# block 1

--- config.mk ---
export PLATFORM = sky130hd
export DESIGN_NAME = mmc1_bus_responder
export DESIGN_NICKNAME = d
export VERILOG_FILES = /design/src/rtl/mmc1_bus_responder.sv
export SDC_FILE = /design/constraint.sdc
export NUM_CORES = 1
export LEC_CHECK = 0
export CAP_MARGIN = 0
export CORE_MARGIN = 4
export CORE_UTILIZATION = 48
export DETAILED_ROUTE_END_ITERATION = 16
export HOLD_SLACK_MARGIN = 0.15
export PLACE_DENSITY = 0.8
export SKIP_CTS_REPAIR_TIMING = 1
export SLEW_MARGIN = 20
export SYNTH_ARGS = -nofsm -noshare
export SYNTH_HDL_FRONTEND = slang
export SYNTH_SLANG_ARGS = --single-unit
--- constraint.sdc ---
create_clock -name master_clock -period 2 [get_ports master_clock]
set_clock_uncertainty 0.2 [all_clocks]
set_input_delay 0.4 -clock master_clock [delete_from_list [all_inputs] [get_ports master_clock]]
set_output_delay 0.4 -clock master_clock [all_outputs]
set_load 0.05 [all_outputs]
--- src/rtl/mmc1_bus_responder.sv ---
// MMC1-compatible cartridge-side bus responder: synchronizes the Famicom CPU bus,
// decodes the serial register protocol and drives PRG/CHR banking and mirroring.
`timescale 1ns/1ps
module mmc1_bus_responder #(
   parameter int SYNC_STAGES = 2
) (
   input  logic       master_clock,
   input  logic       reset,
   input  logic       m2,
   input  logic       romsel,
   input  logic       cpu_rw,
   input  logic [1:0] cpu_a,
   input  logic [1:0] cpu_d,
   input  logic [2:0] ppu_a,
   output logic [3:0] prg_a,
   output logic [4:0] chr_a,
   output logic       ciram_a10,
   output logic       prg_ram_ce_n,
   output logic       reg_write,
   output logic [1:0] reg_index
);

   // Packed bus word: {m2, romsel, rw, a14, a13, d7, d0}; idle has romsel/rw high.
   localparam logic [6:0] BUS_IDLE   = 7'b0110000;
   localparam logic [4:0] SHIFT_INIT = 5'b10000;

   logic [6:0] bus_raw;
   logic [6:0] sync_reg [SYNC_STAGES];
   logic [6:0] bus_sync;
   logic       m2_sync;

   logic       m2_prev_reg;
   logic [5:0] cap_reg, cap_next;
   logic [4:0] shift_reg, shift_next;
   logic [4:0] control_reg, control_next;
   logic [4:0] chr0_reg, chr0_next;
   logic [4:0] chr1_reg, chr1_next;
   logic [4:0] prg_reg, prg_next;
   logic       prev_write_reg, prev_write_next;
   logic       reg_write_reg, reg_write_next;
   logic [1:0] reg_index_reg, reg_index_next;

   logic       cycle_end;
   logic       rom_write;
   logic [4:0] commit_val;

   assign bus_raw  = {m2, romsel, cpu_rw, cpu_a, cpu_d};
   assign bus_sync = sync_reg[SYNC_STAGES-1];
   assign m2_sync  = bus_sync[6];

   always_ff @(posedge master_clock) begin
      if (reset) begin
         for (int i = 0; i < SYNC_STAGES; i++) sync_reg[i] <= BUS_IDLE;
      end else begin
         sync_reg[0] <= bus_raw;
         for (int i = 1; i < SYNC_STAGES; i++) sync_reg[i] <= sync_reg[i-1];
      end
   end

   assign cycle_end = !m2_sync && m2_prev_reg;
   assign rom_write = cycle_end && !cap_reg[5] && !cap_reg[4];

   always_comb begin
      cap_next        = m2_sync ? bus_sync[5:0] : cap_reg;
      shift_next      = shift_reg;
      control_next    = control_reg;
      chr0_next       = chr0_reg;
      chr1_next       = chr1_reg;
      prg_next        = prg_reg;
      prev_write_next = prev_write_reg;
      reg_write_next  = 1'b0;
      reg_index_next  = reg_index_reg;
      commit_val      = {cap_reg[0], shift_reg[4:1]};

      if (cycle_end) prev_write_next = rom_write;

      if (rom_write) begin
         if (cap_reg[1]) begin
            shift_next   = SHIFT_INIT;
            control_next = control_reg | 5'b01100;
         end else if (!prev_write_reg) begin
            // Marker bit reaching bit 0 means this is the fifth serial bit.
            if (shift_reg[0]) begin
               shift_next     = SHIFT_INIT;
               reg_write_next = 1'b1;
               reg_index_next = cap_reg[3:2];
               case (cap_reg[3:2])
                  2'd0:    control_next = commit_val;
                  2'd1:    chr0_next    = commit_val;
                  2'd2:    chr1_next    = commit_val;
                  default: prg_next     = commit_val;
               endcase
            end else begin
               shift_next = {cap_reg[0], shift_reg[4:1]};
            end
         end
      end
   end

   always_ff @(posedge master_clock) begin
      if (reset) begin
         m2_prev_reg    <= 1'b0;
         cap_reg        <= BUS_IDLE[5:0];
         shift_reg      <= SHIFT_INIT;
         control_reg    <= 5'h0C;
         chr0_reg       <= 5'd0;
         chr1_reg       <= 5'd0;
         prg_reg        <= 5'd0;
         prev_write_reg <= 1'b0;
         reg_write_reg  <= 1'b0;
         reg_index_reg  <= 2'd0;
      end else begin
         m2_prev_reg    <= m2_sync;
         cap_reg        <= cap_next;
         shift_reg      <= shift_next;
         control_reg    <= control_next;
         chr0_reg       <= chr0_next;
         chr1_reg       <= chr1_next;
         prg_reg        <= prg_next;
         prev_write_reg <= prev_write_next;
         reg_write_reg  <= reg_write_next;
         reg_index_reg  <= reg_index_next;
      end
   end

   assign reg_write = reg_write_reg;
   assign reg_index = reg_index_reg;

   // Banking outputs use raw address pins so they follow the bus without sync delay.
   always_comb begin
      case (control_reg[3:2])
         2'd2:    prg_a = cpu_a[1] ? prg_reg[3:0] : 4'h0;
         2'd3:    prg_a = cpu_a[1] ? 4'hF : prg_reg[3:0];
         default: prg_a = {prg_reg[3:1], cpu_a[1]};
      endcase

      if (control_reg[4]) chr_a = ppu_a[2] ? chr1_reg : chr0_reg;
      else                chr_a = {chr0_reg[4:1], ppu_a[2]};

      case (control_reg[1:0])
         2'd0:    ciram_a10 = 1'b0;
         2'd1:    ciram_a10 = 1'b1;
         2'd2:    ciram_a10 = ppu_a[0];
         default: ciram_a10 = ppu_a[1];
      endcase
   end

   assign prg_ram_ce_n = !(m2 && romsel && (cpu_a == 2'b11) && !prg_reg[4]);

endmodule

# block 2

$ cat src/rtl/puntaje_ctrl.sv
// puntaje_ctrl: game score keeper.
// Counts scoring events as a 3-digit BCD value, keeps the session record and
// drives three seven-segment patterns for the downstream display mux.
// Optional macro PUNTAJE_BLANK_CEROS_EN blanks leading zeros on the display.
module puntaje_ctrl #(
  parameter logic [11:0] MAX_BCD           = 12'h999,
  parameter logic [3:0]  PUNTOS_POR_EVENTO = 4'd1
) (
  input  logic        clk,
  input  logic        rst,
  input  logic [2:0]  presente,
  input  logic        punto,
  output logic [20:0] display_puntaje,
  output logic [11:0] puntaje_bcd,
  output logic [11:0] record_bcd,
  output logic        nuevo_record,
  output logic        saturado
);

  typedef enum logic [2:0] {
    OFF  = 3'd0,
    WLCM = 3'd1,
    CH   = 3'd2,
    GAME = 3'd3,
    WL   = 3'd4,
    PA   = 3'd5
  } estado_t;

`ifdef PUNTAJE_BLANK_CEROS_EN
  localparam logic [20:0] DISPLAY_RESET = {7'h00, 7'h00, 7'h7E};
`else
  localparam logic [20:0] DISPLAY_RESET = {7'h7E, 7'h7E, 7'h7E};
`endif

  logic [11:0] r_puntaje;
  logic [11:0] r_record;
  logic        r_nuevo;
  logic        r_sat;
  logic        r_punto_q;
  logic [2:0]  r_estado;
  logic [20:0] r_display;

  logic        w_evento;
  logic        w_entra_wl;
  logic [4:0]  w_u_raw, w_t_raw, w_h_raw;
  logic        w_cu, w_ct, w_ch;
  logic [3:0]  w_u_dig, w_t_dig, w_h_dig;
  logic [11:0] w_suma;
  logic [11:0] w_suma_sat;
  logic [11:0] w_siguiente;
  logic [20:0] w_display;

  function automatic logic [6:0] f_seg(input logic [3:0] d);
    case (d)
      4'd0:    f_seg = 7'h7E;
      4'd1:    f_seg = 7'h30;
      4'd2:    f_seg = 7'h6D;
      4'd3:    f_seg = 7'h79;
      4'd4:    f_seg = 7'h33;
      4'd5:    f_seg = 7'h5B;
      4'd6:    f_seg = 7'h5F;
      4'd7:    f_seg = 7'h70;
      4'd8:    f_seg = 7'h7F;
      4'd9:    f_seg = 7'h7B;
      default: f_seg = 7'h01;
    endcase
  endfunction

  // A held punto counts once; rises outside GAME are simply dropped.
  assign w_evento   = punto & ~r_punto_q & (presente == GAME);
  assign w_entra_wl = (presente == WL) & (r_estado != WL);

  // BCD ripple add of the per-event increment, digit by digit.
  assign w_u_raw = {1'b0, r_puntaje[3:0]} + {1'b0, PUNTOS_POR_EVENTO};
  assign w_cu    = (w_u_raw > 5'd9);
  assign w_u_dig = w_cu ? 4'(w_u_raw - 5'd10) : w_u_raw[3:0];
  assign w_t_raw = {1'b0, r_puntaje[7:4]} + {4'd0, w_cu};
  assign w_ct    = (w_t_raw > 5'd9);
  assign w_t_dig = w_ct ? 4'(w_t_raw - 5'd10) : w_t_raw[3:0];
  assign w_h_raw = {1'b0, r_puntaje[11:8]} + {4'd0, w_ct};
  assign w_ch    = (w_h_raw > 5'd9);
  assign w_h_dig = w_ch ? 4'(w_h_raw - 5'd10) : w_h_raw[3:0];
  assign w_suma  = {w_h_dig, w_t_dig, w_u_dig};

  // Saturate instead of wrapping when the sum overflows the hundreds digit.
  assign w_suma_sat = (w_ch || (w_suma > MAX_BCD)) ? MAX_BCD : w_suma;

  // Next score as a function of the game state.
  always_comb begin
    w_siguiente = r_puntaje;
    case (presente)
      GAME:    if (w_evento) w_siguiente = w_suma_sat;
      PA, WL:  w_siguiente = r_puntaje;
      default: w_siguiente = '0;
    endcase
  end

  // Seven-segment encoding of the current score, optionally blanking leading zeros.
  always_comb begin
    w_display = {f_seg(r_puntaje[11:8]), f_seg(r_puntaje[7:4]), f_seg(r_puntaje[3:0])};
`ifdef PUNTAJE_BLANK_CEROS_EN
    if (r_puntaje[11:8] == 4'd0) begin
      w_display[20:14] = 7'h00;
      if (r_puntaje[7:4] == 4'd0) w_display[13:7] = 7'h00;
    end
`endif
  end

  // All state: edge detect, score, saturation flag, record latch and display register.
  always_ff @(posedge clk) begin
    if (rst) begin
      r_puntaje <= '0;
      r_record  <= '0;
      r_nuevo   <= 1'b0;
      r_sat     <= 1'b0;
      r_punto_q <= 1'b0;
      r_estado  <= OFF;
      r_display <= DISPLAY_RESET;
    end else begin
      r_punto_q <= punto;
      r_estado  <= presente;
      r_puntaje <= w_siguiente;
      r_sat     <= (w_siguiente == MAX_BCD);
      r_display <= w_display;
      if (w_entra_wl) begin
        if (r_puntaje > r_record) begin
          r_record <= r_puntaje;
          r_nuevo  <= 1'b1;
        end else begin
          r_nuevo  <= 1'b0;
        end
      end else if (presente == CH) begin
        r_nuevo <= 1'b0;
      end
    end
  end

  assign display_puntaje = r_display;
  assign puntaje_bcd     = r_puntaje;
  assign record_bcd      = r_record;
  assign nuevo_record    = r_nuevo;
  assign saturado        = r_sat;

endmodule
$ cat config.mk
export PLATFORM = sky130hd
export DESIGN_NAME = puntaje_ctrl
export DESIGN_NICKNAME = d
export VERILOG_FILES = /design/src/rtl/puntaje_ctrl.sv
export SDC_FILE = /design/constraint.sdc
export NUM_CORES = 1
export LEC_CHECK = 0
export CORE_MARGIN = 2
export CORE_UTILIZATION = 50
export CTS_BUF_LIST = sky130_fd_sc_hd__clkbuf_8
export DETAILED_ROUTE_END_ITERATION = 12
export PLACE_DENSITY = 0.76
export SLEW_MARGIN = 25
export SYNTH_ARGS = -nofsm -noshare
export SYNTH_HDL_FRONTEND = slang
export SYNTH_SLANG_ARGS = --single-unit
$ cat constraint.sdc
create_clock -name clk -period 4.53 [get_ports clk]
set_input_delay 0.906 -clock clk [delete_from_list [all_inputs] [get_ports clk]]
set_output_delay 0.906 -clock clk [all_outputs]
set_load 0.1 [all_outputs]
# block 3

## config.mk

```make
export PLATFORM = sky130hd
export DESIGN_NAME = split_scheduler
export DESIGN_NICKNAME = d
export VERILOG_FILES = /design/src/rtl/split_scheduler.sv
export SDC_FILE = /design/constraint.sdc
export NUM_CORES = 1
export LEC_CHECK = 0
export CAP_MARGIN = 20
export CORE_ASPECT_RATIO = 1.4
export CORE_MARGIN = 3
export CORE_UTILIZATION = 30
export CTS_BUF_LIST = sky130_fd_sc_hd__clkbuf_2 sky130_fd_sc_hd__clkbuf_4 sky130_fd_sc_hd__clkbuf_8
export DETAILED_ROUTE_END_ITERATION = 16
export HOLD_SLACK_MARGIN = 0.02
export PLACE_DENSITY = 0.68
export SLEW_MARGIN = 0
export SYNTH_ARGS = -nofsm -noshare
export SYNTH_HDL_FRONTEND = slang
export SYNTH_SLANG_ARGS = --single-unit
```

## constraint.sdc

```tcl
create_clock -name clk -period 4.43 [get_ports clk]
set_input_delay 0.886 -clock clk [delete_from_list [all_inputs] [get_ports clk]]
set_output_delay 0.886 -clock clk [all_outputs]
set_load 0.1 [all_outputs]
```

## src/rtl/split_scheduler.sv

```systemverilog
// Split-constraint scheduler: latches one candidate assignment, walks the split
// blocks one at a time through a shared x mux, and reports the first failing
// split (or an all-pass) through a ready/valid result handshake.
module split_scheduler #(
  parameter int NUM_SPLITS = 8,
  parameter int CAND_W     = 64,
  parameter int EVAL_LAT   = 1,
  localparam int SEL_W     = (NUM_SPLITS > 1) ? $clog2(NUM_SPLITS) : 1
) (
  input  logic              clk,
  input  logic              rst,
  input  logic              cand_valid,
  output logic              cand_ready,
  input  logic [CAND_W-1:0] cand_data,
  output logic [CAND_W-1:0] eval_vec,
  output logic [SEL_W-1:0]  split_sel,
  input  logic              split_x,
  input  logic              abort,
  output logic              res_valid,
  input  logic              res_ready,
  output logic              res_pass,
  output logic [SEL_W-1:0]  res_fail_idx,
  output logic              busy,
  output logic [15:0]       pass_cnt,
  output logic [15:0]       fail_cnt
);

  // Wait counter only has to hold EVAL_LAT-1; keep at least one bit.
  localparam int WAIT_W = (EVAL_LAT > 1) ? $clog2(EVAL_LAT) : 1;
  localparam logic [WAIT_W-1:0] WAIT_INIT = WAIT_W'(EVAL_LAT - 1);
  localparam logic [SEL_W-1:0]  SEL_LAST  = SEL_W'(NUM_SPLITS - 1);

  typedef enum logic [1:0] {
    ST_IDLE   = 2'd0,
    ST_EVAL   = 2'd1,
    ST_RESULT = 2'd2
  } state_t;

  state_t              state_p0,    state_nxt;
  logic [CAND_W-1:0]   vec_p0,      vec_nxt;
  logic [SEL_W-1:0]    sel_p0,      sel_nxt;
  logic [WAIT_W-1:0]   wait_p0,     wait_nxt;
  logic                pass_p0,     pass_nxt;
  logic [SEL_W-1:0]    fail_idx_p0, fail_idx_nxt;
  logic [15:0]         pass_cnt_p0, pass_cnt_nxt;
  logic [15:0]         fail_cnt_p0, fail_cnt_nxt;

  // Saturating increment: the counters stick at all-ones instead of wrapping.
  function automatic logic [15:0] sat_inc(input logic [15:0] v);
    return (v == 16'hFFFF) ? v : v + 16'd1;
  endfunction

  // Next-state and datapath update; abort outranks any sample taken in the same cycle.
  always_comb begin
    state_nxt    = state_p0;
    vec_nxt      = vec_p0;
    sel_nxt      = sel_p0;
    wait_nxt     = wait_p0;
    pass_nxt     = pass_p0;
    fail_idx_nxt = fail_idx_p0;
    pass_cnt_nxt = pass_cnt_p0;
    fail_cnt_nxt = fail_cnt_p0;

    case (state_p0)
      ST_IDLE: begin
        if (cand_valid) begin
          vec_nxt   = cand_data;
          sel_nxt   = '0;
          wait_nxt  = WAIT_INIT;
          state_nxt = ST_EVAL;
        end
      end

      ST_EVAL: begin
        if (abort) begin
          // Drop the evaluation silently: no result, no counter movement.
          state_nxt = ST_IDLE;
        end else if (wait_p0 != '0) begin
          // Split outputs are still settling; x is not looked at yet.
          wait_nxt = wait_p0 - WAIT_W'(1);
        end else if (!split_x) begin
          // First unsatisfied split ends the walk early.
          pass_nxt     = 1'b0;
          fail_idx_nxt = sel_p0;
          fail_cnt_nxt = sat_inc(fail_cnt_p0);
          state_nxt    = ST_RESULT;
        end else if (sel_p0 == SEL_LAST) begin
          pass_nxt     = 1'b1;
          fail_idx_nxt = '0;
          pass_cnt_nxt = sat_inc(pass_cnt_p0);
          state_nxt    = ST_RESULT;
        end else begin
          sel_nxt  = sel_p0 + SEL_W'(1);
          wait_nxt = WAIT_INIT;
        end
      end

      ST_RESULT: begin
        // Return to IDLE only; acceptance waits for the following cycle.
        if (res_ready) begin
          state_nxt = ST_IDLE;
        end
      end

      default: begin
        state_nxt = ST_IDLE;
      end
    endcase
  end

  // State and datapath registers; reset clears everything, including counters.
  always_ff @(posedge clk or posedge rst) begin
    if (rst) begin
      state_p0    <= ST_IDLE;
      vec_p0      <= '0;
      sel_p0      <= '0;
      wait_p0     <= '0;
      pass_p0     <= 1'b0;
      fail_idx_p0 <= '0;
      pass_cnt_p0 <= '0;
      fail_cnt_p0 <= '0;
    end else begin
      state_p0    <= state_nxt;
      vec_p0      <= vec_nxt;
      sel_p0      <= sel_nxt;
      wait_p0     <= wait_nxt;
      pass_p0     <= pass_nxt;
      fail_idx_p0 <= fail_idx_nxt;
      pass_cnt_p0 <= pass_cnt_nxt;
      fail_cnt_p0 <= fail_cnt_nxt;
    end
  end

  assign cand_ready   = (state_p0 == ST_IDLE);
  assign res_valid    = (state_p0 == ST_RESULT);
  assign busy         = (state_p0 != ST_IDLE);
  assign eval_vec     = vec_p0;
  assign split_sel    = sel_p0;
  assign res_pass     = pass_p0;
  assign res_fail_idx = fail_idx_p0;
  assign pass_cnt     = pass_cnt_p0;
  assign fail_cnt     = fail_cnt_p0;

endmodule

```


==> notes/layouts.md <==
Pictures saved along the way, in no particular order.

The metal 3 layer.
picture 1
Drawn at 4 px/um.
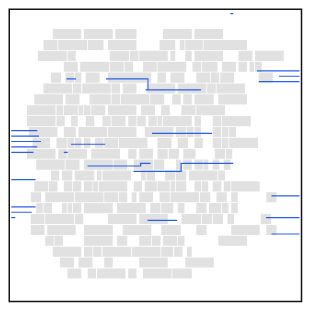
picture 2
Drawn at 2 px/um.
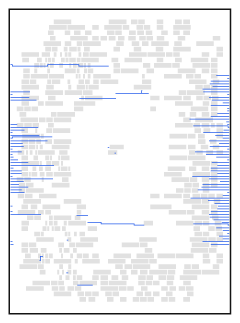
picture 3
Drawn at 4 px/um.
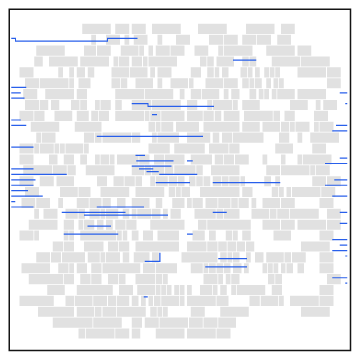
- block 3 = picture 2
- block 1 = picture 1
- block 2 = picture 3
- largest die: picture 2
- smallest die: picture 1

block_3/met1.png
Drawn at 4 px/um. Supply wires on this layer in grey.
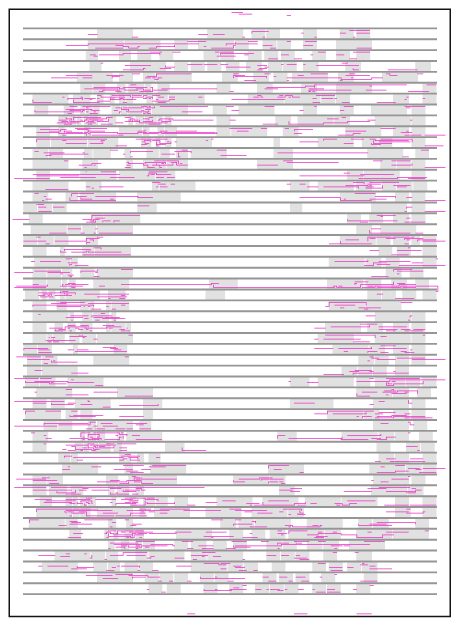
main direction: horizontal
longest straight run: 38.2 um
wire length on this layer: 3990 um
share of all routed wire: 38%
routing usage on met1: 0.1403
post-detailed-routing wire length: 10450 um
via total after detailed routing: 3224

==> results.rst, block 3 <==
Metrics
=======

.. list-table::
   :header-rows: 1

   * - Metric
     - Value
   * - Average instance area after synthesis
     - between 10 and 15 um^2
   * - Hold Worst Slack
     - approximately 510 ps
   * - Final setup vio count
     - 0
   * - Total setup buffers inserted after CTS
     - 0
   * - Hold crit path type
     - register to register
   * - Wire length on met1
     - about 4000 um
   * - Final Hold Viols
     - 0
   * - Layout cells sized above 1
     - 0.1866
   * - Total power per unit cell area
     - between 600 and 700 nW/um^2
   * - Yosys synthesis chip area
     - roughly 4500 um^2
   * - Largest cells by area after synthesis
     - sky130_fd_sc_hd__dfrtp_1, sky130_fd_sc_hd__mux2_2, sky130_fd_sc_hd__xor2_1, sky130_fd_sc_hd__buf_12, sky130_fd_sc_hd__nand3_1
   * - CP Class
     - register to output pin
   * - Clock latency on the worst-skew pair
     - around 360 ps
   * - Result of the run
     - completed
   * - Initial antenna violation count
     - 0
   * - Data arrival at the endpoint of the critical path
     - about 2300 ps
   * - Buffer type at the clock tree root
     - sky130_fd_sc_hd__clkbuf_8
   * - First-pass GRT wire length
     - about 16000 um
   * - Routing layer with the top usage in global route
     - met2
   * - CTS tree
     - done
   * - Critical path launch point
     - state_p0[1]$_DFFE_PP0P_
   * - Destination of the critical timing path
     - cand_ready
   * - Type of element launching the critical path
     - register
   * - Worst path slowest cell
     - sky130_fd_sc_hd__clkdlybuf4s50_1
   * - Net count, final
     - between 500 and 600
   * - NetSw
     - 0.002241 W
   * - Setup skew after layout
     - around 17 ps
   * - Number of cells in Yosys stat
     - between 300 and 400
   * - Post-Synth XOR/XNOR Area
     - 0.04829
   * - Worst Tran Pin Value
     - ~1000 ps
   * - Cells on Worst Hold Path
     - 1
## block 3: state kept, by name (all words and copies together), names as in the netlist
register      cells
res_pass          1
split_sel         3
res_fail_idx      3
state_p0          2
pass_cnt         16
eval_vec         64
fail_cnt         16
## block 3: cell type report
class | count | area [um^2]
Inverter | 8 | 32.53
Tap cell | 189 | 236.5
Timing Repair Buffer | 176 | 1772
Clock inverter | 5 | 81.33
Fill cell | 1372 | 8029
Clock buffer | 10 | 131.4
Sequential cell | 105 | 2628
Multi-Input combinational cell | 205 | 1729
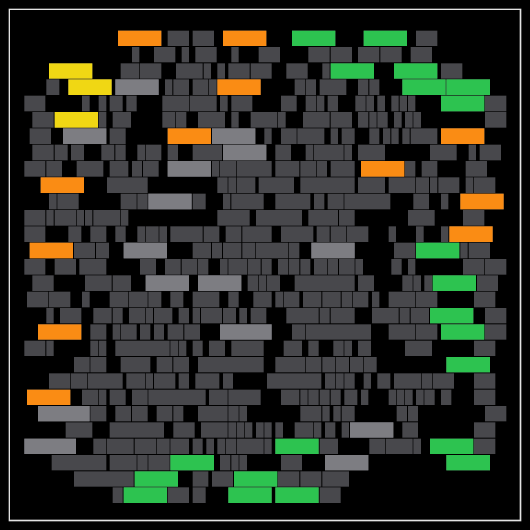
block_2/registers.png
Drawn at 6 px/um. Other sequential cells in the stronger grey, the rest of the logic in the fainter grey.
legend:
  display_puntaje:
    colour: green
    sequential_cells: 21
  r_estado:
    colour: yellow
    sequential_cells: 3
  record_bcd:
    colour: orange
    sequential_cells: 12
not coloured: 15

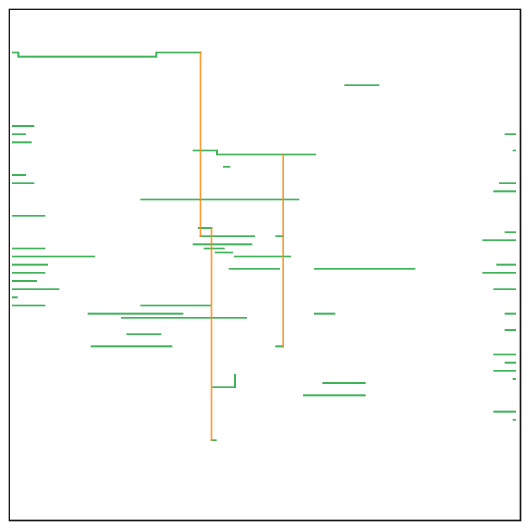
block_2/metal_stack.png
Drawn at 6 px/um. Only two layers are drawn.
legend:
  met3:
    colour: green
    wire_length: 351 um
  met4:
    colour: orange
    wire_length: 97.9 um

==> results.rst, block 2 <==
Metrics
=======

.. list-table::
   :header-rows: 1

   * - Metric
     - Value
   * - Clk pin slew, worst setup/hold paths
     - 90 ps
   * - Log Warnings
     - between 40 and 50
   * - Share of total power in sequential cells
     - 0.519
   * - Final setup slack of the worst path
     - around 88 ps
   * - Number of I/O pins
     - around 53
   * - Maximum number of pins on one net before global-route repair
     - 37
   * - Tightest slew margin relative to the limit
     - 0.3420
   * - Total setup buffers inserted after CTS
     - 1
   * - Maximum clock path buffer count
     - 2
   * - Maximum ir drop on the vdd rail
     - about 130 uV
   * - Top achievable clock speed
     - roughly 0.23 GHz
   * - Cell total after placement
     - ~500
   * - Share of async-settable or async-resettable flops after synthesis
     - 0
   * - Buffer type at the clock tree root
     - sky130_fd_sc_hd__clkbuf_8
   * - Leading area contributor after synthesis
     - sky130_fd_sc_hd__dfxtp_1
   * - Result of the run
     - completed
   * - Layout cells sized above 1
     - 0.1886
   * - Fraction of the yosys area taken by sequential cells
     - 0.3116
   * - Placement Setup Slack
     - -10.74 ps
   * - Floorplan Utilization
     - 0.5161
   * - Average instance area after synthesis
     - roughly 8.5 um^2
   * - NetSw
     - ~0.00018 W
   * - Share of the synthesized area in the top cell type
     - 0.3116
   * - Synthesized-area fraction occupied by ao, oa, aoi and oai cells
     - 0.1997
   * - First-pass GRT wire length
     - roughly 13000 um
   * - Critical path launch point
     - puntaje_bcd[0]$_SDFF_PP0_
   * - Level count of the clock H-tree
     - 2
   * - Post-synthesis instance total
     - between 300 and 400
   * - Destination of the critical timing path
     - saturado$_SDFF_PP0_
   * - Number of global-route vias before repair
     - ~2800
   * - CP max stage delay
     - 390 ps
   * - Most used cell along the critical path
     - sky130_fd_sc_hd__ha_4
   * - Core area
     - between 6000 and 7000 um^2
   * - CP Class
     - register to register
   * - Power consumption
     - between 0.0008 and 0.0009 W
   * - Quantity of I/O buffers inserted on ports
     - ~52
   * - Number of cells in Yosys stat
     - a little under 400
   * - Area grow syn2layout
     - 32.99%
   * - Largest power group
     - registers
   * - Worst Tran Pin Value
     - about 980 ps
   * - Data arrival at the endpoint of the critical path
     - 4660 ps
   * - Most popular library cell in the synthesized design by count
     - sky130_fd_sc_hd__dfxtp_1
   * - Clock network fraction of total power
     - 0.431
## block 2: metal layers
metal / wire [um] / up-vias / global-route usage
li1: - / 1474 / -
met1: 3614 / 1421 / 0.2961
met2: 4043 / 79 / 0.3878
met3: 351 / 7 / 0.03210
met4: 97 / 0 / 0.05916
met5: 0 / - / 0
## block 2: final cells by class
| class | instances | area (um^2) |
|---|---|---|
| multi-input combinational | 283 | 2221 |
| sequential | 51 | 1032 |
| inverter | 32 | 130.1 |
| clock inverter | 3 | 63.81 |
| timing repair buffer | 82 | 745.7 |
| fill | 485 | 1992 |
| tap | 77 | 96.34 |
| clock buffer | 5 | 68.82 |
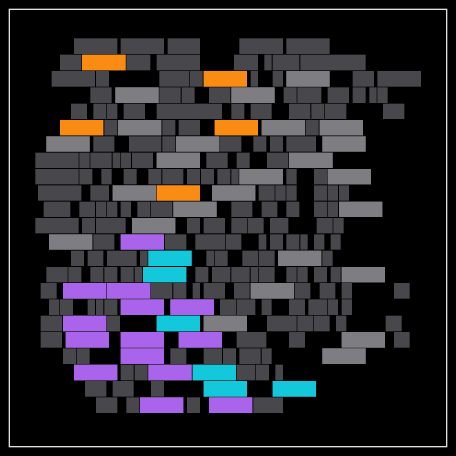
block_1/registers.png
Drawn at 6 px/um. Other sequential cells in the stronger grey, the rest of the logic in the fainter grey.
legend:
  chr1_reg:
    colour: orange
    sequential_cells: 5
  sync_reg:
    colour: purple
    sequential_cells: 14
  cap_reg:
    colour: cyan
    sequential_cells: 6
    where: bottom centre

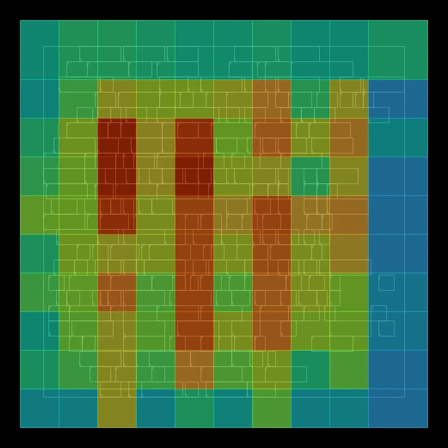
block_1/final_congestion.png
final core utilization: 0.6581
routing layer with the top usage in global route: met2
routing usage on met1: 0.1969
global routing met2 resource utilization: 0.2535

==> results.rst, block 1 <==
Metrics
=======

.. list-table::
   :header-rows: 1

   * - Metric
     - Value
   * - Result of the run
     - completed
   * - Comb area share
     - 0.3662
   * - DRC viols
     - 0
   * - Leading area contributor after synthesis
     - sky130_fd_sc_hd__dfxtp_1
   * - Number of synthesized register bits
     - 50
   * - CP Class
     - register to register
   * - Number of max-cap violations
     - 0
   * - Clock latency on the worst-skew pair
     - between 300 and 400 ps
   * - Violation tally from detailed-route iteration zero
     - around 120
   * - Highest-count logic cell in the final layout
     - sky130_fd_sc_hd__dfxtp_1
   * - CP max stage delay
     - approximately 600 ps
   * - Combinational cell area excluding buffers and inverters
     - approximately 970 um^2
   * - Reg2reg setup slack
     - 60 ps
   * - Global placer's final weighted congestion
     - 0.8236
   * - Destination of the critical timing path
     - control_reg[4]$_SDFFE_PP0P_
   * - Start point of the worst min-delay path
     - sync_reg[0][4]$_SDFF_PP1_
   * - Synthesized cell area
     - about 2000 um^2
   * - Clock buffer and inverter area fraction after layout
     - 0.05380
   * - Quantity of I/O buffers inserted on ports
     - 25
   * - Non-clk buf share
     - 0.1746
   * - Tightest slew margin relative to the limit
     - 0.6435
   * - Dominant combinational family
     - simple AND/OR/NAND/NOR gates
   * - HPWL after detailed placement
     - ~2700 um
   * - Final setup slack of the worst path
     - 55.87 ps
   * - Area of the chip
     - between 5000 and 6000 um^2
   * - Flip-flop cell with the highest count after synthesis
     - sky130_fd_sc_hd__dfxtp_1
   * - Fraction of area in registers
     - 0.3775
   * - Yosys synthesis chip area
     - approximately 2000 um^2
   * - Hold Worst Slack
     - 204.5 ps
   * - Total clock buffers created by CTS
     - 5
   * - Number of vias per cell after detailed routing
     - 5.315
   * - Maximum ir drop on the vdd rail
     - about 400 uV
   * - Count of antenna-violating nets left after detailed routing
     - 0
   * - Share of the synthesized area in the top cell type
     - 0.4988
   * - Row cnt
     - 23
   * - Congestion Overflow GR
     - 0
   * - Length in cells of the worst reg-to-reg path
     - 3
   * - Post-synthesis instance total
     - between 200 and 250
   * - Worst Tran Pin Value
     - ~530 ps
   * - Power consumption
     - 0.002012 W
   * - Clk pin slew, worst setup/hold paths
     - around 90 ps
   * - Required time worst endpoint
     - 1990 ps
   * - Post-synth tally of flip-flops with integrated enable
     - 0
   * - Area share of and/or/nand/nor cells after synthesis
     - 0.2357
block 1: layer usage:
metal | routed length [um] | share of wire | vias to the layer above | track usage
met5 | 0 | 0 | - | 0
met4 | 88 | 0.022 | 0 | 0.06762
met3 | 196 | 0.050 | 7 | 0.05372
met2 | 1826 | 0.47 | 31 | 0.2535
met1 | 1801 | 0.46 | 733 | 0.1969
li1 | - | - | 765 | -
block 1: critical path, delay by kind of cell (launching register included):
kind	cells	cell delay [ps]
flops	1	330
mux	1	160
simple gates	2	1140
block 1: power breakdown:
part           switching [W]  internal (W)
clock network       0.000325      0.000533
registers         0.00000570       0.00101
logic              0.0000629     0.0000741

# block 4

block_4/met1.png
Drawn at 4 px/um. Supply wires on this layer in grey.
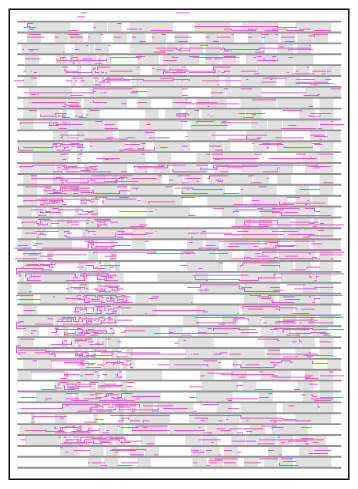

[src/rtl/torpedo_launch_sched.sv]
// torpedo_launch_sched: round-robin torpedo launch sequencer.
// A fire request claims a free torpedo slot, reads the shared sin/cos ROM
// once, then emits a one-hot launch pulse with the captured ship position
// and heading, followed by a vsync-counted cooldown.
// Optional feature: define AUTOFIRE_EN to let vsync act as a request while
// fire is held in IDLE (one launch per cooldown period).
module torpedo_launch_sched #(
    parameter int WIDTH           = 640,
    parameter int HEIGHT          = 480,
    parameter int SLOTS           = 4,
    parameter int TRIG_LAT        = 2,
    parameter int COOLDOWN_FRAMES = 3,
    localparam int X_W            = $clog2(WIDTH),
    localparam int Y_W            = $clog2(HEIGHT)
) (
    input  logic                    clk,
    input  logic                    reset,
    input  logic                    vsync,
    input  logic                    fire,
    input  logic [X_W-1:0]          ship_x,
    input  logic [Y_W-1:0]          ship_y,
    input  logic [8:0]              ship_angle,
    input  logic [SLOTS-1:0]        slot_busy,
    output logic                    trig_req,
    output logic [8:0]              trig_angle,
    input  logic signed [17:0]      sin_val,
    input  logic signed [17:0]      cos_val,
    output logic [SLOTS-1:0]        launch,
    output logic [X_W-1:0]          launch_x,
    output logic [Y_W-1:0]          launch_y,
    output logic signed [17:0]      launch_sin,
    output logic signed [17:0]      launch_cos,
    output logic                    busy,
    output logic [7:0]              drop_cnt
);

    localparam int SW    = $clog2(SLOTS);
    localparam int LAT_W = (TRIG_LAT > 1) ? $clog2(TRIG_LAT) : 1;
    localparam int CD_W  = (COOLDOWN_FRAMES > 0) ? $clog2(COOLDOWN_FRAMES + 1) : 1;

    typedef enum logic [2:0] {
        IDLE   = 3'd0,
        TRIG   = 3'd1,
        WAIT   = 3'd2,
        LAUNCH = 3'd3,
        COOL   = 3'd4
    } state_t;

    state_t            state;
    state_t            next_state;
    logic              fire_d;
    logic [LAT_W-1:0]  lat_cnt;
    logic [CD_W-1:0]   cooldown;
    logic [SW-1:0]     last;
    logic [SW-1:0]     slot;
    logic [X_W-1:0]    cap_x;
    logic [Y_W-1:0]    cap_y;
    logic [8:0]        cap_angle;
    logic              request;
    logic              accept;
    logic              no_free;
    logic              lat_done;
    logic [SW:0]       pick;

    // Saturating increment for the refused-request counter.
    function automatic logic [7:0] sat_inc8(input logic [7:0] v);
        return (v == 8'hFF) ? v : v + 8'd1;
    endfunction

    // Round-robin search: first free slot after 'prev', wrapping; MSB = found.
    function automatic logic [SW:0] pick_slot(input logic [SLOTS-1:0] sb,
                                              input logic [SW-1:0]    prev);
        logic [SW:0] res;
        int          idx;
        res = '0;
        // Scan farthest offset first so the nearest free slot wins.
        for (int i = SLOTS; i >= 1; i--) begin
            idx = (int'(prev) + i) % SLOTS;
            if (!sb[idx]) res = {1'b1, SW'(idx)};
        end
        return res;
    endfunction

    // Request decode: rising fire edge, plus held-fire vsync in autofire builds.
    always_comb begin
`ifdef AUTOFIRE_EN
        request = (fire & ~fire_d) | (vsync & fire);
`else
        request = fire & ~fire_d;
`endif
        accept   = (state == IDLE) && (cooldown == '0) && request;
        no_free  = &slot_busy;
        lat_done = (lat_cnt == LAT_W'(TRIG_LAT - 1));
        pick     = pick_slot(slot_busy, last);
    end

    // State register.
    always_ff @(posedge clk or posedge reset) begin
        if (reset) state <= IDLE;
        else       state <= next_state;
    end

    // Next-state logic.
    always_comb begin
        next_state = state;
        case (state)
            IDLE:    if (accept && !no_free) next_state = TRIG;
            TRIG:    next_state = WAIT;
            WAIT:    if (lat_done) next_state = LAUNCH;
            LAUNCH:  next_state = (COOLDOWN_FRAMES == 0) ? IDLE : COOL;
            COOL:    if (cooldown == '0) next_state = IDLE;
            default: next_state = IDLE;
        endcase
    end

    // Outputs decoded from state so reset clears pulses immediately.
    always_comb begin
        trig_req   = (state == TRIG);
        trig_angle = (state == TRIG) ? cap_angle : 9'd0;
        launch     = (state == LAUNCH) ? (SLOTS'(1) << slot) : '0;
        busy       = (state != IDLE);
    end

    // Control counters, slot bookkeeping and the launch output registers.
    always_ff @(posedge clk or posedge reset) begin
        if (reset) begin
            fire_d     <= 1'b0;
            lat_cnt    <= '0;
            cooldown   <= '0;
            last       <= SW'(SLOTS - 1);
            slot       <= '0;
            drop_cnt   <= 8'd0;
            launch_x   <= '0;
            launch_y   <= '0;
            launch_sin <= '0;
            launch_cos <= '0;
        end else begin
            fire_d <= fire;
            case (state)
                IDLE: begin
                    if (accept) begin
                        if (no_free) drop_cnt <= sat_inc8(drop_cnt);
                        else         slot     <= pick[SW-1:0];
                    end
                end
                TRIG: lat_cnt <= '0;
                WAIT: begin
                    lat_cnt <= lat_cnt + LAT_W'(1);
                    // ROM data is valid in the final wait cycle.
                    if (lat_done) begin
                        launch_x   <= cap_x;
                        launch_y   <= cap_y;
                        launch_sin <= sin_val;
                        launch_cos <= cos_val;
                    end
                end
                LAUNCH: begin
                    last     <= slot;
                    cooldown <= CD_W'(COOLDOWN_FRAMES);
                end
                COOL: if (vsync && cooldown != '0) cooldown <= cooldown - CD_W'(1);
                default: ;
            endcase
        end
    end

    // Ship state snapshot taken when a request is accepted.
    always_ff @(posedge clk) begin
        if (accept && !no_free) begin
            cap_x     <= ship_x;
            cap_y     <= ship_y;
            cap_angle <= ship_angle;
        end
    end

endmodule

[config.mk]
export PLATFORM = sky130hd
export DESIGN_NAME = torpedo_launch_sched
export DESIGN_NICKNAME = d
export VERILOG_FILES = /design/src/rtl/torpedo_launch_sched.sv
export SDC_FILE = /design/constraint.sdc
export NUM_CORES = 1
export LEC_CHECK = 0
export ABC_AREA = 1
export ABC_CLOCK_PERIOD_IN_PS = 2700
export CORE_ASPECT_RATIO = 1.4
export CORE_MARGIN = 1.5
export CORE_UTILIZATION = 45
export DETAILED_ROUTE_END_ITERATION = 8
export PLACE_DENSITY_LB_ADDON = 0.12
export SYNTH_ARGS = -nofsm -noshare
export SYNTH_HDL_FRONTEND = slang
export SYNTH_SLANG_ARGS = --single-unit
export TNS_END_PERCENT = 5
[constraint.sdc]
create_clock -name clk -period 2.7 [get_ports clk]
set_clock_uncertainty 0.05 [all_clocks]
set_input_delay 0.405 -clock clk [delete_from_list [all_inputs] [get_ports clk]]
set_output_delay 0.405 -clock clk [all_outputs]
set_load 0.01 [all_outputs]
# block 5

File: config.mk
export PLATFORM = sky130hd
export DESIGN_NAME = alu_operand_seq
export DESIGN_NICKNAME = d
export VERILOG_FILES = /design/src/rtl/alu_operand_seq.sv
export SDC_FILE = /design/constraint.sdc
export NUM_CORES = 1
export LEC_CHECK = 0
export ABC_CLOCK_PERIOD_IN_PS = 2600
export CAP_MARGIN = 30
export CORE_UTILIZATION = 52
export CTS_CLUSTER_DIAMETER = 200
export DETAILED_ROUTE_END_ITERATION = 12
export PLACE_DENSITY = 0.8
export SETUP_SLACK_MARGIN = 0.15
export SYNTH_ARGS = -nofsm -noshare
export SYNTH_HDL_FRONTEND = slang
export SYNTH_SLANG_ARGS = --single-unit
File: constraint.sdc
create_clock -name clk -period 2.6 [get_ports clk]
set_clock_uncertainty 0.2 [all_clocks]
set_input_delay 0.52 -clock clk [delete_from_list [all_inputs] [get_ports clk]]
set_output_delay 0.52 -clock clk [all_outputs]
set_load 0.05 [all_outputs]
File: src/rtl/alu_operand_seq.sv
// Operand-entry sequencer for the 4-bit sign-magnitude ALU: captures A, B and
// the opcode on successive debounced button presses, then holds them as valid.
module alu_operand_seq #(
    parameter int DB_CYCLES = 20000
) (
    input  logic       clk,
    input  logic       rst_n,
    input  logic [3:0] i_sw,
    input  logic [2:0] i_op_sw,
    input  logic       i_btn,
    input  logic       i_clr,
    output logic [3:0] o_a,
    output logic [3:0] o_b,
    output logic [2:0] o_op,
    output logic       o_valid,
    output logic [1:0] o_stage,
    output logic       o_load
);

    localparam int CW = (DB_CYCLES > 2) ? $clog2(DB_CYCLES) : 1;
    localparam logic [CW-1:0] CNT_MAX = CW'(DB_CYCLES - 1);

    typedef enum logic [1:0] {
        S_A    = 2'b00,
        S_B    = 2'b01,
        S_OP   = 2'b10,
        S_SHOW = 2'b11
    } state_t;

    logic          btn_meta_q, btn_meta_d;
    logic          btn_s_q, btn_s_d;
    logic          clr_meta_q, clr_meta_d;
    logic          clr_s_q, clr_s_d;
    logic          stable_q, stable_d;
    logic [CW-1:0] cnt_q, cnt_d;
    state_t        state_q, state_d;
    logic [3:0]    a_q, a_d;
    logic [3:0]    b_q, b_d;
    logic [2:0]    op_q, op_d;
    logic          valid_q, valid_d;
    logic          load_q, load_d;
    logic          press;

    always_comb begin
        btn_meta_d = i_btn;
        btn_s_d    = btn_meta_q;
        clr_meta_d = i_clr;
        clr_s_d    = clr_meta_q;
    end

    // Debouncer: any sample agreeing with the accepted level restarts the count.
    always_comb begin
        stable_d = stable_q;
        cnt_d    = cnt_q;
        if (btn_s_q == stable_q) begin
            cnt_d = '0;
        end else if (cnt_q == CNT_MAX) begin
            stable_d = btn_s_q;
            cnt_d    = '0;
        end else begin
            cnt_d = cnt_q + CW'(1);
        end
    end

    assign press = ~stable_q & btn_s_q & (cnt_q == CNT_MAX);

    // Clear wins over a press landing on the same edge; that press is dropped.
    always_comb begin
        state_d = state_q;
        a_d     = a_q;
        b_d     = b_q;
        op_d    = op_q;
        valid_d = valid_q;
        load_d  = 1'b0;
        if (clr_s_q) begin
            state_d = S_A;
            a_d     = '0;
            b_d     = '0;
            op_d    = '0;
            valid_d = 1'b0;
        end else if (press) begin
            case (state_q)
                S_A: begin
                    a_d     = i_sw;
                    valid_d = 1'b0;
                    state_d = S_B;
                end
                S_B: begin
                    b_d     = i_sw;
                    state_d = S_OP;
                end
                S_OP: begin
                    op_d    = i_op_sw;
                    valid_d = 1'b1;
                    load_d  = 1'b1;
                    state_d = S_SHOW;
                end
                default: begin
                    valid_d = 1'b0;
                    state_d = S_A;
                end
            endcase
        end
    end

    always_ff @(posedge clk or negedge rst_n) begin
        if (!rst_n) begin
            btn_meta_q <= 1'b0;
            btn_s_q    <= 1'b0;
            clr_meta_q <= 1'b0;
            clr_s_q    <= 1'b0;
            stable_q   <= 1'b0;
            cnt_q      <= '0;
            state_q    <= S_A;
            a_q        <= '0;
            b_q        <= '0;
            op_q       <= '0;
            valid_q    <= 1'b0;
            load_q     <= 1'b0;
        end else begin
            btn_meta_q <= btn_meta_d;
            btn_s_q    <= btn_s_d;
            clr_meta_q <= clr_meta_d;
            clr_s_q    <= clr_s_d;
            stable_q   <= stable_d;
            cnt_q      <= cnt_d;
            state_q    <= state_d;
            a_q        <= a_d;
            b_q        <= b_d;
            op_q       <= op_d;
            valid_q    <= valid_d;
            load_q     <= load_d;
        end
    end

    assign o_a     = a_q;
    assign o_b     = b_q;
    assign o_op    = op_q;
    assign o_valid = valid_q;
    assign o_stage = state_q;
    assign o_load  = load_q;

endmodule

# block 6

**src/rtl/uart_rx_fifo.sv**
```systemverilog
// uart_rx_fifo: UART receiver with a 3-sample majority vote per bit, framing and
// parity error flags, and a first-word-fall-through RX FIFO read through the
// i_iocs/i_iorw strobe. Timing comes only from the b_en oversample tick.
// Optional feature: define UART_RX_PARITY_EN to add a parity bit and the i_par_odd input.
//
// state  | meaning
// IDLE   | line idle, waiting for rx_s low at a tick
// START  | start bit: checked at MID, held until the bit ends
// DATA   | DATA_BITS payload bits, one vote per bit
// PARITY | parity bit checked against the payload (UART_RX_PARITY_EN only)
// STOP   | stop bit sampled, word pushed, back to IDLE half way through the bit
module uart_rx_fifo #(
  parameter int DATA_BITS  = 8,
  parameter int OVERSAMPLE = 16,
  parameter int FIFO_DEPTH = 4,
  parameter int MSB_FIRST  = 0
) (
  input  logic                 clk,
  input  logic                 rst,
  input  logic                 b_en,
`ifdef UART_RX_PARITY_EN
  input  logic                 i_par_odd,
`endif
  input  logic                 i_rx,
  input  logic                 i_iocs,
  input  logic                 i_iorw,
  output logic                 o_rda,
  output logic [DATA_BITS-1:0] o_data,
  output logic                 o_ferr,
  output logic                 o_perr,
  output logic                 o_oerr
);

  localparam int TW  = $clog2(OVERSAMPLE);
  localparam int CW  = $clog2(DATA_BITS);
  localparam int AW  = $clog2(FIFO_DEPTH);
  localparam int EW  = DATA_BITS + 2;
  localparam int MID = OVERSAMPLE / 2;

  localparam logic [TW-1:0] T_MID_M1 = TW'(MID - 1);
  localparam logic [TW-1:0] T_MID    = TW'(MID);
  localparam logic [TW-1:0] T_MID_P1 = TW'(MID + 1);
  localparam logic [TW-1:0] T_LAST   = TW'(OVERSAMPLE - 1);
  localparam logic [CW-1:0] C_LAST   = CW'(DATA_BITS - 1);

  localparam logic [2:0] S_IDLE   = 3'd0;
  localparam logic [2:0] S_START  = 3'd1;
  localparam logic [2:0] S_DATA   = 3'd2;
  localparam logic [2:0] S_PARITY = 3'd3;
  localparam logic [2:0] S_STOP   = 3'd4;

  logic                 r_rx_m, r_rx_s;
  logic [2:0]           r_state;
  logic [TW-1:0]        r_tick;
  logic [CW-1:0]        r_bitcnt;
  logic [1:0]           r_smp;
  logic [DATA_BITS-1:0] r_shreg;
  logic                 r_perr;
  logic                 r_push;
  logic [EW-1:0]        r_word;
  logic                 w_vote;

  logic [EW-1:0]        r_mem [FIFO_DEPTH];
  logic [AW:0]          r_wp, r_rp;
  logic                 r_oerr;
  logic                 w_empty, w_full, w_pop, w_wr;
  logic [EW-1:0]        w_head;

  // Two-flop synchroniser; idles high so reset never looks like a start bit.
  always_ff @(posedge clk or negedge rst) begin
    if (!rst) begin
      r_rx_m <= 1'b1;
      r_rx_s <= 1'b1;
    end else begin
      r_rx_m <= i_rx;
      r_rx_s <= r_rx_m;
    end
  end

  // Third sample is taken live at MID+1, so the vote is valid exactly on that tick.
  assign w_vote = (r_smp[1] & r_smp[0]) | (r_smp[1] & r_rx_s) | (r_smp[0] & r_rx_s);

  // Receive FSM; the tick counter restarts at each bit boundary, so MID is bit centre.
  always_ff @(posedge clk or negedge rst) begin
    if (!rst) begin
      r_state  <= S_IDLE;
      r_tick   <= '0;
      r_bitcnt <= '0;
      r_smp    <= '0;
      r_shreg  <= '0;
      r_perr   <= 1'b0;
      r_push   <= 1'b0;
      r_word   <= '0;
    end else begin
      r_push <= 1'b0;
      if (b_en) begin
        if (r_state != S_IDLE) begin
          r_tick <= (r_tick == T_LAST) ? '0 : r_tick + 1'b1;
          if (r_tick == T_MID_M1 || r_tick == T_MID)
            r_smp <= {r_smp[0], r_rx_s};
        end
        case (r_state)
          S_IDLE: begin
            if (!r_rx_s) begin
              r_tick   <= '0;
              r_bitcnt <= '0;
              r_perr   <= 1'b0;
              r_state  <= S_START;
            end
          end
          S_START: begin
            if (r_tick == T_MID && r_rx_s)
              r_state <= S_IDLE;
            else if (r_tick == T_LAST)
              r_state <= S_DATA;
          end
          S_DATA: begin
            if (r_tick == T_MID_P1) begin
              if (MSB_FIRST != 0)
                r_shreg <= {r_shreg[DATA_BITS-2:0], w_vote};
              else
                r_shreg <= {w_vote, r_shreg[DATA_BITS-1:1]};
            end
            if (r_tick == T_LAST) begin
              if (r_bitcnt == C_LAST) begin
                r_bitcnt <= '0;
`ifdef UART_RX_PARITY_EN
                r_state  <= S_PARITY;
`else
                r_state  <= S_STOP;
`endif
              end else begin
                r_bitcnt <= r_bitcnt + 1'b1;
              end
            end
          end
`ifdef UART_RX_PARITY_EN
          S_PARITY: begin
            if (r_tick == T_MID_P1) begin
              r_perr  <= w_vote != ((^r_shreg) ^ i_par_odd);
              r_state <= S_STOP;
            end
          end
`endif
          S_STOP: begin
            if (r_tick == T_MID_P1) begin
              r_push  <= 1'b1;
              r_word  <= {r_shreg, ~w_vote, r_perr};
              r_state <= S_IDLE;
            end
          end
          default: r_state <= S_IDLE;
        endcase
      end
    end
  end

  assign w_empty = (r_wp == r_rp);
  assign w_full  = (r_wp[AW] != r_rp[AW]) && (r_wp[AW-1:0] == r_rp[AW-1:0]);
  assign w_pop   = i_iocs & i_iorw & ~w_empty;
  // A pop frees the slot in the same clk, so push-while-full-with-pop is accepted.
  assign w_wr    = r_push & (~w_full | w_pop);
  assign w_head  = r_mem[r_rp[AW-1:0]];

  // FIFO storage; contents need no reset because the pointers gate visibility.
  always_ff @(posedge clk) begin
    if (w_wr)
      r_mem[r_wp[AW-1:0]] <= r_word;
  end

  // Pointers and the sticky overrun flag.
  always_ff @(posedge clk or negedge rst) begin
    if (!rst) begin
      r_wp   <= '0;
      r_rp   <= '0;
      r_oerr <= 1'b0;
    end else begin
      if (w_wr)
        r_wp <= r_wp + 1'b1;
      if (w_pop)
        r_rp <= r_rp + 1'b1;
      if (r_push && w_full && !w_pop)
        r_oerr <= 1'b1;
      else if (w_pop)
        r_oerr <= 1'b0;
    end
  end

  assign o_rda  = ~w_empty;
  assign o_data = w_empty ? '0 : w_head[EW-1:2];
  assign o_ferr = w_empty ? 1'b0 : w_head[1];
  assign o_perr = w_empty ? 1'b0 : w_head[0];
  assign o_oerr = r_oerr;

endmodule
```
**config.mk**
```make
export PLATFORM = sky130hd
export DESIGN_NAME = uart_rx_fifo
export DESIGN_NICKNAME = d
export VERILOG_FILES = /design/src/rtl/uart_rx_fifo.sv
export SDC_FILE = /design/constraint.sdc
export NUM_CORES = 1
export LEC_CHECK = 0
export ABC_CLOCK_PERIOD_IN_PS = 4100
export CORE_MARGIN = 1
export CORE_UTILIZATION = 30
export DETAILED_ROUTE_END_ITERATION = 12
export PLACE_DENSITY = 0.56
export SYNTH_ARGS = -nofsm -noshare
export SYNTH_HDL_FRONTEND = slang
export SYNTH_SLANG_ARGS = --single-unit
```
**constraint.sdc**
```tcl
create_clock -name clk -period 4.1 [get_ports clk]
set_input_delay 1.23 -clock clk [delete_from_list [all_inputs] [get_ports clk]]
set_output_delay 1.23 -clock clk [all_outputs]
set_load 0.005 [all_outputs]
```
# block 7

$ cat src/rtl/ps2_rx_fifo_if.sv
// ps2_rx_fifo_if: valid/ready word port of the PS/2 receiver with its fill level
interface ps2_rx_fifo_if #(
  parameter int DATA_BITS  = 8,
  parameter int FIFO_DEPTH = 16
);
  logic [DATA_BITS+1:0]        out_data;
  logic                        out_valid;
  logic                        out_ready;
  logic [$clog2(FIFO_DEPTH):0] fifo_count;
  modport master (output out_data, out_valid, fifo_count, input out_ready);
  modport slave (input out_data, out_valid, fifo_count, output out_ready);
endinterface

$ cat src/rtl/ps2_rx_fifo.sv
// ps2_rx_fifo: oversampled PS/2 frame receiver with prefix folding and a show-ahead output FIFO
module ps2_rx_fifo #(
  parameter int DATA_BITS   = 8,
  parameter int FILTER_LEN  = 8,
  parameter int TIMEOUT_CYC = 50000,
  parameter int FIFO_DEPTH  = 16,
  parameter int DECODE      = 1
) (
  input  logic           clk,
  input  logic           rst,
  input  logic           ps2_clk,
  input  logic           ps2_data,
  ps2_rx_fifo_if.master  out,
  output logic           parity_err,
  output logic           frame_err,
  output logic           overflow
);
  localparam int AW = $clog2(FIFO_DEPTH);
  localparam int TW = $clog2(TIMEOUT_CYC + 1);
  localparam int BW = DATA_BITS > 1 ? $clog2(DATA_BITS) : 1;
  localparam logic [DATA_BITS-1:0] EXT_CODE = DATA_BITS'(8'hE0);
  localparam logic [DATA_BITS-1:0] BRK_CODE = DATA_BITS'(8'hF0);
  typedef enum logic [1:0] {IDLE, DATA, PARITY, STOP} state_t;
  state_t state, state_n;
  logic [1:0] cs, ds;
  logic [7:0] fcnt;
  logic fclk, fall;
  logic [BW-1:0] bitcnt;
  logic [DATA_BITS-1:0] shreg;
  logic par, tout, done, done_n, perr_n, ferr_n;
  logic [TW-1:0] tcnt;
  logic ext, brk, is_pfx, push, pop, full, wr;
  logic [DATA_BITS+1:0] mem [FIFO_DEPTH];
  logic [DATA_BITS+1:0] last;
  logic [AW-1:0] wp, rp;
  logic [AW:0] count;
  // fall is registered so it lines up with fclk having just dropped
  always_ff @(posedge clk)
    if (rst) begin
      cs <= 2'b11;
      ds <= 2'b11;
      fclk <= 1'b1;
      fcnt <= '0;
      fall <= 1'b0;
    end else begin
      cs <= {cs[0], ps2_clk};
      ds <= {ds[0], ps2_data};
      fall <= 1'b0;
      if (cs[1] == fclk) fcnt <= '0;
      else if (fcnt == 8'(FILTER_LEN - 1)) begin
        fcnt <= '0;
        fclk <= ~fclk;
        fall <= fclk;
      end else fcnt <= fcnt + 1'b1;
    end
  always_comb begin
    state_n = state;
    perr_n = 1'b0;
    ferr_n = 1'b0;
    done_n = 1'b0;
    tout = state != IDLE && tcnt == TW'(TIMEOUT_CYC);
    if (tout) begin
      state_n = IDLE;
      ferr_n = 1'b1;
    end else if (fall)
      case (state)
        IDLE:    state_n = ds[1] ? IDLE : DATA;
        DATA:    state_n = bitcnt == BW'(DATA_BITS - 1) ? PARITY : DATA;
        PARITY:  state_n = STOP;
        default: begin
          state_n = IDLE;
          perr_n = ~^{shreg, par};
          ferr_n = ^{shreg, par} & ~ds[1];
          done_n = ^{shreg, par} & ds[1];
        end
      endcase
  end
  always_ff @(posedge clk)
    if (rst) begin
      state <= IDLE;
      bitcnt <= '0;
      shreg <= '0;
      par <= 1'b0;
      tcnt <= '0;
      done <= 1'b0;
      parity_err <= 1'b0;
      frame_err <= 1'b0;
    end else begin
      state <= state_n;
      done <= done_n;
      parity_err <= perr_n;
      frame_err <= ferr_n;
      tcnt <= (fall || state == IDLE) ? '0 : tcnt + 1'b1;
      if (fall && state == IDLE) bitcnt <= '0;
      if (fall && state == DATA && !tout) begin
        shreg <= {ds[1], shreg[DATA_BITS-1:1]};
        bitcnt <= bitcnt + 1'b1;
      end
      if (fall && state == PARITY && !tout) par <= ds[1];
    end
  // shreg stays stable after STOP, so the decoder reads it one cycle later
  always_comb begin
    is_pfx = DECODE != 0 && (shreg == EXT_CODE || shreg == BRK_CODE);
    push = done && !is_pfx;
    pop = out.out_valid && out.out_ready;
    full = count == (AW + 1)'(FIFO_DEPTH);
    wr = push && (!full || pop);
    overflow = push && full && !pop;
  end
  assign out.out_valid = count != '0;
  assign out.fifo_count = count;
  assign out.out_data = out.out_valid ? mem[rp] : last;
  always_ff @(posedge clk)
    if (wr) mem[wp] <= {ext, brk, shreg};
  always_ff @(posedge clk)
    if (rst) begin
      ext <= 1'b0;
      brk <= 1'b0;
      wp <= '0;
      rp <= '0;
      count <= '0;
      last <= '0;
    end else begin
      if (parity_err || frame_err) {ext, brk} <= 2'b00;
      else if (done && DECODE != 0)
        {ext, brk} <= shreg == EXT_CODE ? {1'b1, brk} : shreg == BRK_CODE ? {ext, 1'b1} : 2'b00;
      if (wr) wp <= wp + 1'b1;
      if (pop) begin
        rp <= rp + 1'b1;
        last <= mem[rp];
      end
      count <= count + (AW + 1)'(wr) - (AW + 1)'(pop);
    end
endmodule

$ cat src/flat_wrapper.sv
// flat-port wrapper written by rule: the top's interface ports become plain ports
module ps2_rx_fifo_flat 
#(
  parameter int DATA_BITS   = 8,
  parameter int FILTER_LEN  = 8,
  parameter int TIMEOUT_CYC = 50000,
  parameter int FIFO_DEPTH  = 16,
  parameter int DECODE      = 1
)
  (clk, rst, ps2_clk, ps2_data, parity_err, frame_err, overflow, out_out_data, out_out_valid, out_fifo_count, out_out_ready);
  ps2_rx_fifo_if #(.DATA_BITS(DATA_BITS), .FIFO_DEPTH(FIFO_DEPTH)) out_i ();
  input  logic clk;
  input  logic rst;
  input  logic ps2_clk;
  input  logic ps2_data;
  output logic parity_err;
  output logic frame_err;
  output logic overflow;
  output wire logic [$bits(out_i.out_data)-1:0] out_out_data;
  output wire logic [$bits(out_i.out_valid)-1:0] out_out_valid;
  output wire logic [$bits(out_i.fifo_count)-1:0] out_fifo_count;
  input wire logic [$bits(out_i.out_ready)-1:0] out_out_ready;
  assign out_out_data = out_i.out_data;
  assign out_out_valid = out_i.out_valid;
  assign out_fifo_count = out_i.fifo_count;
  assign out_i.out_ready = out_out_ready;
  ps2_rx_fifo #(.DATA_BITS(DATA_BITS), .FILTER_LEN(FILTER_LEN), .TIMEOUT_CYC(TIMEOUT_CYC), .FIFO_DEPTH(FIFO_DEPTH), .DECODE(DECODE)) u_core (.clk(clk), .rst(rst), .ps2_clk(ps2_clk), .ps2_data(ps2_data), .out(out_i), .parity_err(parity_err), .frame_err(frame_err), .overflow(overflow));
endmodule
$ cat config.mk
export PLATFORM = sky130hd
export DESIGN_NAME = ps2_rx_fifo_flat
export DESIGN_NICKNAME = d
export VERILOG_FILES = /design/src/rtl/ps2_rx_fifo_if.sv /design/src/rtl/ps2_rx_fifo.sv /design/src/flat_wrapper.sv
export SDC_FILE = /design/constraint.sdc
export NUM_CORES = 1
export LEC_CHECK = 0
export ABC_AREA = 1
export ABC_CLOCK_PERIOD_IN_PS = 3000
export CAP_MARGIN = 0
export CORE_AREA = 2 2 154 156
export DETAILED_ROUTE_END_ITERATION = 7
export DIE_AREA = 0 0 156 158
export HOLD_SLACK_MARGIN = 0.1
export PLACE_DENSITY = 0.68
export SLEW_MARGIN = 40
export SYNTH_ARGS = -nofsm -noshare
export SYNTH_HDL_FRONTEND = slang
export SYNTH_SLANG_ARGS = --single-unit
$ cat constraint.sdc
create_clock -name clk -period 3 [get_ports clk]
set_input_delay 0.3 -clock clk [delete_from_list [all_inputs] [get_ports clk]]
set_output_delay 0.3 -clock clk [all_outputs]
set_load 0.02 [all_outputs]

==> layout pictures side by side <==
Routed metal, one colour a layer.
Plate I
Drawn at 3 px/um. Only two layers are drawn.
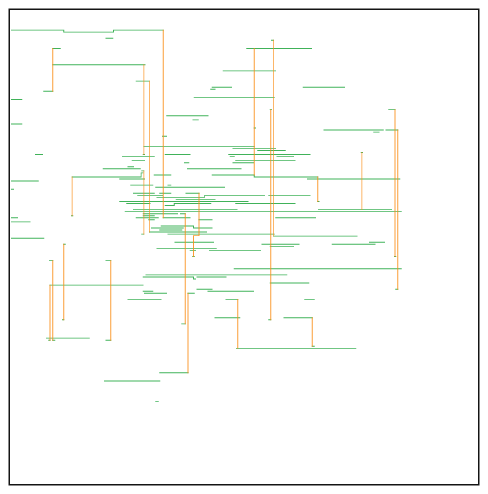
Plate II
Drawn at 8 px/um. Only two layers are drawn.
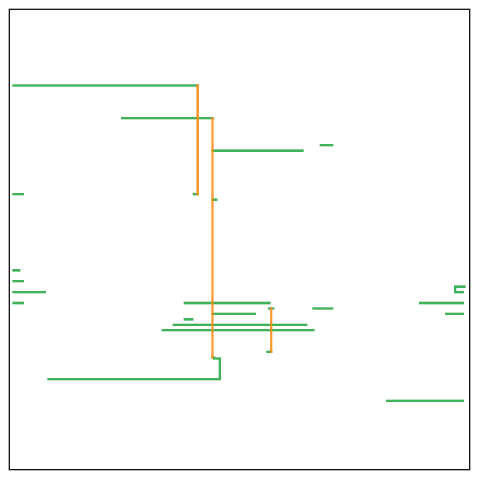
Plate III
Drawn at 4 px/um. Only two layers are drawn.
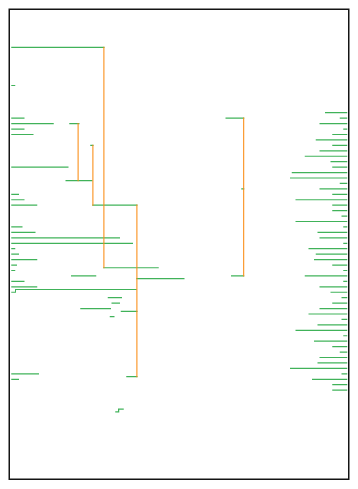
Plate IV
Drawn at 4 px/um. Only two layers are drawn.
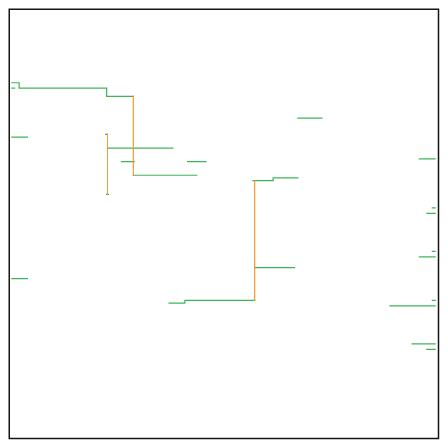
The one with the largest die is Plate I.
block 7: Plate I
block 5: Plate II
block 6: Plate IV
block 4: Plate III

Key to Plate I:
legend:
  met3:
    colour: green
    wire_length: 1500 um
  met4:
    colour: orange
    wire_length: 706 um

block_4/registers.png
Drawn at 4 px/um. Other sequential cells in the stronger grey, the rest of the logic in the fainter grey.
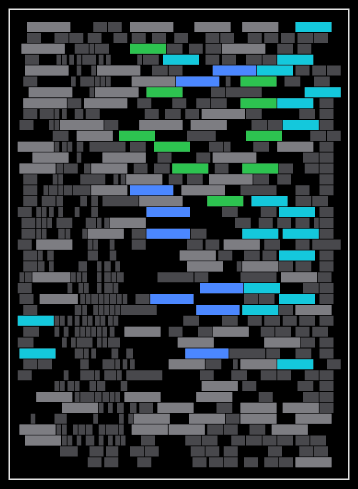
legend:
  launch_x:
    colour: green
    sequential_cells: 10
  launch_cos:
    colour: cyan
    sequential_cells: 18
  cap_y:
    colour: blue
    sequential_cells: 9
not coloured: 65

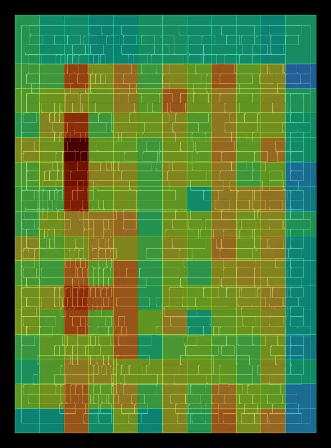
block_4/final_congestion.png
global routing met2 resource utilization: 0.3053
routing layer with the top usage in global route: met2
global-route met3 utilization: 0.05049
final core utilization: 0.6714
aggregate global-route resource usage: 0.1799

About block_4/met1.png:
share of all routed wire: 41%
longest straight run: 23.9 um
nets with wire on the layer: 498
main direction: horizontal
wire length on this layer: 3500 um
routing usage on met1: 0.2169
post-detailed-routing wire length: 8548 um
via total after detailed routing: 3000

==> results.rst, block 4 <==
Metrics
=======

.. list-table::
   :header-rows: 1

   * - Metric
     - Value
   * - Share of total power in sequential cells
     - 0.401
   * - Tightest slew margin relative to the limit
     - 0.7347
   * - Yosys warnings
     - 0
   * - Area grow syn2layout
     - 44.76%
   * - Power Combinational
     - around 0.0025 W
   * - Maximum number of pins on one net before global-route repair
     - roughly 75
   * - Final setup vio count
     - 0
   * - Static leakage power
     - 2.601 nW
   * - Fraction of area in registers
     - 0.4446
   * - Die outline height
     - roughly 120 um
   * - Number of cells in Yosys stat
     - 341
   * - CTS tree
     - done
   * - Synthesized cell area
     - ~4200 um^2
   * - Clock sink count
     - 102
   * - Result of the run
     - completed
   * - Combinational cell area excluding buffers and inverters
     - approximately 1300 um^2
   * - Buffer type at the clock tree root
     - sky130_fd_sc_hd__clkbuf_16
   * - HPWL after detailed placement
     - roughly 6300 um
   * - Number of global-route vias before repair
     - ~3000
   * - Dominant combinational family
     - multiplexers
   * - Area of the chip
     - between 9000 and 10000 um^2
   * - Net switching fraction of the power
     - 0.3007
   * - CP max stage delay
     - 570 ps
   * - Length in cells of the worst reg-to-reg path
     - 7
   * - Clock network fraction of total power
     - 0.190
   * - FF+latch area
     - 2695 um^2
   * - Power Clock
     - 0.00114 W
## block 4: worst paths after layout
kind                                              end  slack [ps]
max                                         launch[0]         190
min                           launch_x[6]$_DFFE_PP0P_         400
max reg2reg                        cap_x[5]$_DFFE_PP_         950
min reg2reg                   launch_x[6]$_DFFE_PP0P_         400
max in group asynchronous         last[0]$_DFFE_PP1P_        1830
min in group asynchronous  launch_cos[14]$_DFFE_PP0P_         420
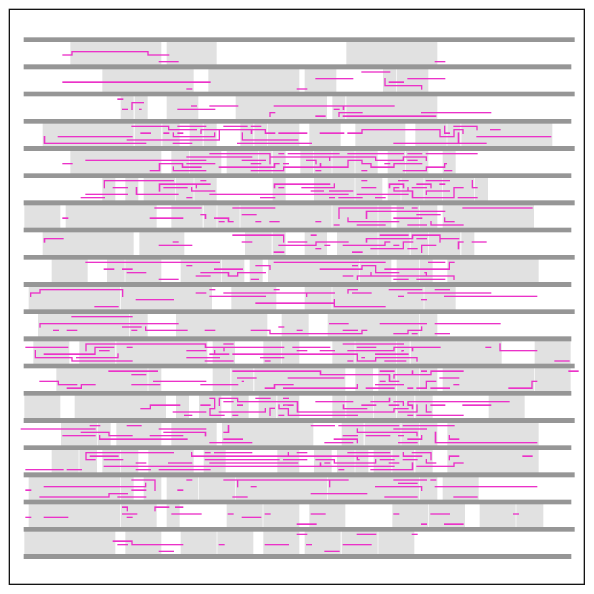
block_5/met1.png
Drawn at 10 px/um. Supply wires on this layer in grey.
share of all routed wire: 43%
longest straight run: 29.0 um
nets with wire on the layer: 180
wire length on this layer: 1390 um

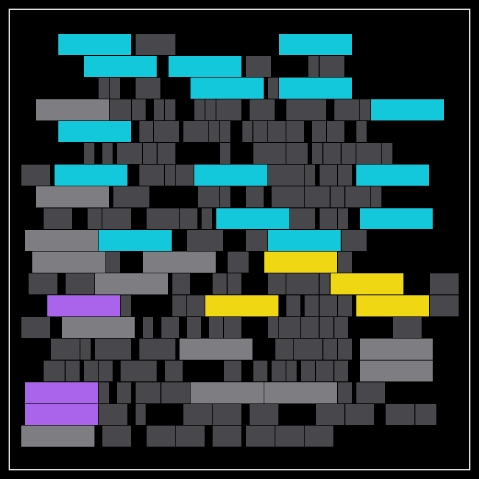
block_5/registers.png
Drawn at 8 px/um. Other sequential cells in the stronger grey, the rest of the logic in the fainter grey.
legend:
  o_b:
    colour: yellow
    sequential_cells: 4
  o_op:
    colour: purple
    sequential_cells: 3
  cnt_q:
    colour: cyan
    sequential_cells: 15
not coloured: 13
fraction of area in registers: 0.4505
final core utilization: 0.6873
FF+latch area: 875.8 um^2
power of the sequential group: 0.000560 W

==> results.rst, block 5 <==
Metrics
=======

.. list-table::
   :header-rows: 1

   * - Metric
     - Value
   * - Result of the run
     - finished with violations
   * - Failing checks
     - DRC
   * - Violation tally from detailed-route iteration zero
     - 24
   * - Critical path buffer and inverter count
     - 0
   * - HPWL after detailed placement
     - about 2300 um
   * - Met3 wirelength from detailed routing
     - 154 um
   * - Routing usage on met1
     - 0.2617
   * - DRC viols
     - 2
   * - Number of I/O pins
     - 26
   * - Category of the worst setup path capture point
     - register
   * - Number of max-cap violations
     - 0
   * - Reg2reg setup slack
     - about 320 ps
   * - Power Clock
     - ~0.00034 W
   * - CTS resizes
     - 1
   * - Cells on Worst Hold Path
     - 0
   * - Global placer's final weighted congestion
     - ~0.75
   * - Largest cells by area after synthesis
     - sky130_fd_sc_hd__dfrtp_1, sky130_fd_sc_hd__nand4_1, sky130_fd_sc_hd__xnor2_1, sky130_fd_sc_hd__nor2_1, sky130_fd_sc_hd__ha_1
   * - Hold crit path type
     - register to register
   * - Critical path launch point
     - cnt_q[0]$_DFF_PN0_
   * - Cell family with the largest share of critical-path delay
     - simple AND/OR/NAND/NOR gates
   * - CP Class
     - register to register
   * - Global routing met2 resource utilization
     - 0.3588
   * - Core area
     - between 2000 and 3000 um^2
   * - Highest net fanout along the worst path
     - 15
   * - Number of gates on the worst path with buffers counted
     - 5
   * - Aggregate global-route resource usage
     - 0.2162
   * - Worst R2R End
     - o_a[3]$_DFFE_PN0P_
   * - Top achievable clock speed
     - about 0.44 GHz
   * - NetSw
     - roughly 0.00021 W
   * - Clk pin slew, worst setup/hold paths
     - around 100 ps
   * - Post-detailed-route wirelength per cell
     - between 15 and 20 um
   * - Combinational share of power
     - 0.049
[block 5: registers in the layout, indices dropped and copies added (netlist names), 2 cells and up]
register  count
cnt_q        15
o_a           4
o_b           4
o_op          3
o_stage       2
[block 5: per-stage QoR]
stage | power (W) | instances | cell area, um^2 | worst slack, ps
2_1_floorplan | 0.0005828 | 153 | 1594 | 420.7
3_3_place_gp | 0.0006140 | 206 | 1872 | 251.2
3_5_place_dp | 0.0006167 | 206 | 1872 | 116.6
4_1_cts | 0.0009454 | 214 | 1944 | 308.2
5_1_grt | 0.0009748 | 214 | 1944 | 211.4
6_report | 0.0009411 | 214 | 1944 | 318.5
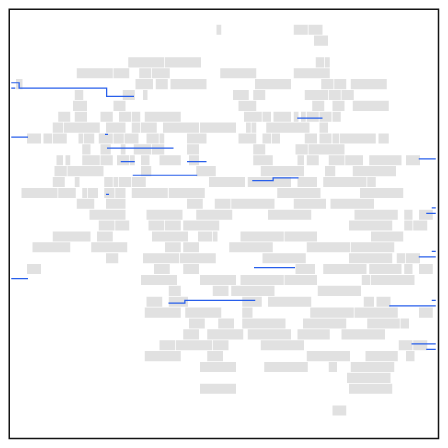
block_6/met3.png
Drawn at 4 px/um.
share of all routed wire: 3.2%
longest straight run: 21.8 um
nets with wire on the layer: 16

==> results.rst, block 6 <==
Metrics
=======

.. list-table::
   :header-rows: 1

   * - Metric
     - Value
   * - Number of fill cells in the layout
     - approximately 990
   * - Largest cell class
     - sequential cells
   * - Number of nets in the synthesized netlist
     - approximately 230
   * - Number of cells in Yosys stat
     - around 210
   * - Destination of the critical timing path
     - o_data[4]
   * - Share of total power in sequential cells
     - 0.471
   * - Maximum number of pins on one net before global-route repair
     - 40
   * - Power of the sequential group
     - between 0.0009 and 0.001 W
   * - Maximum clock path buffer count
     - 2
   * - Non-clock inverter total of the final layout
     - 9
   * - Max Used Layer
     - met4
   * - Result of the run
     - completed
   * - Share of async-settable or async-resettable flops after synthesis
     - 0.5200
   * - Cells on Worst Hold Path
     - 0
   * - Synthesized-area fraction occupied by ao, oa, aoi and oai cells
     - 0.05379
   * - Number of vias per cell after detailed routing
     - between 4 and 5
   * - Floorplan Utilization
     - 0.3143
   * - Tightest slew margin relative to the limit
     - 0.4054
   * - Routing layer with the top usage in global route
     - met2
   * - Number of sequential cells
     - between 70 and 80
block 6: through the flow:
stage,hold WS [ps],cell area (um^2),setup WS (ps),utilization,power (W)
after CTS,359.9,3789,409.2,0.3605,0.002012
after global routing,370.5,3789,235.3,0.3605,0.002119
final,358.1,3789,490.1,0.3605,0.001979
after detailed placement,348.5,3608,811.8,0.3434,0.001486
after floorplan,345.2,3303,1497,-,0.001292
after global placement,349.1,3608,879.1,0.3434,0.001478
block 6: critical path, delay by kind of cell (launching register included):
kind          cells  cell delay (ps)
flops             1              560
xor+xnor          1              430
buf+inv           1              440
simple gates      2              610
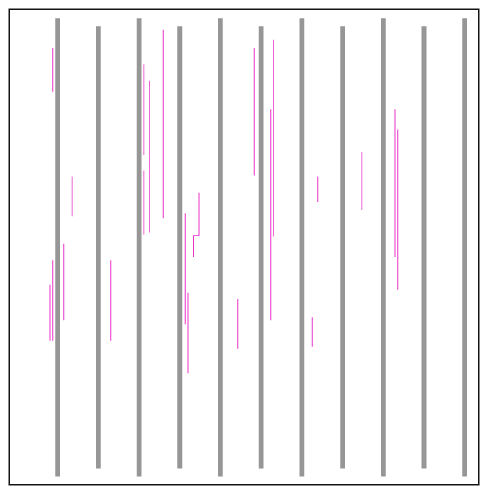
block_7/met4.png
Drawn at 3 px/um. Supply wires on this layer in grey.
nets with wire on the layer: 15
longest straight run: 70.0 um
share of all routed wire: 3.2%
wire length on this layer: 706 um
post-detailed-routing wire length: 22250 um
via total after detailed routing: 7083

==> results.rst, block 7 <==
Metrics
=======

.. list-table::
   :header-rows: 1

   * - Metric
     - Value
   * - Worst Tran Pin Value
     - around 800 ps
   * - Power Combinational
     - approximately 0.0021 W
   * - Maximum number of pins on one net before global-route repair
     - 43
   * - DRC viols
     - 0
   * - Global placer's final weighted congestion
     - between 0.8 and 0.9
   * - Final setup slack of the worst path
     - roughly 130 ps
   * - Net count, final
     - between 1000 and 1500
   * - Post-synthesis instance total
     - roughly 1000
   * - Yosys synthesis chip area
     - a little over 10000 um^2
   * - NetSw
     - approximately 0.0026 W
   * - Synthesized-area fraction occupied by ao, oa, aoi and oai cells
     - 0.1125
   * - Quantity of I/O buffers inserted on ports
     - 23
   * - Cells on Worst Hold Path
     - 2
   * - Maximum clock path buffer count
     - 3
   * - Number of gates on the worst path with buffers counted
     - 6
   * - Top achievable clock speed
     - 0.3483 GHz
   * - Clock buffer and inverter area fraction after layout
     - 0.07219
   * - Flip-flop cell with the highest count after synthesis
     - sky130_fd_sc_hd__edfxtp_1
   * - Area share of and/or/nand/nor cells after synthesis
     - 0.1537
   * - Largest power group
     - registers
   * - Die outline height
     - ~160 um
   * - Diode count
     - 0
   * - Wire length on met1
     - between 9000 and 10000 um
   * - Number of cells in Yosys stat
     - slightly above 1000
   * - Synthesized cell area
     - 10240 um^2
   * - Hold Worst Slack
     - 335.1 ps
   * - Dominant combinational family
     - simple AND/OR/NAND/NOR gates
   * - Final-layout clock buffer total
     - 36
   * - Yosys warnings
     - 0
   * - CTS resizes
     - 2
   * - Worst path slowest cell
     - sky130_fd_sc_hd__clkdlybuf4s50_1
   * - Adder share
     - 0.02639
   * - Post-detailed-route wirelength per cell
     - around 16 um
   * - Level count of the clock H-tree
     - 1
   * - Area of the chip
     - between 20000 and 25000 um^2
   * - First-pass GRT wire length
     - between 30000 and 40000 um
   * - Result of the run
     - completed
   * - Floorplan Utilization
     - 0.4443
   * - Proportion of synthesized area in mux cells
     - 0
   * - Critical path buffer and inverter count
     - 2
   * - Post-cts hold-fix buffer tally
     - 0
   * - Final cycle utilization of the critical path
     - 0.9570
   * - Category of the worst setup path capture point
     - output pin
   * - Total setup buffers inserted after CTS
     - 3
   * - Number of synthesized register bits
     - around 240
[block 7: state kept, by name (all words and copies together) (netlist names), named ones only]
signal	count
u_core.fall	1
u_core.ext	1
u_core.tcnt	16
u_core.fcnt	8
u_core.last	10
u_core.frame_err	1
u_core.cs	2
u_core.fclk	1
u_core.bitcnt	3
u_core.rp	4
u_core.ds	2
u_core.mem	160
u_core.shreg	8
u_core.brk	1
u_core.par	1
u_core.out.fifo_count	5
u_core.wp	4
u_core.done	1
u_core.parity_err	1
u_core.state	2


## Gallery

Routing congestion map.
shot_01.png
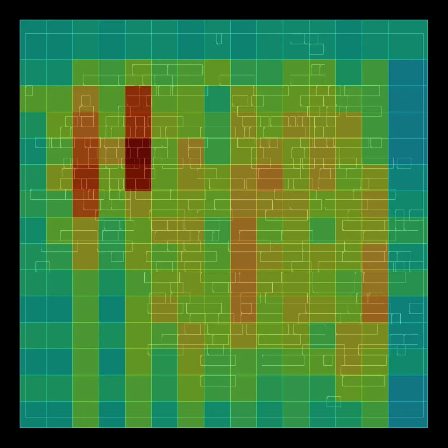
shot_02.png
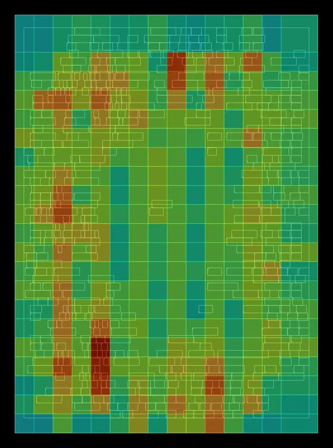
shot_03.png
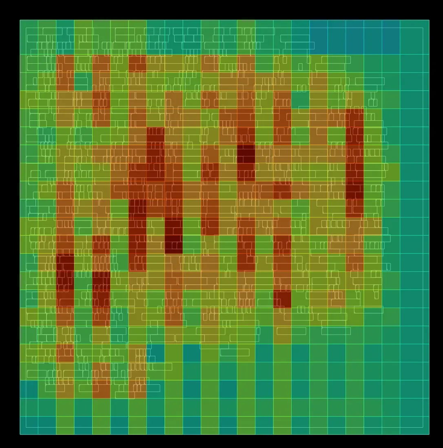
shot_04.png
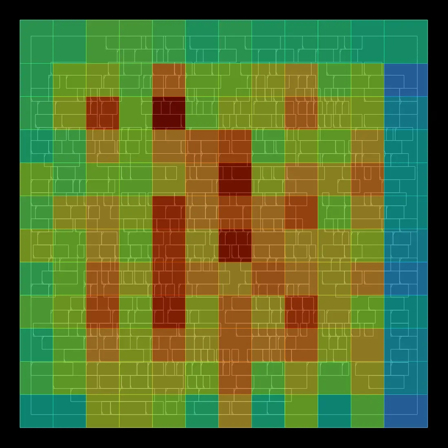
shot_05.png
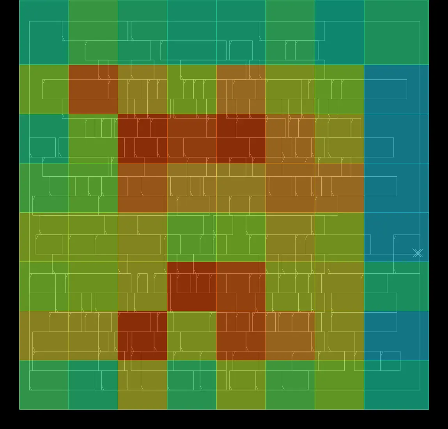
Of these, lowest utilization: shot_01.png
Of these, lowest track usage: shot_01.png
| from | picture |
|---|---|
| block 6 | shot_01.png |
| block 2 | shot_04.png |
| block 3 | shot_02.png |
| block 5 | shot_05.png |
| block 7 | shot_03.png |


==> screenshots <==
Met1 routing.
panel A
Drawn at 6 px/um. Supply wires on this layer in grey.
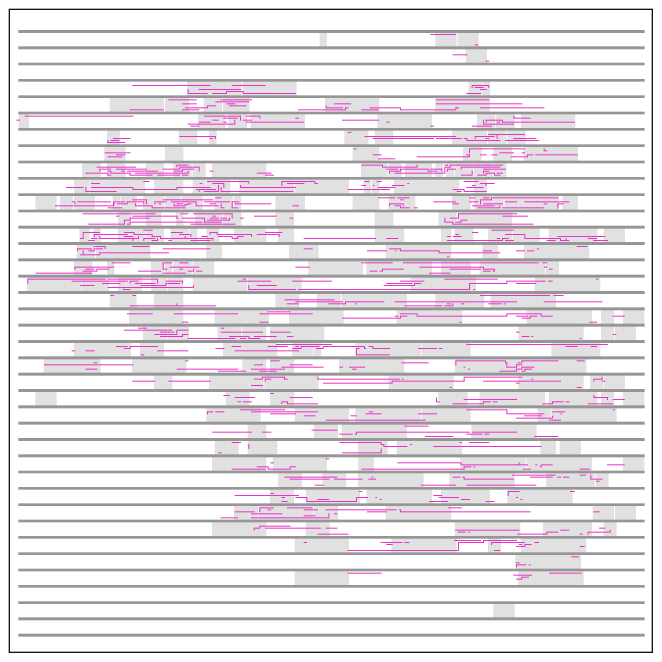
panel B
Drawn at 8 px/um. Supply wires on this layer in grey.
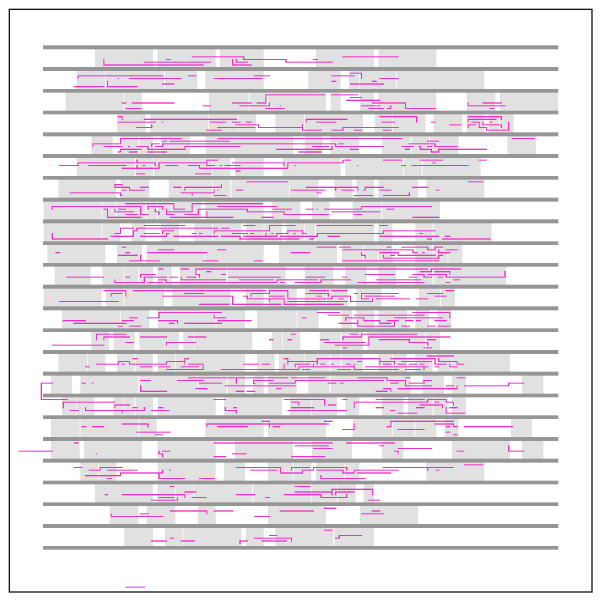
panel C
Drawn at 6 px/um. Supply wires on this layer in grey.
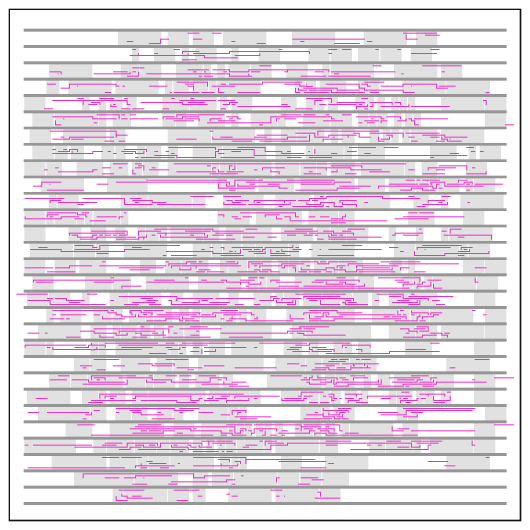
panel D
Drawn at 4 px/um. Supply wires on this layer in grey.
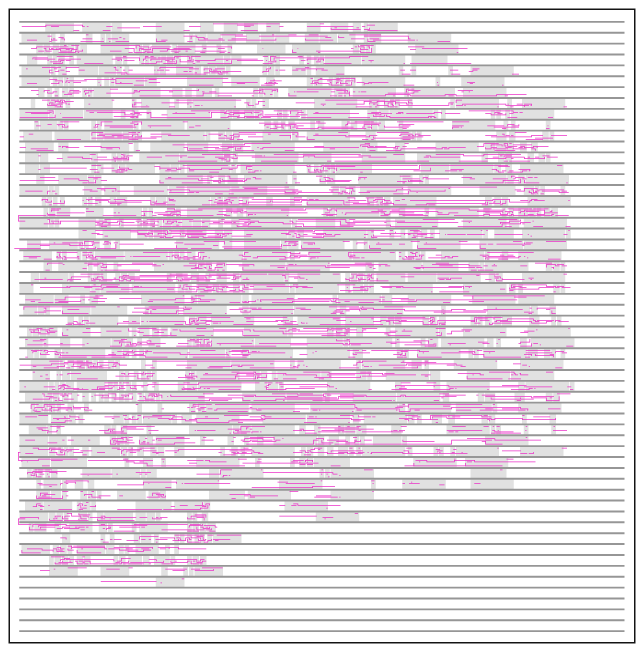
- panel A = block 6
- panel D = block 7
- panel C = block 2
- panel B = block 1
- largest die: panel D
- smallest die: panel B

Key to panel C:
nets with wire on the layer: 437
main direction: horizontal

Power figures rest on the tool's default switching activity, not on a simulated workload.
